=== la_iocfg_seq ===
la_iocfg_seq/congestion.png
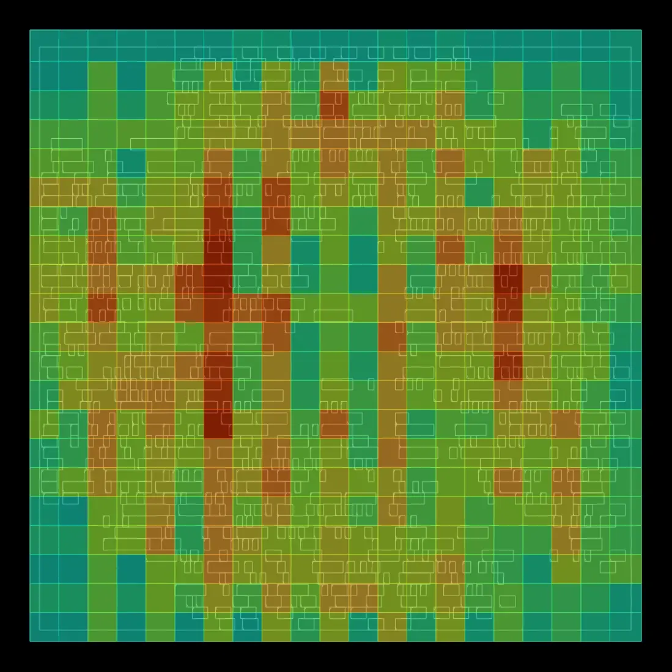

**src/rtl/la_iocfg_pkg.sv**
```systemverilog
// Shared types and constants for the GPIO bank
// configuration sequencer.
package la_iocfg_pkg;

  typedef enum logic [2:0] {
    PWR_WAIT,
    EN_WAIT,
    IDLE,
    HOLD,
    APPLY,
    RELEASE
  } state_t;

  localparam int CFG_HLD_N = 0;
  localparam int CFG_EN    = 1;

  function automatic int imax(int a, int b);
    return (a > b) ? a : b;
  endfunction

endpackage

```
**src/rtl/la_iocfg_timer.sv**
```systemverilog
// Loadable down-counter; done while it reads zero.
// Loading N-1 makes the owning state last N cycles.
module la_iocfg_timer #(
  parameter int W = 4
) (
  input  logic         clk,
  input  logic         load,
  input  logic [W-1:0] value,
  output logic         done
);

  logic [W-1:0] cnt;

  // load wins; otherwise count down and park at zero
  always_ff @(posedge clk) begin
    if (load) begin
      cnt <= value;
    end else if (cnt != '0) begin
      cnt <= cnt - W'(1);
    end
  end

  assign done = (cnt == '0);

endmodule

```
**src/rtl/la_iocfg_seq.sv**
```systemverilog
// Power-up sequencer and glitch-free config owner
// for a bank of bidirectional GPIO pads.
module la_iocfg_seq
  import la_iocfg_pkg::*;
#(
  parameter int NPADS  = 8,
  parameter int CFGW   = 16,
  parameter int AW     = 3,
  parameter int PWRUP  = 16,
  parameter int SETTLE = 4,
  parameter logic [CFGW-1:0] DEFCFG = '0
) (
  input  logic                  clk,
  input  logic                  rst,
  input  logic                  req_valid,
  output logic                  req_ready,
  input  logic [AW-1:0]         req_addr,
  input  logic [CFGW-1:0]       req_data,
  output logic [NPADS*CFGW-1:0] cfg,
  output logic                  powered,
  output logic                  busy
);

  localparam int TMAX = imax(PWRUP, SETTLE);
  localparam int TW   = imax(1, $clog2(TMAX));
  localparam int DW   = CFGW - 2;
  localparam logic [AW:0] NP = (AW+1)'(NPADS);

  state_t state, ns;

  logic          tload;
  logic [TW-1:0] tval;
  logic          tdone;

  logic          accept;
  logic          in_range;
  logic [AW-1:0] tgt_n;
  logic          wr_n;

  logic [AW-1:0] pend_addr;
  logic [DW-1:0] pend_data;

  logic [CFGW-1:0] pad_q [NPADS];
  logic [CFGW-1:0] pad_n [NPADS];

  logic ready_q, ready_n;
  logic busy_q, busy_n;
  logic powered_q, powered_n;

  logic unused_lsbs;
  assign unused_lsbs = ^req_data[1:0];

  assign accept   = req_valid & ready_q;
  assign in_range = ({1'b0, req_addr} < NP);

  la_iocfg_timer #(
    .W(TW)
  ) u_timer (
    .clk  (clk),
    .load (rst | tload),
    .value(rst ? TW'(PWRUP - 1) : tval),
    .done (tdone)
  );

  // state register
  always_ff @(posedge clk) begin
    if (rst) begin
      state <= PWR_WAIT;
    end else begin
      state <= ns;
    end
  end

  // capture target and data of an accepted write
  always_ff @(posedge clk) begin
    if (accept && in_range) begin
      pend_addr <= req_addr;
      pend_data <= req_data[CFGW-1:2];
    end
  end

  // next-state and timer reload
  always_comb begin
    ns    = state;
    tload = 1'b0;
    tval  = TW'(SETTLE - 1);
    unique case (state)
      PWR_WAIT: begin
        if (tdone) begin
          ns    = EN_WAIT;
          tload = 1'b1;
        end
      end
      EN_WAIT: begin
        if (tdone) ns = IDLE;
      end
      IDLE: begin
        if (accept && in_range) begin
          ns    = HOLD;
          tload = 1'b1;
        end
      end
      HOLD: begin
        if (tdone) ns = APPLY;
      end
      APPLY: begin
        ns    = RELEASE;
        tload = 1'b1;
      end
      RELEASE: begin
        if (tdone) ns = IDLE;
      end
      default: ns = state;
    endcase
  end

  // next register contents, derived from the upcoming state
  always_comb begin
    tgt_n = (accept && in_range) ? req_addr : pend_addr;
    wr_n  = (ns == HOLD) || (ns == APPLY)
         || (ns == RELEASE);
    for (int k = 0; k < NPADS; k++) begin
      pad_n[k] = pad_q[k];
      if (state == APPLY && pend_addr == AW'(k)) begin
        pad_n[k][CFGW-1:2] = pend_data;
      end
      pad_n[k][CFG_EN]    = (ns != PWR_WAIT);
      pad_n[k][CFG_HLD_N] = (ns == IDLE)
                         || (wr_n && tgt_n != AW'(k));
    end
    ready_n   = (ns == IDLE);
    busy_n    = wr_n;
    powered_n = powered_q | (ns == IDLE);
  end

  // output registers
  always_ff @(posedge clk) begin
    if (rst) begin
      for (int k = 0; k < NPADS; k++) begin
        pad_q[k] <= {DEFCFG[CFGW-1:2], 2'b00};
      end
      ready_q   <= 1'b0;
      busy_q    <= 1'b0;
      powered_q <= 1'b0;
    end else begin
      for (int k = 0; k < NPADS; k++) begin
        pad_q[k] <= pad_n[k];
      end
      ready_q   <= ready_n;
      busy_q    <= busy_n;
      powered_q <= powered_n;
    end
  end

  // flatten pad registers onto the ring bus
  always_comb begin
    for (int k = 0; k < NPADS; k++) begin
      cfg[k*CFGW +: CFGW] = pad_q[k];
    end
  end

  assign req_ready = ready_q;
  assign busy      = busy_q;
  assign powered   = powered_q;

endmodule

```
**config.mk**
```make
export PLATFORM = sky130hd
export DESIGN_NAME = la_iocfg_seq
export DESIGN_NICKNAME = d
export VERILOG_FILES = /design/src/rtl/la_iocfg_pkg.sv /design/src/rtl/la_iocfg_timer.sv /design/src/rtl/la_iocfg_seq.sv
export SDC_FILE = /design/constraint.sdc
export NUM_CORES = 1
export LEC_CHECK = 0
export ABC_AREA = 1
export CELL_PAD_IN_SITES_DETAIL_PLACEMENT = 1
export CELL_PAD_IN_SITES_GLOBAL_PLACEMENT = 2
export CORE_MARGIN = 2
export CORE_UTILIZATION = 27
export CTS_CLUSTER_DIAMETER = 40
export CTS_CLUSTER_SIZE = 16
export DETAILED_ROUTE_END_ITERATION = 8
export PLACE_DENSITY = 0.83
export SYNTH_ARGS = -nofsm -noshare
export SYNTH_HDL_FRONTEND = slang
export SYNTH_SLANG_ARGS = --single-unit
```
**constraint.sdc**
```tcl
create_clock -name clk -period 2.38 [get_ports clk]
set_input_delay 0.595 -clock clk [delete_from_list [all_inputs] [get_ports clk]]
set_output_delay 0.595 -clock clk [all_outputs]
set_load 0.05 [all_outputs]
```
=== pipe_ctrl_gen ===
--- src/rtl/pipe_ctrl_gen_pkg.sv ---
// Shared encodings for the pipeline hazard controller: per-boundary
// commands, FSM states and a debug view of the controller state.
package pipe_ctrl_gen_pkg;

  // Command issued to one boundary register each cycle.
  typedef enum logic [1:0] {
    CTRL_STATE_DEFAULT = 2'b00,  // load next value
    CTRL_STATE_BLOCK   = 2'b01,  // hold
    CTRL_STATE_BUBBLE  = 2'b10,  // load a NOP
    CTRL_STATE_BRANCH  = 2'b11   // PC boundary only: load pc_new_o
  } ctrl_cmd_e;

  // Controller FSM states. REDIR_WAIT means a redirect target is parked
  // in pend_pc until the fetch unit finishes its outstanding miss.
  typedef enum logic {
    PCTRL_RUN        = 1'b0,
    PCTRL_REDIR_WAIT = 1'b1
  } pctrl_state_e;

  // Width of a boundary index; never zero so tiny configurations still
  // have a legal vector.
  function automatic int idx_width(input int n);
    return (n > 1) ? $clog2(n) : 1;
  endfunction

endpackage

--- src/rtl/pipe_stall_prio.sv ---
// Highest-set-bit encoder: reports the index of the most significant
// asserted stall request (the stall level) and whether any bit is set.
module pipe_stall_prio
  import pipe_ctrl_gen_pkg::*;
#(
  parameter int N  = 5,
  parameter int IW = idx_width(N)
) (
  input  logic [N-1:0]  req_i,
  output logic [IW-1:0] idx_o,
  output logic          valid_o
);

  // Scan upward so the last hit, i.e. the highest set bit, wins.
  always_comb begin
    idx_o   = '0;
    valid_o = 1'b0;
    for (int i = 0; i < N; i++) begin
      if (req_i[i]) begin
        idx_o   = i[IW-1:0];
        valid_o = 1'b1;
      end
    end
  end

endmodule

--- src/rtl/pipe_ctrl_gen.sv ---
// Pipeline hazard controller. Every cycle it issues one 2-bit command per
// boundary register from the stall requests, the fetch-busy flag and a
// redirect from a resolving stage. A redirect that arrives while fetch is
// busy is parked in pend_pc and replayed as BRANCH once fetch goes idle.
// Two saturating counters track stall cycles and accepted redirects.
//
// Handshake: redirect_i is a level request held by the producer until
// accepted; acceptance is the combinational decision made this cycle
// (no separate ready output), and an unaccepted cycle has no side effect.
module pipe_ctrl_gen
  import pipe_ctrl_gen_pkg::*;
#(
  parameter int NSTAGE   = 5,
  parameter int ADDR_W   = 64,
  parameter bit DECOUPLE = 1'b0,
  parameter int CNT_W    = 32
) (
  input  logic                      clk,
  input  logic                      rst,
  input  logic                      fetch_busy_i,
  input  logic [NSTAGE-1:0]         stall_req_i,
  input  logic                      redirect_i,
  input  logic [$clog2(NSTAGE)-1:0] redirect_stage_i,
  input  logic [ADDR_W-1:0]         redirect_pc_i,
  input  logic                      clr_cnt_i,
  output logic [2*NSTAGE-1:0]       ctrl_o,
  output logic [ADDR_W-1:0]         pc_new_o,
  output logic                      redirect_pending_o,
  output logic [CNT_W-1:0]          stall_cycles_o,
  output logic [CNT_W-1:0]          flush_cnt_o
);

  localparam int IW = $clog2(NSTAGE);
  localparam logic [CNT_W-1:0] CNT_ONE = {{(CNT_W-1){1'b0}}, 1'b1};

  pctrl_state_e      state_q, state_d;
  logic [ADDR_W-1:0] pend_pc_q, pend_pc_d;
  logic [CNT_W-1:0]  stall_cnt_q, stall_cnt_d;
  logic [CNT_W-1:0]  flush_cnt_q, flush_cnt_d;

  logic [NSTAGE-1:0] stall_vec;
  logic [IW-1:0]     stall_lvl;
  logic              stall_any;
  logic              accept;

  // Fetch-busy is folded into the PC boundary's stall request.
  always_comb begin
    stall_vec    = stall_req_i;
    stall_vec[0] = stall_req_i[0] | fetch_busy_i;
  end

  pipe_stall_prio #(
    .N  (NSTAGE),
    .IW (IW)
  ) u_prio (
    .req_i   (stall_vec),
    .idx_o   (stall_lvl),
    .valid_o (stall_any)
  );

  // Command generation and next-state: stall commands first, then the
  // REDIR_WAIT overrides, then an accepted redirect overrides both.
  always_comb begin
    ctrl_o      = '0;
    pc_new_o    = redirect_pc_i;
    state_d     = state_q;
    pend_pc_d   = pend_pc_q;
    accept      = 1'b0;

    // Stall commands.
    for (int k = 0; k < NSTAGE; k++) begin
      if (!DECOUPLE) begin
        ctrl_o[2*k +: 2] = stall_any ? CTRL_STATE_BLOCK : CTRL_STATE_DEFAULT;
      end else if (stall_any && (k <= int'(stall_lvl))) begin
        ctrl_o[2*k +: 2] = CTRL_STATE_BLOCK;
      end else if (stall_any && (k == int'(stall_lvl) + 1)) begin
        ctrl_o[2*k +: 2] = CTRL_STATE_BUBBLE;
      end else begin
        ctrl_o[2*k +: 2] = CTRL_STATE_DEFAULT;
      end
    end

    // Parked redirect: discard the stale fetch and branch once fetch idles.
    if (state_q == PCTRL_REDIR_WAIT) begin
      pc_new_o = pend_pc_q;
      if (NSTAGE > 1) ctrl_o[3:2] = CTRL_STATE_BUBBLE;
      if (fetch_busy_i) begin
        ctrl_o[1:0] = CTRL_STATE_BLOCK;
      end else begin
        ctrl_o[1:0] = CTRL_STATE_BRANCH;
        state_d     = PCTRL_RUN;
      end
    end

    // A redirect is only taken when no stall sits at or above its stage.
    if (DECOUPLE) accept = redirect_i && (!stall_any || (stall_lvl < redirect_stage_i));
    else          accept = redirect_i && !stall_any;

    if (accept) begin
      for (int k = 1; k < NSTAGE; k++) begin
        if (k <= int'(redirect_stage_i)) ctrl_o[2*k +: 2] = CTRL_STATE_BUBBLE;
      end
      if (fetch_busy_i) begin
        ctrl_o[1:0] = CTRL_STATE_BLOCK;
        pend_pc_d   = redirect_pc_i;
        state_d     = PCTRL_REDIR_WAIT;
      end else begin
        ctrl_o[1:0] = CTRL_STATE_BRANCH;
        pc_new_o    = redirect_pc_i;
        state_d     = PCTRL_RUN;
      end
    end
  end

  // Saturating counters; clear beats increment.
  always_comb begin
    stall_cnt_d = stall_cnt_q;
    flush_cnt_d = flush_cnt_q;
    if (clr_cnt_i) begin
      stall_cnt_d = '0;
      flush_cnt_d = '0;
    end else begin
      if ((state_q == PCTRL_RUN) && (ctrl_o[1:0] == CTRL_STATE_BLOCK) &&
          (stall_cnt_q != '1)) begin
        stall_cnt_d = stall_cnt_q + CNT_ONE;
      end
      if (accept && (flush_cnt_q != '1)) begin
        flush_cnt_d = flush_cnt_q + CNT_ONE;
      end
    end
  end

  // State, parked target and counters; reset drops any pending redirect.
  always_ff @(posedge clk or negedge rst) begin
    if (!rst) begin
      state_q     <= PCTRL_RUN;
      pend_pc_q   <= '0;
      stall_cnt_q <= '0;
      flush_cnt_q <= '0;
    end else begin
      state_q     <= state_d;
      pend_pc_q   <= pend_pc_d;
      stall_cnt_q <= stall_cnt_d;
      flush_cnt_q <= flush_cnt_d;
    end
  end

  assign redirect_pending_o = (state_q == PCTRL_REDIR_WAIT);
  assign stall_cycles_o     = stall_cnt_q;
  assign flush_cnt_o        = flush_cnt_q;

endmodule
--- config.mk ---
export PLATFORM = sky130hd
export DESIGN_NAME = pipe_ctrl_gen
export DESIGN_NICKNAME = d
export VERILOG_FILES = /design/src/rtl/pipe_ctrl_gen_pkg.sv /design/src/rtl/pipe_stall_prio.sv /design/src/rtl/pipe_ctrl_gen.sv
export SDC_FILE = /design/constraint.sdc
export NUM_CORES = 1
export LEC_CHECK = 0
export CORE_UTILIZATION = 46
export CTS_BUF_LIST = sky130_fd_sc_hd__clkbuf_4 sky130_fd_sc_hd__clkbuf_8 sky130_fd_sc_hd__clkbuf_16
export DETAILED_ROUTE_END_ITERATION = 10
export PLACE_DENSITY = 0.85
export SETUP_SLACK_MARGIN = 0.02
export SYNTH_ARGS = -nofsm -noshare
export SYNTH_HDL_FRONTEND = slang
export SYNTH_SLANG_ARGS = --single-unit
--- constraint.sdc ---
create_clock -name clk -period 2.5 [get_ports clk]
set_clock_uncertainty 0.15 [all_clocks]
set_input_delay 0.25 -clock clk [delete_from_list [all_inputs] [get_ports clk]]
set_output_delay 0.25 -clock clk [all_outputs]
set_load 0.02 [all_outputs]
=== alu_arbiter ===
**config.mk**
```make
export PLATFORM = sky130hd
export DESIGN_NAME = alu_arbiter
export DESIGN_NICKNAME = d
export VERILOG_FILES = /design/src/rtl/alu_pkg.sv /design/src/rtl/alu_arbiter.sv
export SDC_FILE = /design/constraint.sdc
export NUM_CORES = 1
export LEC_CHECK = 0
export CORE_AREA = 2 2 176 178
export DETAILED_ROUTE_END_ITERATION = 10
export DIE_AREA = 0 0 178 180
export PLACE_DENSITY_LB_ADDON = 0.1
export SETUP_SLACK_MARGIN = 0.02
export SLEW_MARGIN = 20
export SYNTH_ARGS = -nofsm -noshare
export SYNTH_HDL_FRONTEND = slang
export SYNTH_SLANG_ARGS = --single-unit
```
**constraint.sdc**
```tcl
create_clock -name clk -period 6.2 [get_ports clk]
set_input_delay 1.24 -clock clk [delete_from_list [all_inputs] [get_ports clk]]
set_output_delay 1.24 -clock clk [all_outputs]
set_load 0.01 [all_outputs]
```
**src/rtl/alu_pkg.sv**
```systemverilog
// Operation encoding shared by the ALU arbiter and its requesters.
package alu_pkg;

  typedef enum logic [3:0] {
    ALU_ADD  = 4'd0,
    ALU_SUB  = 4'd1,
    ALU_AND  = 4'd2,
    ALU_OR   = 4'd3,
    ALU_XOR  = 4'd4,
    ALU_SLT  = 4'd5,
    ALU_SLTU = 4'd6,
    ALU_SLL  = 4'd7,
    ALU_SRL  = 4'd8,
    ALU_SRA  = 4'd9
  } alu_op_e;

endpackage

```
**src/rtl/alu_arbiter.sv**
```systemverilog
// Round-robin arbiter sharing one ALU between NUM_REQ requesters, with a
// single-entry result register returned on the owner's response channel.
module alu_arbiter
  import alu_pkg::*;
#(
  parameter int WIDTH   = 32,
  parameter int NUM_REQ = 2
) (
  input  logic                     clk,
  input  logic                     rst_n,
  input  logic [NUM_REQ-1:0]       req_valid,
  output logic [NUM_REQ-1:0]       req_ready,
  input  logic [NUM_REQ*4-1:0]     req_op,
  input  logic [NUM_REQ*WIDTH-1:0] req_a,
  input  logic [NUM_REQ*WIDTH-1:0] req_b,
  output logic [NUM_REQ-1:0]       rsp_valid,
  input  logic [NUM_REQ-1:0]       rsp_ready,
  output logic [WIDTH-1:0]         rsp_result,
  output logic                     rsp_zero
);

  localparam int IW  = $clog2(NUM_REQ);
  localparam int SHW = $clog2(WIDTH);

  logic             full;
  logic [IW-1:0]    owner;
  logic [IW-1:0]    last;
  logic [WIDTH-1:0] result;
  logic             zero;

  logic             found;
  logic [IW-1:0]    winner;
  logic             drain;
  logic             can_accept;
  logic             accept;
  logic [WIDTH-1:0] alu_res;

  function automatic logic [WIDTH-1:0] alu_eval(
    input logic [3:0]       op,
    input logic [WIDTH-1:0] a,
    input logic [WIDTH-1:0] b
  );
    logic [SHW-1:0]   sh;
    logic [WIDTH-1:0] res;
    sh = b[SHW-1:0];
    case (alu_op_e'(op))
      ALU_ADD:  res = a + b;
      ALU_SUB:  res = a - b;
      ALU_AND:  res = a & b;
      ALU_OR:   res = a | b;
      ALU_XOR:  res = a ^ b;
      ALU_SLT:  res = ($signed(a) < $signed(b)) ? WIDTH'(1'b1) : '0;
      ALU_SLTU: res = (a < b) ? WIDTH'(1'b1) : '0;
      ALU_SLL:  res = a << sh;
      ALU_SRL:  res = a >> sh;
      ALU_SRA:  res = $unsigned($signed(a) >>> sh);
      default:  res = '0;
    endcase
    return res;
  endfunction

  // Round-robin scan starting just after the last granted requester.
  always_comb begin
    found  = 1'b0;
    winner = '0;
    for (int k = 1; k <= NUM_REQ; k++) begin
      if (!found && req_valid[(int'(last) + k) % NUM_REQ]) begin
        found  = 1'b1;
        winner = IW'((int'(last) + k) % NUM_REQ);
      end else begin
        found  = found;
      end
    end
  end

  // Grant and handshake decode; a drain frees the slot in the same cycle.
  always_comb begin
    drain      = full && rsp_ready[owner];
    can_accept = !full || drain;
    req_ready  = '0;
    if (rst_n && found && can_accept) begin
      req_ready[winner] = 1'b1;
    end else begin
      req_ready = '0;
    end
    accept  = |(req_valid & req_ready);
    alu_res = alu_eval(req_op[int'(winner)*4 +: 4],
                       req_a[int'(winner)*WIDTH +: WIDTH],
                       req_b[int'(winner)*WIDTH +: WIDTH]);
  end

  // Result register, ownership and round-robin pointer.
  always_ff @(posedge clk) begin
    if (!rst_n) begin
      full   <= 1'b0;
      owner  <= '0;
      last   <= IW'(NUM_REQ - 1);
      result <= '0;
      zero   <= 1'b1;
    end else if (accept) begin
      full   <= 1'b1;
      owner  <= winner;
      last   <= winner;
      result <= alu_res;
      zero   <= (alu_res == '0);
    end else if (drain) begin
      full   <= 1'b0;
    end else begin
      full   <= full;
    end
  end

  // Response routing to the owner of the held result.
  always_comb begin
    rsp_valid        = '0;
    rsp_valid[owner] = full;
  end

  assign rsp_result = result;
  assign rsp_zero   = zero;

endmodule

```
=== ras_driver ===
`src/rtl/ras_driver.sv`:
```
// Return-address-stack driver: decodes fetch call/return into push/pop, tracks
// per-stage RAS op groups for commit/flush, and registers return predictions.
module ras_driver #(
   parameter int STAGES  = 2,
   parameter int WIDTH   = 31,
   parameter int MAX_OPS = 16,
   localparam int SW     = (STAGES > 1) ? $clog2(STAGES) : 1
) (
   input  logic              clk,
   input  logic              rst_i,
   input  logic              fe_valid,
   output logic              fe_ready,
   input  logic              fe_call,
   input  logic              fe_ret,
   input  logic              fe_rvc,
   input  logic [WIDTH-1:0]  fe_pc,
   input  logic [STAGES-1:0] be_adv,
   input  logic              be_redirect,
   input  logic [SW-1:0]     be_redirect_stage,
   output logic              push,
   output logic              pop,
   output logic [WIDTH-1:0]  din,
   output logic [STAGES-1:0] commit,
   output logic [STAGES-1:0] flush,
   input  logic [WIDTH-1:0]  ras_dout,
   input  logic              ras_valid,
   output logic              pred_valid,
   output logic              pred_hit,
   output logic [WIDTH-1:0]  pred_target
);

   localparam int CW = $clog2(MAX_OPS + 1);
   localparam logic [SW-1:0] LAST_STAGE = SW'(STAGES - 1);

   typedef enum logic [1:0] {ST_RESET, ST_RUN, ST_RECOVER} state_t;

   state_t            state, state_next;
   logic [1:0]        rst_cnt, rst_cnt_next;
   logic              accept;
   logic              op;
   logic [SW-1:0]     s_eff;
   logic [STAGES-1:0] flushed;
   logic [CW-1:0]     cnt     [STAGES];
   logic [CW:0]       cnt_sum [STAGES];

   always_ff @(posedge clk) begin
      if (rst_i) begin
         state   <= ST_RESET;
         rst_cnt <= 2'd0;
      end else begin
         state   <= state_next;
         rst_cnt <= rst_cnt_next;
      end
   end

   // RESET holds for two sampled-low edges so the RAS finishes its own reset.
   always_comb begin
      state_next   = state;
      rst_cnt_next = rst_cnt;
      case (state)
         ST_RESET: begin
            if (rst_cnt == 2'd2) state_next = ST_RUN;
            else                 rst_cnt_next = rst_cnt + 2'd1;
         end
         ST_RUN:     if (be_redirect) state_next = ST_RECOVER;
         ST_RECOVER: state_next = be_redirect ? ST_RECOVER : ST_RUN;
         default:    state_next = ST_RESET;
      endcase
   end

   always_comb begin
      fe_ready = (state == ST_RUN) && !be_redirect &&
                 ((cnt[0] < CW'(MAX_OPS)) || be_adv[0]);
      accept   = fe_valid && fe_ready;
      push     = accept && fe_call;
      pop      = accept && fe_ret;
      op       = accept && (fe_call || fe_ret);
   end

   assign din = fe_pc + (fe_rvc ? WIDTH'(1) : WIDTH'(2));

   // A group advancing out of a flushed stage is dropped rather than carried up.
   always_comb begin
      logic [CW:0] carry;
      carry   = '0;
      s_eff   = (be_redirect_stage > LAST_STAGE) ? LAST_STAGE : be_redirect_stage;
      for (int i = 0; i < STAGES; i++) begin
         flushed[i] = be_redirect && (i <= int'(s_eff));
         commit[i]  = be_adv[i] && (cnt[i] != '0) && !flushed[i];
      end
      flush = flushed;
      cnt_sum[0] = flushed[0] ? '0 :
                   ((be_adv[0] ? '0 : {1'b0, cnt[0]}) + (CW+1)'(op));
      for (int i = 1; i < STAGES; i++) begin
         carry      = (be_adv[i-1] && !flushed[i-1]) ? {1'b0, cnt[i-1]} : '0;
         cnt_sum[i] = flushed[i] ? '0 :
                      ((be_adv[i] ? '0 : {1'b0, cnt[i]}) + carry);
      end
   end

   always_ff @(posedge clk) begin
      if (rst_i) begin
         for (int i = 0; i < STAGES; i++) cnt[i] <= '0;
      end else begin
         for (int i = 0; i < STAGES; i++) cnt[i] <= cnt_sum[i][CW-1:0];
      end
   end

   for (genvar g = 0; g < STAGES; g++) begin : g_chk
      a_no_overflow: assert property (@(posedge clk) disable iff (rst_i)
         cnt_sum[g] <= (CW+1)'(MAX_OPS));
   end

   // Prediction captures the top of stack as it was before this pop.
   always_ff @(posedge clk) begin
      if (rst_i) begin
         pred_valid  <= 1'b0;
         pred_hit    <= 1'b0;
         pred_target <= '0;
      end else if (accept && fe_ret) begin
         pred_valid  <= 1'b1;
         pred_hit    <= ras_valid;
         pred_target <= ras_dout;
      end else begin
         pred_valid  <= 1'b0;
      end
   end

endmodule
```
`config.mk`:
```
export PLATFORM = sky130hd
export DESIGN_NAME = ras_driver
export DESIGN_NICKNAME = d
export VERILOG_FILES = /design/src/rtl/ras_driver.sv
export SDC_FILE = /design/constraint.sdc
export NUM_CORES = 1
export LEC_CHECK = 0
export CORE_MARGIN = 2
export CORE_UTILIZATION = 42
export DETAILED_ROUTE_END_ITERATION = 12
export PLACE_DENSITY = 0.82
export SLEW_MARGIN = 20
export SYNTH_ARGS = -nofsm -noshare
export SYNTH_HDL_FRONTEND = slang
export SYNTH_SLANG_ARGS = --single-unit
```
`constraint.sdc`:
```
create_clock -name clk -period 5.8 [get_ports clk]
set_input_delay 0.58 -clock clk [delete_from_list [all_inputs] [get_ports clk]]
set_output_delay 0.58 -clock clk [all_outputs]
set_load 0.005 [all_outputs]
```
la_iocfg_seq/logic_types.png
(2 px per um)
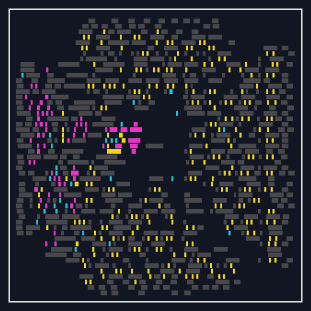
legend:
  yellow:
    family: nor cells
    cells: 241
    where: all over the die
  magenta:
    family: nand cells
    cells: 65
    where: left middle
  cyan:
    family: inv cells
    cells: 27

la_iocfg_seq/flops_by_reg.png
(2 px per um) Other sequential cells in the stronger gray, the rest of the logic in the fainter gray.
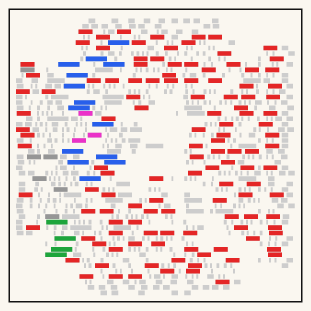
legend:
  magenta:
    signal: `pend_addr`
    sequential_cells: 3
  green:
    signal: `u_timer.cnt`
    sequential_cells: 4
    where: bottom left
  red:
    signal: `pad_q`
    sequential_cells: 122
    where: all over the die
  blue:
    signal: `pend_data`
    sequential_cells: 14
not colored: 6
fraction of area in registers: 41.2%
Final Util: 39.3%
Flop area: 3160 um2

About la_iocfg_seq/congestion.png:
routing usage on met2: 27.2%
met1 usage: 21.2%
Routed WL per cell: 16.5 um
Top Usage Layer GRT: met2

==> impl_metrics.csv, la_iocfg_seq <==
group,metric,value,unit
outcome,status,"complete, no violations",
synth,synthSimpleGateAreaFrac,23.4,%
run,maxCapViolCount,0,
power_and_ir_drop,p_sw_share,21.2,%
detailed_routing,route.detailed.drc,0,
clock_tree,hold_buffers,0,
layout,largest_class,"registers",
power_and_ir_drop,pwr-share-comb,2.3,%
worst_setup_path,worstPathBufferInverterCount,1,
detailed_routing,wl,17500,um
place,routabilityCongestion,0.748,
layout,comb_area_share,25.1,%
place,hpwlAfterDp,11600,um
min_path,min_from,"powered$_SDFF_PP0_",
detailed_routing,avgViaCountPerCell,4.35,
worst_setup_path,max_stage_delay,0.84,ns
place,place_ws,0.297,ns
layout,inverters_excl_clock,27,
clock_tree,clock_sink_count,149,
==> la_iocfg_seq: tightest hold or removal path, cell delays in order, from the launching register on <==
cell and delay [ns]:
dfxtp_1 0.31, nand2_1 0.06, nand2_1 0.04
==> la_iocfg_seq: final timing paths <==
path                            slack, ns  cells past startpoint                            to
worst max-delay path                 0.13                      1                      cfg[113]
worst min-delay path                 0.46                      2            powered$_SDFF_PP0_
worst min register to register       0.46                      2            powered$_SDFF_PP0_
worst max register to register       0.67                      8  u_timer.cnt[1]$_SDFFCE_PP1P_
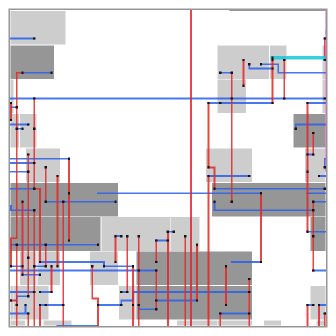
pipe_ctrl_gen/detail.png
Region (48, 24) to (73, 49) um. Cells in gray, sequential cells in the stronger gray; small squares are vias.
legend:
  cyan:
    layer: metal 3
  red:
    layer: metal 2
  magenta:
    layer: metal 4
  blue:
    layer: metal 1
most frequent: dfrtp_1 (5), nor2_1 (3)
cells with their middle in the window: 20
netlist names of flops here include: `stall_cycles_o` (3)
sequential cells in the window: 5

==> impl_metrics.csv, pipe_ctrl_gen <==
group,metric,value,unit
layout,num-multi-input-gates,395,
final_timing,period_used_share,96.2,%
synth,fp_nets,702,
final_timing,slew_headroom,60.2,%
global_route,grt_pass1_wl,27500,um
outcome,status,"complete, no violations",
worst_setup_path,crit_top_cell,"buf_4",
detailed_routing,drtIter0Drc,374,
clock_tree,cts_root_buf,"clkbuf_16",
detailed_routing,wl_met1,7020,um
run,maxCapViolCount,0,
synth,flop_cell,"dfrtp_1",
synth,synthCells,623,
synth,top_cells_by_count,"129 x dfrtp_1, 83 x clkbuf_1, 64 x mux2_2",
layout,nNonClkBuffers,264,
clock_tree,cts_tree,"yes",
synth,synth_stat.cells,623,
layout,n_fill_cell,1008,
place,dp_cells,964,
floorplan,die_area,14400,um2
layout,register_area,3230,um2
layout,flop-count,129,
detailed_routing,avgViaCountPerCell,5.57,
worst_setup_path,cp-startpoint,"stall_cycles_o[11]$_DFFE_PN0P_",
worst_setup_path,reg2reg_setup_slack,0.09,ns
final_timing,fin_ws,0.0950,ns
worst_setup_path,endpoint_kind,"flop",
layout,top_register,"pend_pc_q",
layout,antenna_cells,0,
clock_tree,clk_latency,0.41,ns
layout,drive_above_1_share,28.3,%
layout,most-common-layout-cells,"142 x clkdlybuf4s50_1, 129 x dfrtp_1, 64 x mux2_2, 54 x buf_2, 49 x a21oi_1",
global_route,met1_usage,30.0,%
synth,yosysTopAreaCell,"dfrtp_1",
pipe_ctrl_gen: where the power goes:
group | leakage (nW) | internal [mW] | total (mW) | switching [mW]
logic | 1.76 | 0.208 | 0.416 | 0.208
registers | 1.80 | 2.09 | 2.10 | 0.00617
clock network | 0.311 | 1.78 | 2.75 | 0.968
total | 3.87 | 4.08 | 5.27 | 1.18
pipe_ctrl_gen: timing repair:
action	4_1_cts	5_1_grt
hold endpoints to repair	39	0
gates resized	192	71
hold buffers	1	0
buffers inserted	3	2
cloned	0	0
setup endpoints to repair	77	81
pin swaps	1	6
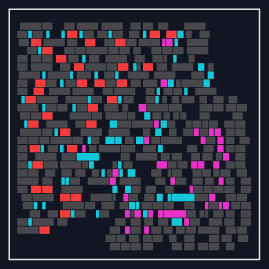
ras_driver/logic_types.png
(3 px per um)
legend:
  magenta:
    family: nand cells
    cells: 36
  cyan:
    family: nor cells
    cells: 65
  red:
    family: mux cells
    cells: 32
multi-input combinational area share: 37.5%
dominant logic cell type in the layout: clkdlybuf4s50_1
Post-Layout Cell Count: 493

==> impl_metrics.csv, ras_driver <==
group,metric,value,unit
place,dp_cells,485,
clock_tree,htree_levels,2,
global_route,gr-usage-met3,8.95,%
global_route,grt_max_degree,45,
detailed_routing,avgViaCountPerCell,5.10,
layout,post-route-util,69.9,%
synth,ys_async_sr_fraction,0,%
worst_setup_path,critPathKind,"in -> out",
floorplan,row_count,28,
min_path,min_from,"pred_target[24]$_SDFFE_PP0P_",
worst_setup_path,worstPathMaxFanout,8,
final_timing,hold_violations,0,
global_route,gr-usage-met2,35.0,%
synth,xor_share,12.7,%
floorplan,initial_utilization,43.9,%
worst_setup_path,critPathLaunchType,"input port",
worst_setup_path,max_stage_delay,0.52,ns
detailed_routing,highest_layer,"met4",
synth,synth_flop_count,47,
detailed_routing,drtPass1Iterations,4,
clock_tree,cts_setup_buffers,0,
synth,synthCells,276,
worst_setup_path,cp.arrival,3.04,ns
final_timing,rsz0062_at_grt,"no",
clock_tree,cts_root_buf,"clkbuf_8",
power_and_ir_drop,power_leader,"sequential cells",
power_and_ir_drop,powerComb,0.183,mW
clock_tree,clk_pin_slew_worst_paths,0.09,ns
power_and_ir_drop,power.net_switching,0.188,mW
final_timing,final-setup-viol-count,0,
final_timing,fin_ws,2.18,ns
outcome,status,"complete, no violations",
synth,flop_cell,"dfxtp_1",
worst_setup_path,endpoint_kind,"output pin",
place,hpwlAfterDp,5710,um
final_timing,slew_headroom,66.7,%
synth,synth_adder_area_share,5.84,%
clock_tree,cts_buffer_depth,2,
detailed_routing,via_count,2512,
power_and_ir_drop,power_frac_seq,47.0,%
run,maxCapViolCount,0,
floorplan,die_area,6870,um2
min_path,worst_hold_path_type,"reg -> reg",
global_route,grt_overflow_total,0,
## ras_driver: layout make-up
| class | count | area (um2) | area share (%) |
|---|---|---|---|
| clock buffer | 7 | 86.3 | 2.07 |
| clock inverter | 1 | 8.76 | 0.210 |
| inverter | 5 | 18.8 | 0.451 |
| multi-input combinational | 212 | 1560 | 37.5 |
| sequential | 47 | 941 | 22.6 |
| tap | 75 | 93.8 | 2.25 |
| timing repair buffer | 146 | 1450 | 34.9 |
## ras_driver: flip-flops by register name, summed over array words and instances, names as in the netlist
name,cells
pred_valid,1
state,2
cnt,10
rst_cnt,2
pred_target,31
pred_hit,1
alu_arbiter/io_placement.png
(3 px per um) Pins as bars across the die edge, other pins in gray.
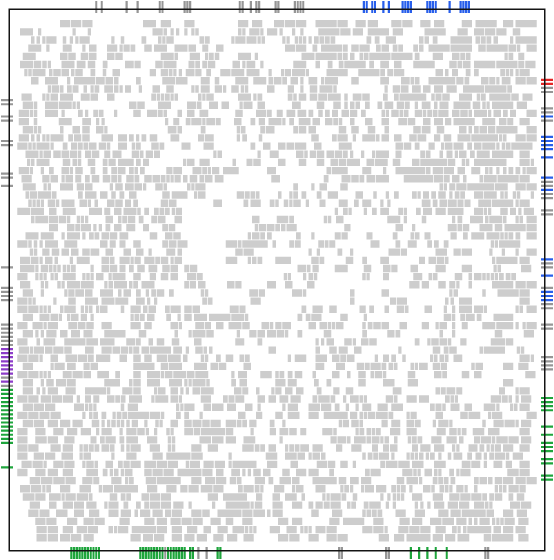
legend:
  purple:
    port: `req_op`
    pins: 8
    direction: input
    edge: left
  red:
    port: `rsp_valid`
    pins: 2
    direction: output
    edge: right
  green:
    port: `req_a`
    pins: 64
    direction: input
    edge: 36 bottom, 15 left, 13 right
  blue:
    port: `rsp_result`
    pins: 32
    direction: output
    edge: 19 top, 13 right

alu_arbiter/detail.png
Region (76, 42) to (101, 67) um. Cells in gray, sequential cells in the stronger gray; small squares are vias.
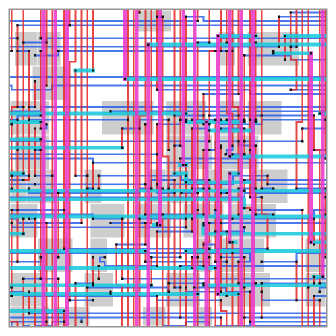
legend:
  red:
    layer: metal 2
  cyan:
    layer: metal 3
  blue:
    layer: metal 1
  magenta:
    layer: metal 4
cells with their middle in the window: 39
sequential cells in the window: 0
most frequent: buf_4 (10), nand2_1 (5)

==> impl_metrics.csv, alu_arbiter <==
group,metric,value,unit
layout,num-multi-input-gates,1682,
synth,avgSynthCellArea,6.77,um2
worst_setup_path,worstPathMaxFanout,25,
global_route,grt_pass1_wl,104000,um
worst_setup_path,crit_cells,18,
worst_setup_path,rr_startpoint,"last$_SDFFE_PN1P_",
floorplan,die_area,32000,um2
final_timing,period_used_share,97.6,%
worst_setup_path,critical-path-top-delay-family,"AND-OR/OR-AND gates",
clock_tree,htree_levels,2,
layout,inverters_excl_clock,98,
layout,nClkBuffers,6,
synth,yosysTopAreaCell,"mux2i_1",
detailed_routing,wl_met2,30500,um
detailed_routing,ant_nets,0,
final_timing,worst_pin_slew,0.820,ns
layout,nNonClkBuffers,465,
layout,comb_area_share,66.8,%
worst_setup_path,worstPathBufferInverterCount,3,
synth,seq_area_frac_synth,5.41,%
final_timing,fin_hold_ws,0.454,ns
worst_setup_path,cp_cell_sequence,"clkdlybuf4s50_1, a21boi_4, buf_12, buf_4, nand2_1, nand2_1, ha_1, a21oi_1, o32ai_1, a2111o_1, a21oi_2, a21oi_1, o31a_1, a41o_1, a311o_1, a311oi_2, nand4_1, o41ai_2",
run,warnings,91,
worst_setup_path,worst_path_max_delay_cell,"clkdlybuf4s50_1",
layout,antenna_cells,0,
outcome,status,"complete, no violations",
min_path,min_from,"rsp_result[24]$_SDFFE_PN0P_",
place,io_buffers,178,
place,hpwlAfterDp,58200,um
layout,seq_share,4.13,%
power_and_ir_drop,pwr-share-comb,80.3,%
layout,post-route-util,57.8,%
global_route,busiest_layer,"met2",
worst_setup_path,max_stage_delay,0.50,ns
layout,flop-count,36,
final_timing,drv_slew,0,
final_timing,tns,0,ns
==> alu_arbiter: final timing paths <==
check,slack [ns],endpoint
max,0.15,rsp_zero$_SDFFE_PN1P_
min,0.45,rsp_result[24]$_SDFFE_PN0P_
max reg2reg,1.26,rsp_zero$_SDFFE_PN1P_
min reg2reg,0.45,rsp_result[24]$_SDFFE_PN0P_
==> alu_arbiter: registers in the layout, summed over array words and instances (netlist names) <==
signal      cells
last            1
rsp_zero        1
owner           1
rsp_result     32
full            1
==> alu_arbiter: tightest hold or removal path, stage by stage, from the launching register on <==
cell and delay [ns]:
dfxtp_1 0.31, nand3_1 0.06, nand2_1 0.05

=== spi_config_master ===
spi_config_master/detail.png
Region (26, 11) to (51, 36) um. Cells in gray, sequential cells in the stronger gray; small squares are vias.
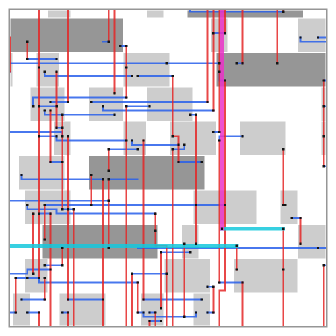

==> src/rtl/spi_config_pkg.sv <==
// Shared SPI definitions for the configuration master and the FIR config receive side.
// Mode 0: clock idles low, data sampled on the rising edge and launched on the falling edge.
package spi_config_pkg;

  typedef enum logic [2:0] {
    IDLE,
    LOW,
    HIGH,
    NEXT,
    HOLD,
    GAP
  } spi_state_t;

  // {CPOL, CPHA}
  localparam logic [1:0] SPI_MODE0 = 2'b00;

endpackage

==> src/rtl/spi_config_master.sv <==
// SPI mode-0 master: frames valid/ready words under cs and shifts them MSB-first.
// spiClk/cs/mosi are registered; wordReady depends on state only and is high in IDLE and NEXT.
module spi_config_master
  import spi_config_pkg::*;
#(
  parameter int DATA_WIDTH = 16,
  parameter int CLK_DIV    = 4
) (
  input  logic                  clk,
  input  logic                  reset,
  input  logic [DATA_WIDTH-1:0] wordData,
  input  logic                  wordLast,
  input  logic                  wordValid,
  output logic                  wordReady,
  output logic                  spiClk,
  output logic                  cs,
  output logic                  mosi,
  output logic                  busy,
  output logic                  frameDone
);

  localparam int PW = (CLK_DIV > 1) ? $clog2(CLK_DIV) : 1;
  localparam int BW = (DATA_WIDTH > 1) ? $clog2(DATA_WIDTH) : 1;
  localparam logic [PW-1:0] PH_LAST  = PW'(CLK_DIV - 1);
  localparam logic [BW-1:0] BIT_LAST = BW'(DATA_WIDTH - 1);
  localparam logic          CLK_IDLE = SPI_MODE0[1];

  spi_state_t            r_state;
  spi_state_t            w_next;
  logic [PW-1:0]         r_phase;
  logic [BW-1:0]         r_bit;
  logic [DATA_WIDTH-1:0] r_shift;
  logic                  r_last;
  logic                  r_armed;
  logic                  r_sclk;
  logic                  r_cs;
  logic                  r_frame_done;
  logic                  w_ready;
  logic                  w_phase_end;
  logic                  w_load;

  assign w_phase_end = (r_phase == PH_LAST);
  assign w_load      = w_ready & wordValid;

  always_ff @(posedge clk or posedge reset) begin
    if (reset) begin
      r_state <= IDLE;
    end else begin
      r_state <= w_next;
    end
  end

  // r_armed keeps wordReady low until the first edge after reset release.
  always_comb begin
    w_next  = r_state;
    w_ready = 1'b0;
    unique case (r_state)
      IDLE: begin
        w_ready = r_armed;
        if (wordValid && r_armed) w_next = LOW;
      end
      LOW: begin
        if (w_phase_end) w_next = HIGH;
      end
      HIGH: begin
        if (w_phase_end) begin
          if (r_bit != BIT_LAST) w_next = LOW;
          else if (r_last)       w_next = HOLD;
          else                   w_next = NEXT;
        end
      end
      NEXT: begin
        w_ready = 1'b1;
        if (wordValid) w_next = LOW;
      end
      HOLD: begin
        if (w_phase_end) w_next = GAP;
      end
      GAP: begin
        if (w_phase_end) w_next = IDLE;
      end
      default: w_next = IDLE;
    endcase
  end

  // Pins are decoded from the next state so they change on the same edge as the state.
  always_ff @(posedge clk or posedge reset) begin
    if (reset) begin
      r_phase      <= '0;
      r_bit        <= '0;
      r_shift      <= '0;
      r_last       <= 1'b0;
      r_armed      <= 1'b0;
      r_sclk       <= CLK_IDLE;
      r_cs         <= 1'b1;
      r_frame_done <= 1'b0;
    end else begin
      r_armed      <= 1'b1;
      r_phase      <= (w_next != r_state) ? '0 : r_phase + 1'b1;
      r_sclk       <= (w_next == HIGH) ? ~CLK_IDLE : CLK_IDLE;
      r_cs         <= (w_next == IDLE) || (w_next == GAP);
      r_frame_done <= (r_state == HOLD) && w_phase_end;
      if (w_load) begin
        r_shift <= wordData;
        r_last  <= wordLast;
        r_bit   <= '0;
      end else if ((r_state == HIGH) && w_phase_end && (r_bit != BIT_LAST)) begin
        r_shift <= r_shift << 1;
        r_bit   <= r_bit + 1'b1;
      end
    end
  end

  assign wordReady = w_ready;
  assign spiClk    = r_sclk;
  assign cs        = r_cs;
  assign mosi      = r_shift[DATA_WIDTH-1];
  assign busy      = (r_state != IDLE);
  assign frameDone = r_frame_done;

endmodule

==> config.mk <==
export PLATFORM = sky130hd
export DESIGN_NAME = spi_config_master
export DESIGN_NICKNAME = d
export VERILOG_FILES = /design/src/rtl/spi_config_pkg.sv /design/src/rtl/spi_config_master.sv
export SDC_FILE = /design/constraint.sdc
export NUM_CORES = 1
export LEC_CHECK = 0
export CELL_PAD_IN_SITES_DETAIL_PLACEMENT = 2
export CELL_PAD_IN_SITES_GLOBAL_PLACEMENT = 2
export CORE_MARGIN = 5
export CORE_UTILIZATION = 33
export CTS_CLUSTER_SIZE = 30
export DETAILED_ROUTE_END_ITERATION = 6
export HOLD_SLACK_MARGIN = 0.02
export PLACE_DENSITY_LB_ADDON = 0.1
export SETUP_SLACK_MARGIN = 0.15
export SLEW_MARGIN = 25
export SYNTH_ARGS = -nofsm -noshare
export SYNTH_HDL_FRONTEND = slang
export SYNTH_SLANG_ARGS = --single-unit
==> constraint.sdc <==
create_clock -name clk -period 1.95 [get_ports clk]
set_input_delay 0.2925 -clock clk [delete_from_list [all_inputs] [get_ports clk]]
set_output_delay 0.2925 -clock clk [all_outputs]
set_load 0.005 [all_outputs]
=== multi_tracking_buffer ===
==> config.mk <==
export PLATFORM = sky130hd
export DESIGN_NAME = multi_tracking_buffer
export DESIGN_NICKNAME = d
export VERILOG_FILES = /design/src/rtl/tracking_pkg.sv /design/src/rtl/tracking_channel.sv /design/src/rtl/multi_tracking_buffer.sv
export SDC_FILE = /design/constraint.sdc
export NUM_CORES = 1
export LEC_CHECK = 0
export CORE_MARGIN = 2
export CORE_UTILIZATION = 35
export CTS_CLUSTER_DIAMETER = 200
export DETAILED_ROUTE_END_ITERATION = 7
export PLACE_DENSITY = 0.61
export SLEW_MARGIN = 0
export SYNTH_ARGS = -nofsm -noshare
export SYNTH_HDL_FRONTEND = slang
export SYNTH_SLANG_ARGS = --single-unit
==> constraint.sdc <==
create_clock -name clk -period 2.9 [get_ports clk]
set_input_delay 0.58 -clock clk [delete_from_list [all_inputs] [get_ports clk]]
set_output_delay 0.58 -clock clk [all_outputs]
set_load 0.005 [all_outputs]
==> src/rtl/tracking_pkg.sv <==
// Shared types and helpers for the multi-channel presence filter.
package tracking_pkg;

  typedef enum logic [1:0] {
    IDLE    = 2'd0,
    ACQUIRE = 2'd1,
    TRACK   = 2'd2,
    HOLD    = 2'd3
  } track_state_t;

  // Hold time in clk cycles: MHz * 1000 cycles per millisecond.
  function automatic int unsigned hold_cycles(input int unsigned mhz, input int unsigned ms);
    return mhz * 32'd1000 * ms;
  endfunction

endpackage

==> src/rtl/tracking_channel.sv <==
// Single-channel presence filter: acquisition debounce, hold-after-loss timer,
// and one-cycle acquired/lost event pulses.
module tracking_channel
  import tracking_pkg::*;
#(
  parameter int unsigned ACQ_CYCLES  = 1,
  parameter int unsigned HOLD_CYCLES = 1000
) (
  input  logic clk,
  input  logic rst_n,
  input  logic enable,
  input  logic clear,
  input  logic detect,
  output logic on_screen,
  output logic acquired,
  output logic lost,
  output logic on_screen_nxt_c
);

  localparam int unsigned ACQ_W  = $clog2(ACQ_CYCLES + 1);
  localparam int unsigned HOLD_W = $clog2(HOLD_CYCLES + 1);

  track_state_t      state, state_nxt;
  logic [ACQ_W-1:0]  acq_cnt, acq_cnt_nxt;
  logic [HOLD_W-1:0] hold_cnt, hold_cnt_nxt;
  logic              acquired_nxt, lost_nxt;

  always_ff @(posedge clk) begin
    if (!rst_n) begin
      state     <= IDLE;
      acq_cnt   <= '0;
      hold_cnt  <= '0;
      on_screen <= 1'b0;
      acquired  <= 1'b0;
      lost      <= 1'b0;
    end else begin
      state     <= state_nxt;
      acq_cnt   <= acq_cnt_nxt;
      hold_cnt  <= hold_cnt_nxt;
      on_screen <= on_screen_nxt_c;
      acquired  <= acquired_nxt;
      lost      <= lost_nxt;
    end
  end

  always_comb begin
    state_nxt    = state;
    acq_cnt_nxt  = acq_cnt;
    hold_cnt_nxt = hold_cnt;
    acquired_nxt = 1'b0;
    lost_nxt     = 1'b0;

    // Clear/disable overrides detection; a visible object reports loss.
    if (clear || !enable) begin
      state_nxt    = IDLE;
      acq_cnt_nxt  = '0;
      hold_cnt_nxt = '0;
      lost_nxt     = (state == TRACK) || (state == HOLD);
    end else begin
      case (state)
        IDLE: begin
          if (detect) begin
            if (ACQ_CYCLES == 1) begin
              state_nxt    = TRACK;
              acquired_nxt = 1'b1;
            end else begin
              state_nxt   = ACQUIRE;
              acq_cnt_nxt = ACQ_W'(1);
            end
          end
        end
        ACQUIRE: begin
          if (!detect) begin
            state_nxt   = IDLE;
            acq_cnt_nxt = '0;
          end else if ((acq_cnt + ACQ_W'(1)) == ACQ_W'(ACQ_CYCLES)) begin
            state_nxt    = TRACK;
            acq_cnt_nxt  = '0;
            acquired_nxt = 1'b1;
          end else begin
            acq_cnt_nxt = acq_cnt + ACQ_W'(1);
          end
        end
        TRACK: begin
          if (!detect) begin
            state_nxt    = HOLD;
            hold_cnt_nxt = HOLD_W'(1);
          end
        end
        HOLD: begin
          // Detection rearms the timer; expiry needs HOLD_CYCLES+1 lows in a row.
          if (detect) begin
            state_nxt    = TRACK;
            hold_cnt_nxt = '0;
          end else if (hold_cnt == HOLD_W'(HOLD_CYCLES)) begin
            state_nxt    = IDLE;
            hold_cnt_nxt = '0;
            lost_nxt     = 1'b1;
          end else begin
            hold_cnt_nxt = hold_cnt + HOLD_W'(1);
          end
        end
        default: begin
          state_nxt    = IDLE;
          acq_cnt_nxt  = '0;
          hold_cnt_nxt = '0;
        end
      endcase
    end

    on_screen_nxt_c = (state_nxt == TRACK) || (state_nxt == HOLD);
  end

endmodule

==> src/rtl/multi_tracking_buffer.sv <==
// NUM_CH independent presence filters with registered OR/popcount aggregates
// aligned to on_screen.
module multi_tracking_buffer
  import tracking_pkg::*;
#(
  parameter int unsigned NUM_CH                   = 4,
  parameter int unsigned CLOCK_FREQUENCY_MHZ      = 25,
  parameter int unsigned BUFFER_TIME_MILLISECONDS = 100,
  parameter int unsigned ACQ_CYCLES               = 1
) (
  input  logic                        clk,
  input  logic                        rst_n,
  input  logic [NUM_CH-1:0]           enable,
  input  logic [NUM_CH-1:0]           clear,
  input  logic [NUM_CH-1:0]           oObjectDetected,
  output logic [NUM_CH-1:0]           on_screen,
  output logic [NUM_CH-1:0]           acquired,
  output logic [NUM_CH-1:0]           lost,
  output logic                        any_on_screen,
  output logic [$clog2(NUM_CH+1)-1:0] num_on_screen
);

  localparam int unsigned CNT_W       = $clog2(NUM_CH + 1);
  localparam int unsigned HOLD_CYCLES = hold_cycles(CLOCK_FREQUENCY_MHZ, BUFFER_TIME_MILLISECONDS);

  logic [NUM_CH-1:0] on_screen_nxt;
  logic [CNT_W-1:0]  num_nxt;
  logic              any_nxt;

  for (genvar i = 0; i < NUM_CH; i++) begin : g_ch
    tracking_channel #(
      .ACQ_CYCLES  (ACQ_CYCLES),
      .HOLD_CYCLES (HOLD_CYCLES)
    ) u_ch (
      .clk             (clk),
      .rst_n           (rst_n),
      .enable          (enable[i]),
      .clear           (clear[i]),
      .detect          (oObjectDetected[i]),
      .on_screen       (on_screen[i]),
      .acquired        (acquired[i]),
      .lost            (lost[i]),
      .on_screen_nxt_c (on_screen_nxt[i])
    );
  end

  // Aggregates built from next-state values so they land with on_screen.
  always_comb begin
    num_nxt = '0;
    for (int i = 0; i < NUM_CH; i++) begin
      num_nxt = num_nxt + CNT_W'(on_screen_nxt[i]);
    end
    any_nxt = |on_screen_nxt;
  end

  always_ff @(posedge clk) begin
    if (!rst_n) begin
      any_on_screen <= 1'b0;
      num_on_screen <= '0;
    end else begin
      any_on_screen <= any_nxt;
      num_on_screen <= num_nxt;
    end
  end

endmodule

=== sr_pulse_gen ===
===== config.mk =====
export PLATFORM = sky130hd
export DESIGN_NAME = sr_pulse_gen
export DESIGN_NICKNAME = d
export VERILOG_FILES = /design/src/rtl/sr_pkg.sv /design/src/rtl/sr_debounce.sv /design/src/rtl/sr_pulse_gen.sv
export SDC_FILE = /design/constraint.sdc
export NUM_CORES = 1
export LEC_CHECK = 0
export CAP_MARGIN = 15
export CORE_ASPECT_RATIO = 1.5
export CORE_UTILIZATION = 33
export CTS_CLUSTER_DIAMETER = 120
export DETAILED_ROUTE_END_ITERATION = 8
export PLACE_DENSITY = 0.55
export SYNTH_ARGS = -nofsm -noshare
export SYNTH_HDL_FRONTEND = slang
export SYNTH_HIERARCHICAL = 1
export SYNTH_SLANG_ARGS = --single-unit

===== constraint.sdc =====
create_clock -name clk -period 2 [get_ports clk]
set_clock_uncertainty 0.05 [all_clocks]
set_input_delay 0.4 -clock clk [delete_from_list [all_inputs] [get_ports clk]]
set_output_delay 0.4 -clock clk [all_outputs]
set_load 0.005 [all_outputs]

===== src/rtl/sr_pkg.sv =====
// Shared constants and sizing helper for the SR latch front-end.
// Latency: n/a (package only).
// Backpressure: n/a (package only).
package sr_pkg;

  // Width of the bring-up event counters; they wrap silently.
  localparam int EVT_CNT_W = 8;

  // Flops in each button synchroniser chain.
  localparam int SYNC_STAGES = 2;

  // Smallest width (at least 1) able to hold the values 0 .. value-1.
  // Callers pass max+1 to get a counter that can hold max.
  function automatic int clog2(input int value);
    int w;
    w = 1;
    while ((1 << w) < value) begin
      w = w + 1;
    end
    return w;
  endfunction

endpackage


===== src/rtl/sr_debounce.sv =====
// Purpose: synchronise, debounce and rising-edge detect one raw button.
// Latency: rise is high DEB_CYCLES+2 edges after din is first sampled high and held.
// Backpressure: none; free-running, one-cycle rise strobe per accepted press.
//
// Ports:
//   clk    - system clock
//   reset  - asynchronous, active-high reset
//   din    - raw asynchronous button level
//   level  - debounced button level
//   rise   - one-cycle strobe: level went 0 -> 1 on the previous edge
module sr_debounce
  import sr_pkg::*;
#(
  parameter int DEB_CYCLES = 16
) (
  input  logic clk,
  input  logic reset,
  input  logic din,
  output logic level,
  output logic rise
);

  localparam int CW = clog2(DEB_CYCLES + 1);

  logic [SYNC_STAGES-1:0] sync;
  logic [CW-1:0]          deb_cnt;
  logic                   level_d;

  always_ff @(posedge clk or posedge reset) begin
    if (reset) begin
      sync    <= '0;
      deb_cnt <= '0;
      level   <= 1'b0;
      level_d <= 1'b0;
      rise    <= 1'b0;
    end else begin
      sync <= {sync[SYNC_STAGES-2:0], din};

      // The counter only runs while the synchronised input disagrees with
      // the accepted level; any agreement restarts the stability window.
      if (sync[SYNC_STAGES-1] == level) begin
        deb_cnt <= '0;
      end else if (deb_cnt == CW'(DEB_CYCLES - 1)) begin
        level   <= sync[SYNC_STAGES-1];
        deb_cnt <= '0;
      end else begin
        deb_cnt <= deb_cnt + CW'(1);
      end

      // Registered edge detect: only presses produce a strobe.
      level_d <= level;
      rise    <= level & ~level_d;
    end
  end

endmodule


===== src/rtl/sr_pulse_gen.sv =====
// Purpose: turn two raw buttons into programmable-width set/reset pulses for an SR latch.
// Latency: s/r rise DEB_CYCLES+3 edges after the button is first sampled high and held.
// Backpressure: none; a request during an active pulse retriggers it.
//
// Ports:
//   clk, reset        - system clock, asynchronous active-high reset
//   btn_set, btn_rst  - raw asynchronous push buttons, active high
//   s, r              - pulses to the latch, PULSE_W cycles each
//   conflict          - one-cycle flag for simultaneous requests (guard builds only)
//   set_cnt, rst_cnt  - wrap-around counts of pulses started or retriggered
//
// Build option: define SR_CONFLICT_GUARD_EN to make s and r mutually exclusive.
module sr_pulse_gen
  import sr_pkg::*;
#(
  parameter int DEB_CYCLES = 16,
  parameter int PULSE_W    = 1
) (
  input  logic                 clk,
  input  logic                 reset,
  input  logic                 btn_set,
  input  logic                 btn_rst,
  output logic                 s,
  output logic                 r,
  output logic                 conflict,
  output logic [EVT_CNT_W-1:0] set_cnt,
  output logic [EVT_CNT_W-1:0] rst_cnt
);

  localparam int PCW = clog2(PULSE_W + 1);

  logic           set_level, rst_level;
  logic           set_rise, rst_rise;
  logic           levels_unused;
  logic           start_set, start_rst;
  logic           kill_set, kill_rst;
  logic           conflict_nxt;
  logic [PCW-1:0] s_cnt, r_cnt;

  sr_debounce #(.DEB_CYCLES(DEB_CYCLES)) u_deb_set (
    .clk   (clk),
    .reset (reset),
    .din   (btn_set),
    .level (set_level),
    .rise  (set_rise)
  );

  sr_debounce #(.DEB_CYCLES(DEB_CYCLES)) u_deb_rst (
    .clk   (clk),
    .reset (reset),
    .din   (btn_rst),
    .level (rst_level),
    .rise  (rst_rise)
  );

  // Debounced levels are only of interest on a probe; nothing here consumes them.
  assign levels_unused = set_level ^ rst_level;

  always_comb begin
    start_set    = set_rise;
    start_rst    = rst_rise;
    kill_set     = 1'b0;
    kill_rst     = 1'b0;
    conflict_nxt = 1'b0;
`ifdef SR_CONFLICT_GUARD_EN
    if (set_rise && rst_rise) begin
      // Ambiguous intent: drop both and flag it.
      start_set    = 1'b0;
      start_rst    = 1'b0;
      conflict_nxt = 1'b1;
    end else begin
      // Last request wins: a new request cuts the other channel's pulse short.
      kill_set = rst_rise;
      kill_rst = set_rise;
    end
`endif
  end

  // Outputs decode straight from the down-counters so an asynchronous reset
  // removes an in-flight pulse without waiting for a clock edge.
  assign s = (s_cnt != '0);
  assign r = (r_cnt != '0);

  always_ff @(posedge clk or posedge reset) begin
    if (reset) begin
      s_cnt    <= '0;
      r_cnt    <= '0;
      set_cnt  <= '0;
      rst_cnt  <= '0;
      conflict <= 1'b0;
    end else begin
      conflict <= conflict_nxt;

      if (start_set) begin
        s_cnt   <= PCW'(PULSE_W);
        set_cnt <= set_cnt + EVT_CNT_W'(1);
      end else if (kill_set) begin
        s_cnt <= '0;
      end else if (s_cnt != '0) begin
        s_cnt <= s_cnt - PCW'(1);
      end

      if (start_rst) begin
        r_cnt   <= PCW'(PULSE_W);
        rst_cnt <= rst_cnt + EVT_CNT_W'(1);
      end else if (kill_rst) begin
        r_cnt <= '0;
      end else if (r_cnt != '0) begin
        r_cnt <= r_cnt - PCW'(1);
      end
    end
  end

endmodule


sr_pulse_gen/flops_by_reg.png
(3 px per um) Other sequential cells in the stronger gray, the rest of the logic in the fainter gray.
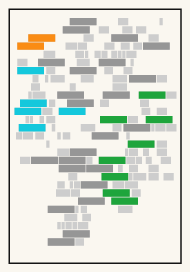
legend:
  cyan:
    signal: `u_deb_set/deb_cnt`
    sequential_cells: 5
    where: left middle
  orange:
    signal: `u_deb_set/sync`
    sequential_cells: 2
  green:
    signal: `rst_cnt`
    sequential_cells: 8

sr_pulse_gen/logic_types.png
(3 px per um)
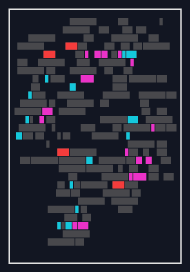
legend:
  magenta:
    family: nand cells
    cells: 16
  red:
    family: mux cells
    cells: 4
  cyan:
    family: nor cells
    cells: 14
    where: all over the die

==> impl_metrics.csv, sr_pulse_gen <==
group,metric,value,unit
synth,aoi_share,1.18,%
power_and_ir_drop,power_leader,"sequential cells",
worst_setup_path,worstRegToRegCells,4,
worst_setup_path,critPathKind,"reg -> out",
layout,inverters_excl_clock,5,
outcome,violations,"design-rule violations",
clock_tree,clk_latency,0.29,ns
global_route,grt_pass1_wl,3850,um
power_and_ir_drop,ir_drop,0.404,mV
worst_setup_path,worstPathMaxFanout,5,
floorplan,initial_utilization,34.7,%
floorplan,chipHeight,84.1,um
layout,final_nets,147,
clock_tree,cts_setup_buffers,0,
synth,top_logic_kind,"simple AND/OR/NAND/NOR gates",
worst_setup_path,cp.arrival,1.27,ns
final_timing,period_used_share,86.0,%
detailed_routing,ant_nets,0,
final_timing,rsz0062_at_grt,"no",
global_route,grt_overflow_total,0,
global_route,grt_usage,10.9,%
synth,yosysChipArea,1480,um2
detailed_routing,avgViaCountPerCell,4.68,
synth,top_cells_by_count,"38 x dfrtp_1, 12 x xor2_1, 8 x nor2_1, 8 x xnor2_1, 6 x nand2_1",
layout,num-multi-input-gates,67,
layout,seq_share,51.5,%
power_and_ir_drop,power_frac_seq,57.3,%
outcome,status,"complete, but fails checks",
place,placed_area,1750,um2
run,warnings,26,
synth,yosys-top-cells-area,"dfrtp_1 64%, xor2_1 7.1%, xnor2_1 4.7%",
power_and_ir_drop,pwr-share-comb,3.5,%
worst_setup_path,cp-startpoint,"set_cnt[2]$_DFFE_PP0P_",
final_timing,tns,0,ns
clock_tree,cts_tree,"yes",
detailed_routing,route.detailed.drc,4,
layout,syn_to_final_growth,24.5,%
layout,register_area,951,um2
place,hpwlAfterDp,1640,um
power_and_ir_drop,p_clk_share,39.2,%
worst_setup_path,cp_cell_sequence,"clkdlybuf4s50_1",
worst_setup_path,worst_path_max_delay_cell,"clkdlybuf4s50_1",
## sr_pulse_gen: flip-flops by register name (all words and copies together) (netlist names), 2 cells and up
| signal | flops |
|---|---|
| u_deb_set/deb_cnt | 5 |
| u_deb_rst/sync | 2 |
| set_cnt | 8 |
| rst_cnt | 8 |
| u_deb_set/sync | 2 |
| u_deb_rst/deb_cnt | 5 |
## sr_pulse_gen: layer usage
metal  GRT usage (%)  wire [um]
met2            17.9       1080
met4            6.65         61
met1            11.7        927
met3            4.16        120
met5               0          0
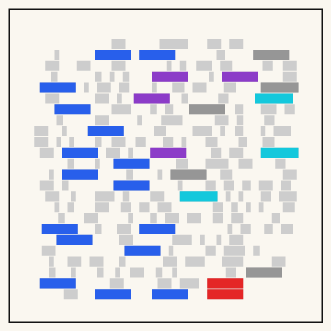
spi_config_master/flops_by_reg.png
(4 px per um) Other sequential cells in the stronger gray, the rest of the logic in the fainter gray.
legend:
  red:
    signal: `r_phase`
    sequential_cells: 2
  purple:
    signal: `r_bit`
    sequential_cells: 4
    where: top middle
  cyan:
    signal: `r_state`
    sequential_cells: 3
  blue:
    signal: `r_shift`
    sequential_cells: 16
not colored: 5

About spi_config_master/detail.png:
legend:
  red:
    layer: metal 2
  blue:
    layer: metal 1
  magenta:
    layer: metal 4
  cyan:
    layer: metal 3
most frequent: clkdlybuf4s50_1 (5), nand2_1 (4), o21ai_0 (4)
netlist names of flops here include: `r_shift` (3), `r_state` (1)
cells with their middle in the window: 28
sequential cells in the window: 4

==> impl_metrics.csv, spi_config_master <==
group,metric,value,unit
power_and_ir_drop,powerDensity,1280,nW/um2
clock_tree,cts_buffers,5,
detailed_routing,via_count,1247,
final_timing,hold_violations,0,
place,routabilityCongestion,0.867,
synth,ys_async_sr_fraction,100,%
final_timing,drv_slew,0,
clock_tree,clk_latency,0.29,ns
floorplan,core_area,4410,um2
synth,yosysTopAreaCell,"dfrtp_1",
layout,layout_top_cell,"dfrtp_1",
final_timing,rsz0062_at_grt,"no",
outcome,status,"complete, no violations",
min_path,worst_hold_path_type,"in -> async",
synth,synth_flop_count,30,
worst_setup_path,endpoint_kind,"flop",
worst_setup_path,worstPathMaxFanout,5,
worst_setup_path,worstPathBufferInverterCount,2,
synth,flop_cell,"dfrtp_1",
detailed_routing,wl,4040,um
worst_setup_path,cp_cell_sequence,"buf_4, buf_4, a21bo_2, a221o_1, nor2b_1, mux2_2",
clock_tree,hold_buffers,0,
synth,ys_types,44,
global_route,grt_overflow_total,0,
power_and_ir_drop,p_int,1.71,mW
power_and_ir_drop,power_leader,"combinational logic",
floorplan,num_tap_cells,52,
place,place_ws,0.134,ns
layout,most-common-layout-cells,"26 x dfrtp_1, 23 x nand2_1, 23 x clkdlybuf4s50_1, 14 x mux2i_1, 14 x buf_4",
power_and_ir_drop,power_frac_seq,39.5,%
run,maxCapViolCount,0,
layout,final_nets,205,
floorplan,row_count,24,
worst_setup_path,required,2.17,ns
power_and_ir_drop,clk-power,0.527,mW
==> spi_config_master: per-layer routing <==
metal  wire [um]  track usage [%]  share of wire [%]
met4         124             8.08                3.1
met1        1610             15.0                 40
met5           0                0                  0
met3         152             3.59                3.8
met2        2150             23.5                 53
==> spi_config_master: cells by family after synthesis <==
family / count (synthesis) / share of synthesized area (%)
compound gates: 31 / 14.2
simple gates: 48 / 16.2
flops: 30 / 49.5
buf+inv: 13 / 5.84
mux: 16 / 10.7
xor+xnor: 3 / 1.73
other cells: 1 / 0.247
fa+ha+maj: 2 / 1.65
multi_tracking_buffer/io_placement.png
(4 px per um) Pins as bars across the die edge, other pins in gray.
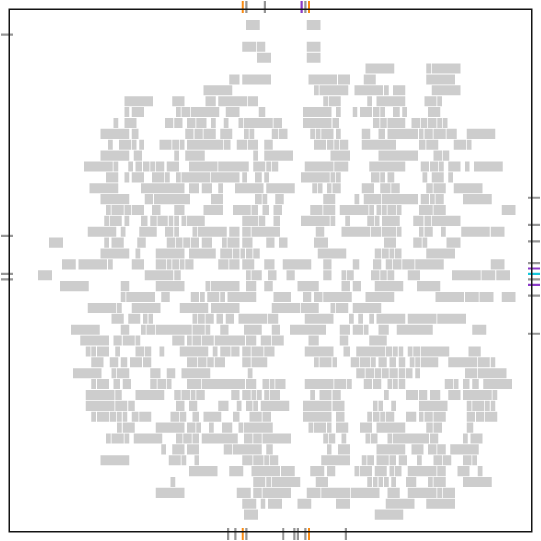
legend:
  orange:
    port: `enable`
    pins: 4
    direction: input
    edge: 2 bottom, 2 top
  cyan:
    port: `any_on_screen`
    pins: 1
    direction: output
    edge: right
  purple:
    port: `num_on_screen`
    pins: 3
    direction: output
    edge: 2 right, 1 top
chip height: 130 um
count of input and output buffers: 29
die width: 130 um

multi_tracking_buffer/congestion.png
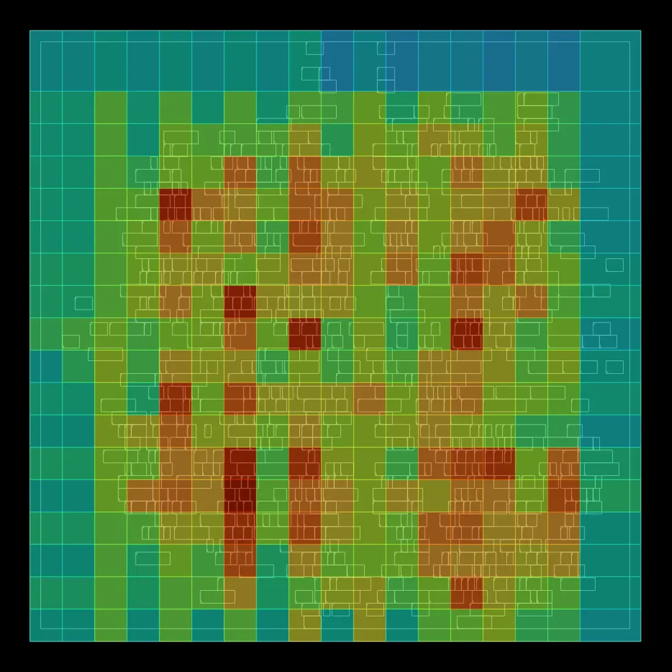
Top Usage Layer GRT: met2
met3 GRT Util: 2.83%

==> impl_metrics.csv, multi_tracking_buffer <==
group,metric,value,unit
layout,final_nets,728,
final_timing,fin_ws,0.142,ns
global_route,grt_usage,15.6,%
floorplan,core_area,15700,um2
global_route,gr-usage-met2,26.7,%
layout,final-nonclk-buf-share,8.09,%
worst_setup_path,critPathCapture,"num_on_screen[1]$_SDFF_PN0_",
layout,nNonClkBuffers,61,
run,maxCapViolCount,0,
worst_setup_path,worst_path_max_delay_cell,"fa_1",
global_route,grt_max_degree,20,
synth,synth-warning-count,0,
layout,combGateArea,3120,um2
layout,final_area,6550,um2
layout,layout_top_cell,"dfxtp_1",
layout,flop-count,112,
worst_setup_path,rr_endpoint,"num_on_screen[1]$_SDFF_PN0_",
final_timing,final-setup-viol-count,0,
clock_tree,cts_root_buf,"clkbuf_16",
place,placed_area,6200,um2
worst_setup_path,rr_startpoint,"g_ch[0].u_ch.hold_cnt[1]$_SDFFE_PP0P_",
clock_tree,cts_tree,"yes",
worst_setup_path,crit_top_cell,"ha_1",
worst_setup_path,required,3.15,ns
place,place_ws,0.0558,ns
run,warnings,31,
floorplan,num_tap_cells,216,
synth,top_cell,"dfxtp_1",
power_and_ir_drop,powerDensity,459,nW/um2
synth,synth_stat.cells,656,
final_timing,hold_violations,0,
worst_setup_path,reg2reg_setup_slack,0.14,ns
global_route,grt_antenna_before_repair,0,
layout,largest_class,"combinational gates",
detailed_routing,wl_met1,5850,um
outcome,status,"complete, no violations",
global_route,grt_pass1_wl,21100,um
worst_setup_path,critPathKind,"reg -> reg",
synth,synth_adder_area_share,2.83,%
multi_tracking_buffer: worst max-delay path: cells and delay by family, from the launching register on:
kind	cells	cell delay [ns]
adders and majority gates	4	1.06
buffers and inverters	1	0.06
AOI/OAI and AO/OA	1	0.19
DFF	1	0.33
and+or+nand+nor	5	1.00
multi_tracking_buffer: through the flow:
| step | utilization (%) | total power, mW | cells |
|---|---|---|---|
| global placement | 39.4 | 1.70 | 905 |
| detailed placement | 39.4 | 1.70 | 905 |
| finish | 41.7 | 3.01 | 923 |
| global route | 41.7 | 3.11 | 923 |
| floorplan | - | 1.64 | 656 |
| CTS | 41.4 | 3.03 | 921 |


==> gallery <==
Congestion heat map.
Plate I
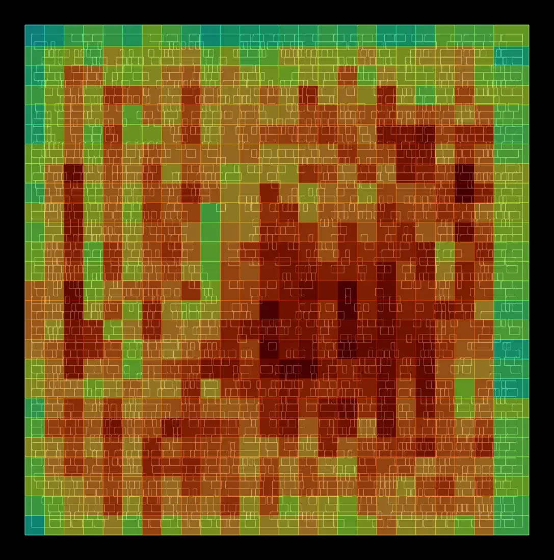
Plate II
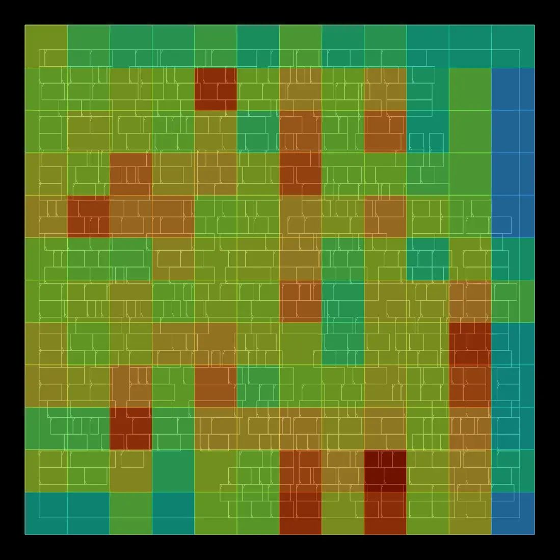
Plate III
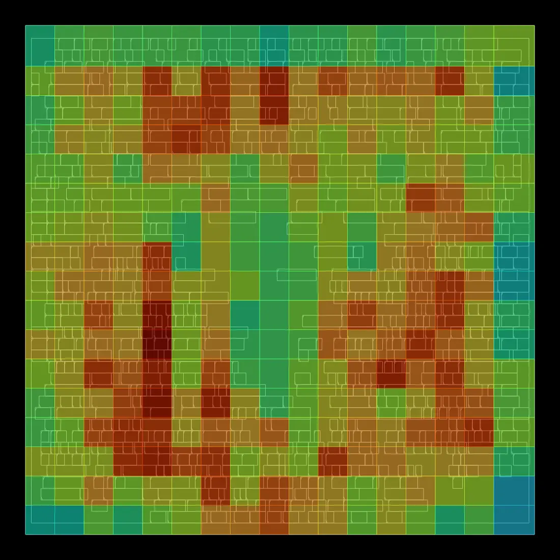
Plate IV
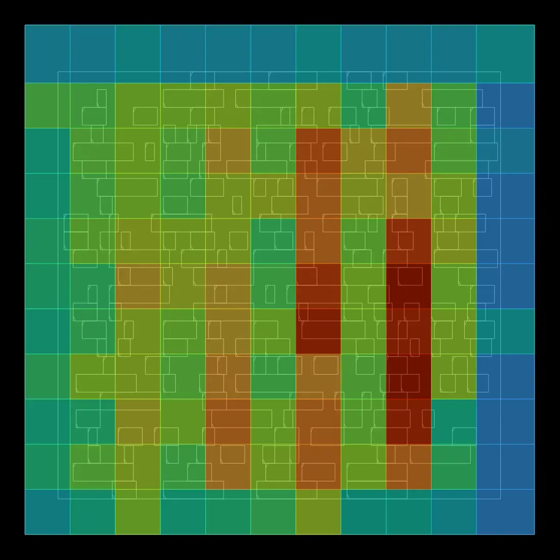
alu_arbiter: Plate I
ras_driver: Plate II
spi_config_master: Plate IV
pipe_ctrl_gen: Plate III
- most wire per cell: Plate I
- highest track usage: Plate I


==> gallery <==
Gate-type map.
image #1
(1.5 px per um)
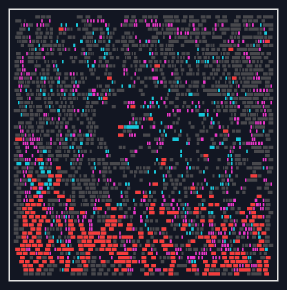
image #2
(2 px per um)
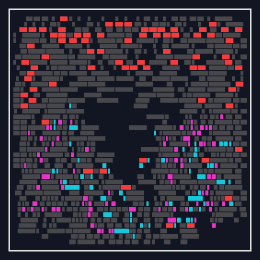
image #3
(4 px per um)
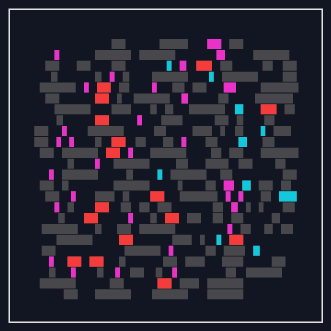
image #4
(2 px per um)
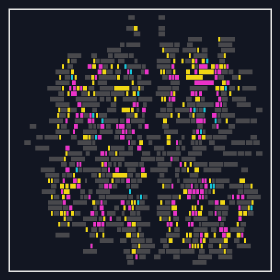
The one with the largest die is image #1.
The one with the smallest die is image #3.
For pipe_ctrl_gen, see image #2.
For alu_arbiter, see image #1.
For multi_tracking_buffer, see image #4.
For spi_config_master, see image #3.

Key to image #2:
legend:
  cyan:
    family: nor cells
    cells: 55
  magenta:
    family: nand cells
    cells: 80
  red:
    family: mux cells
    cells: 73

No activity file was given, so power comes from the tool's default toggle rates.
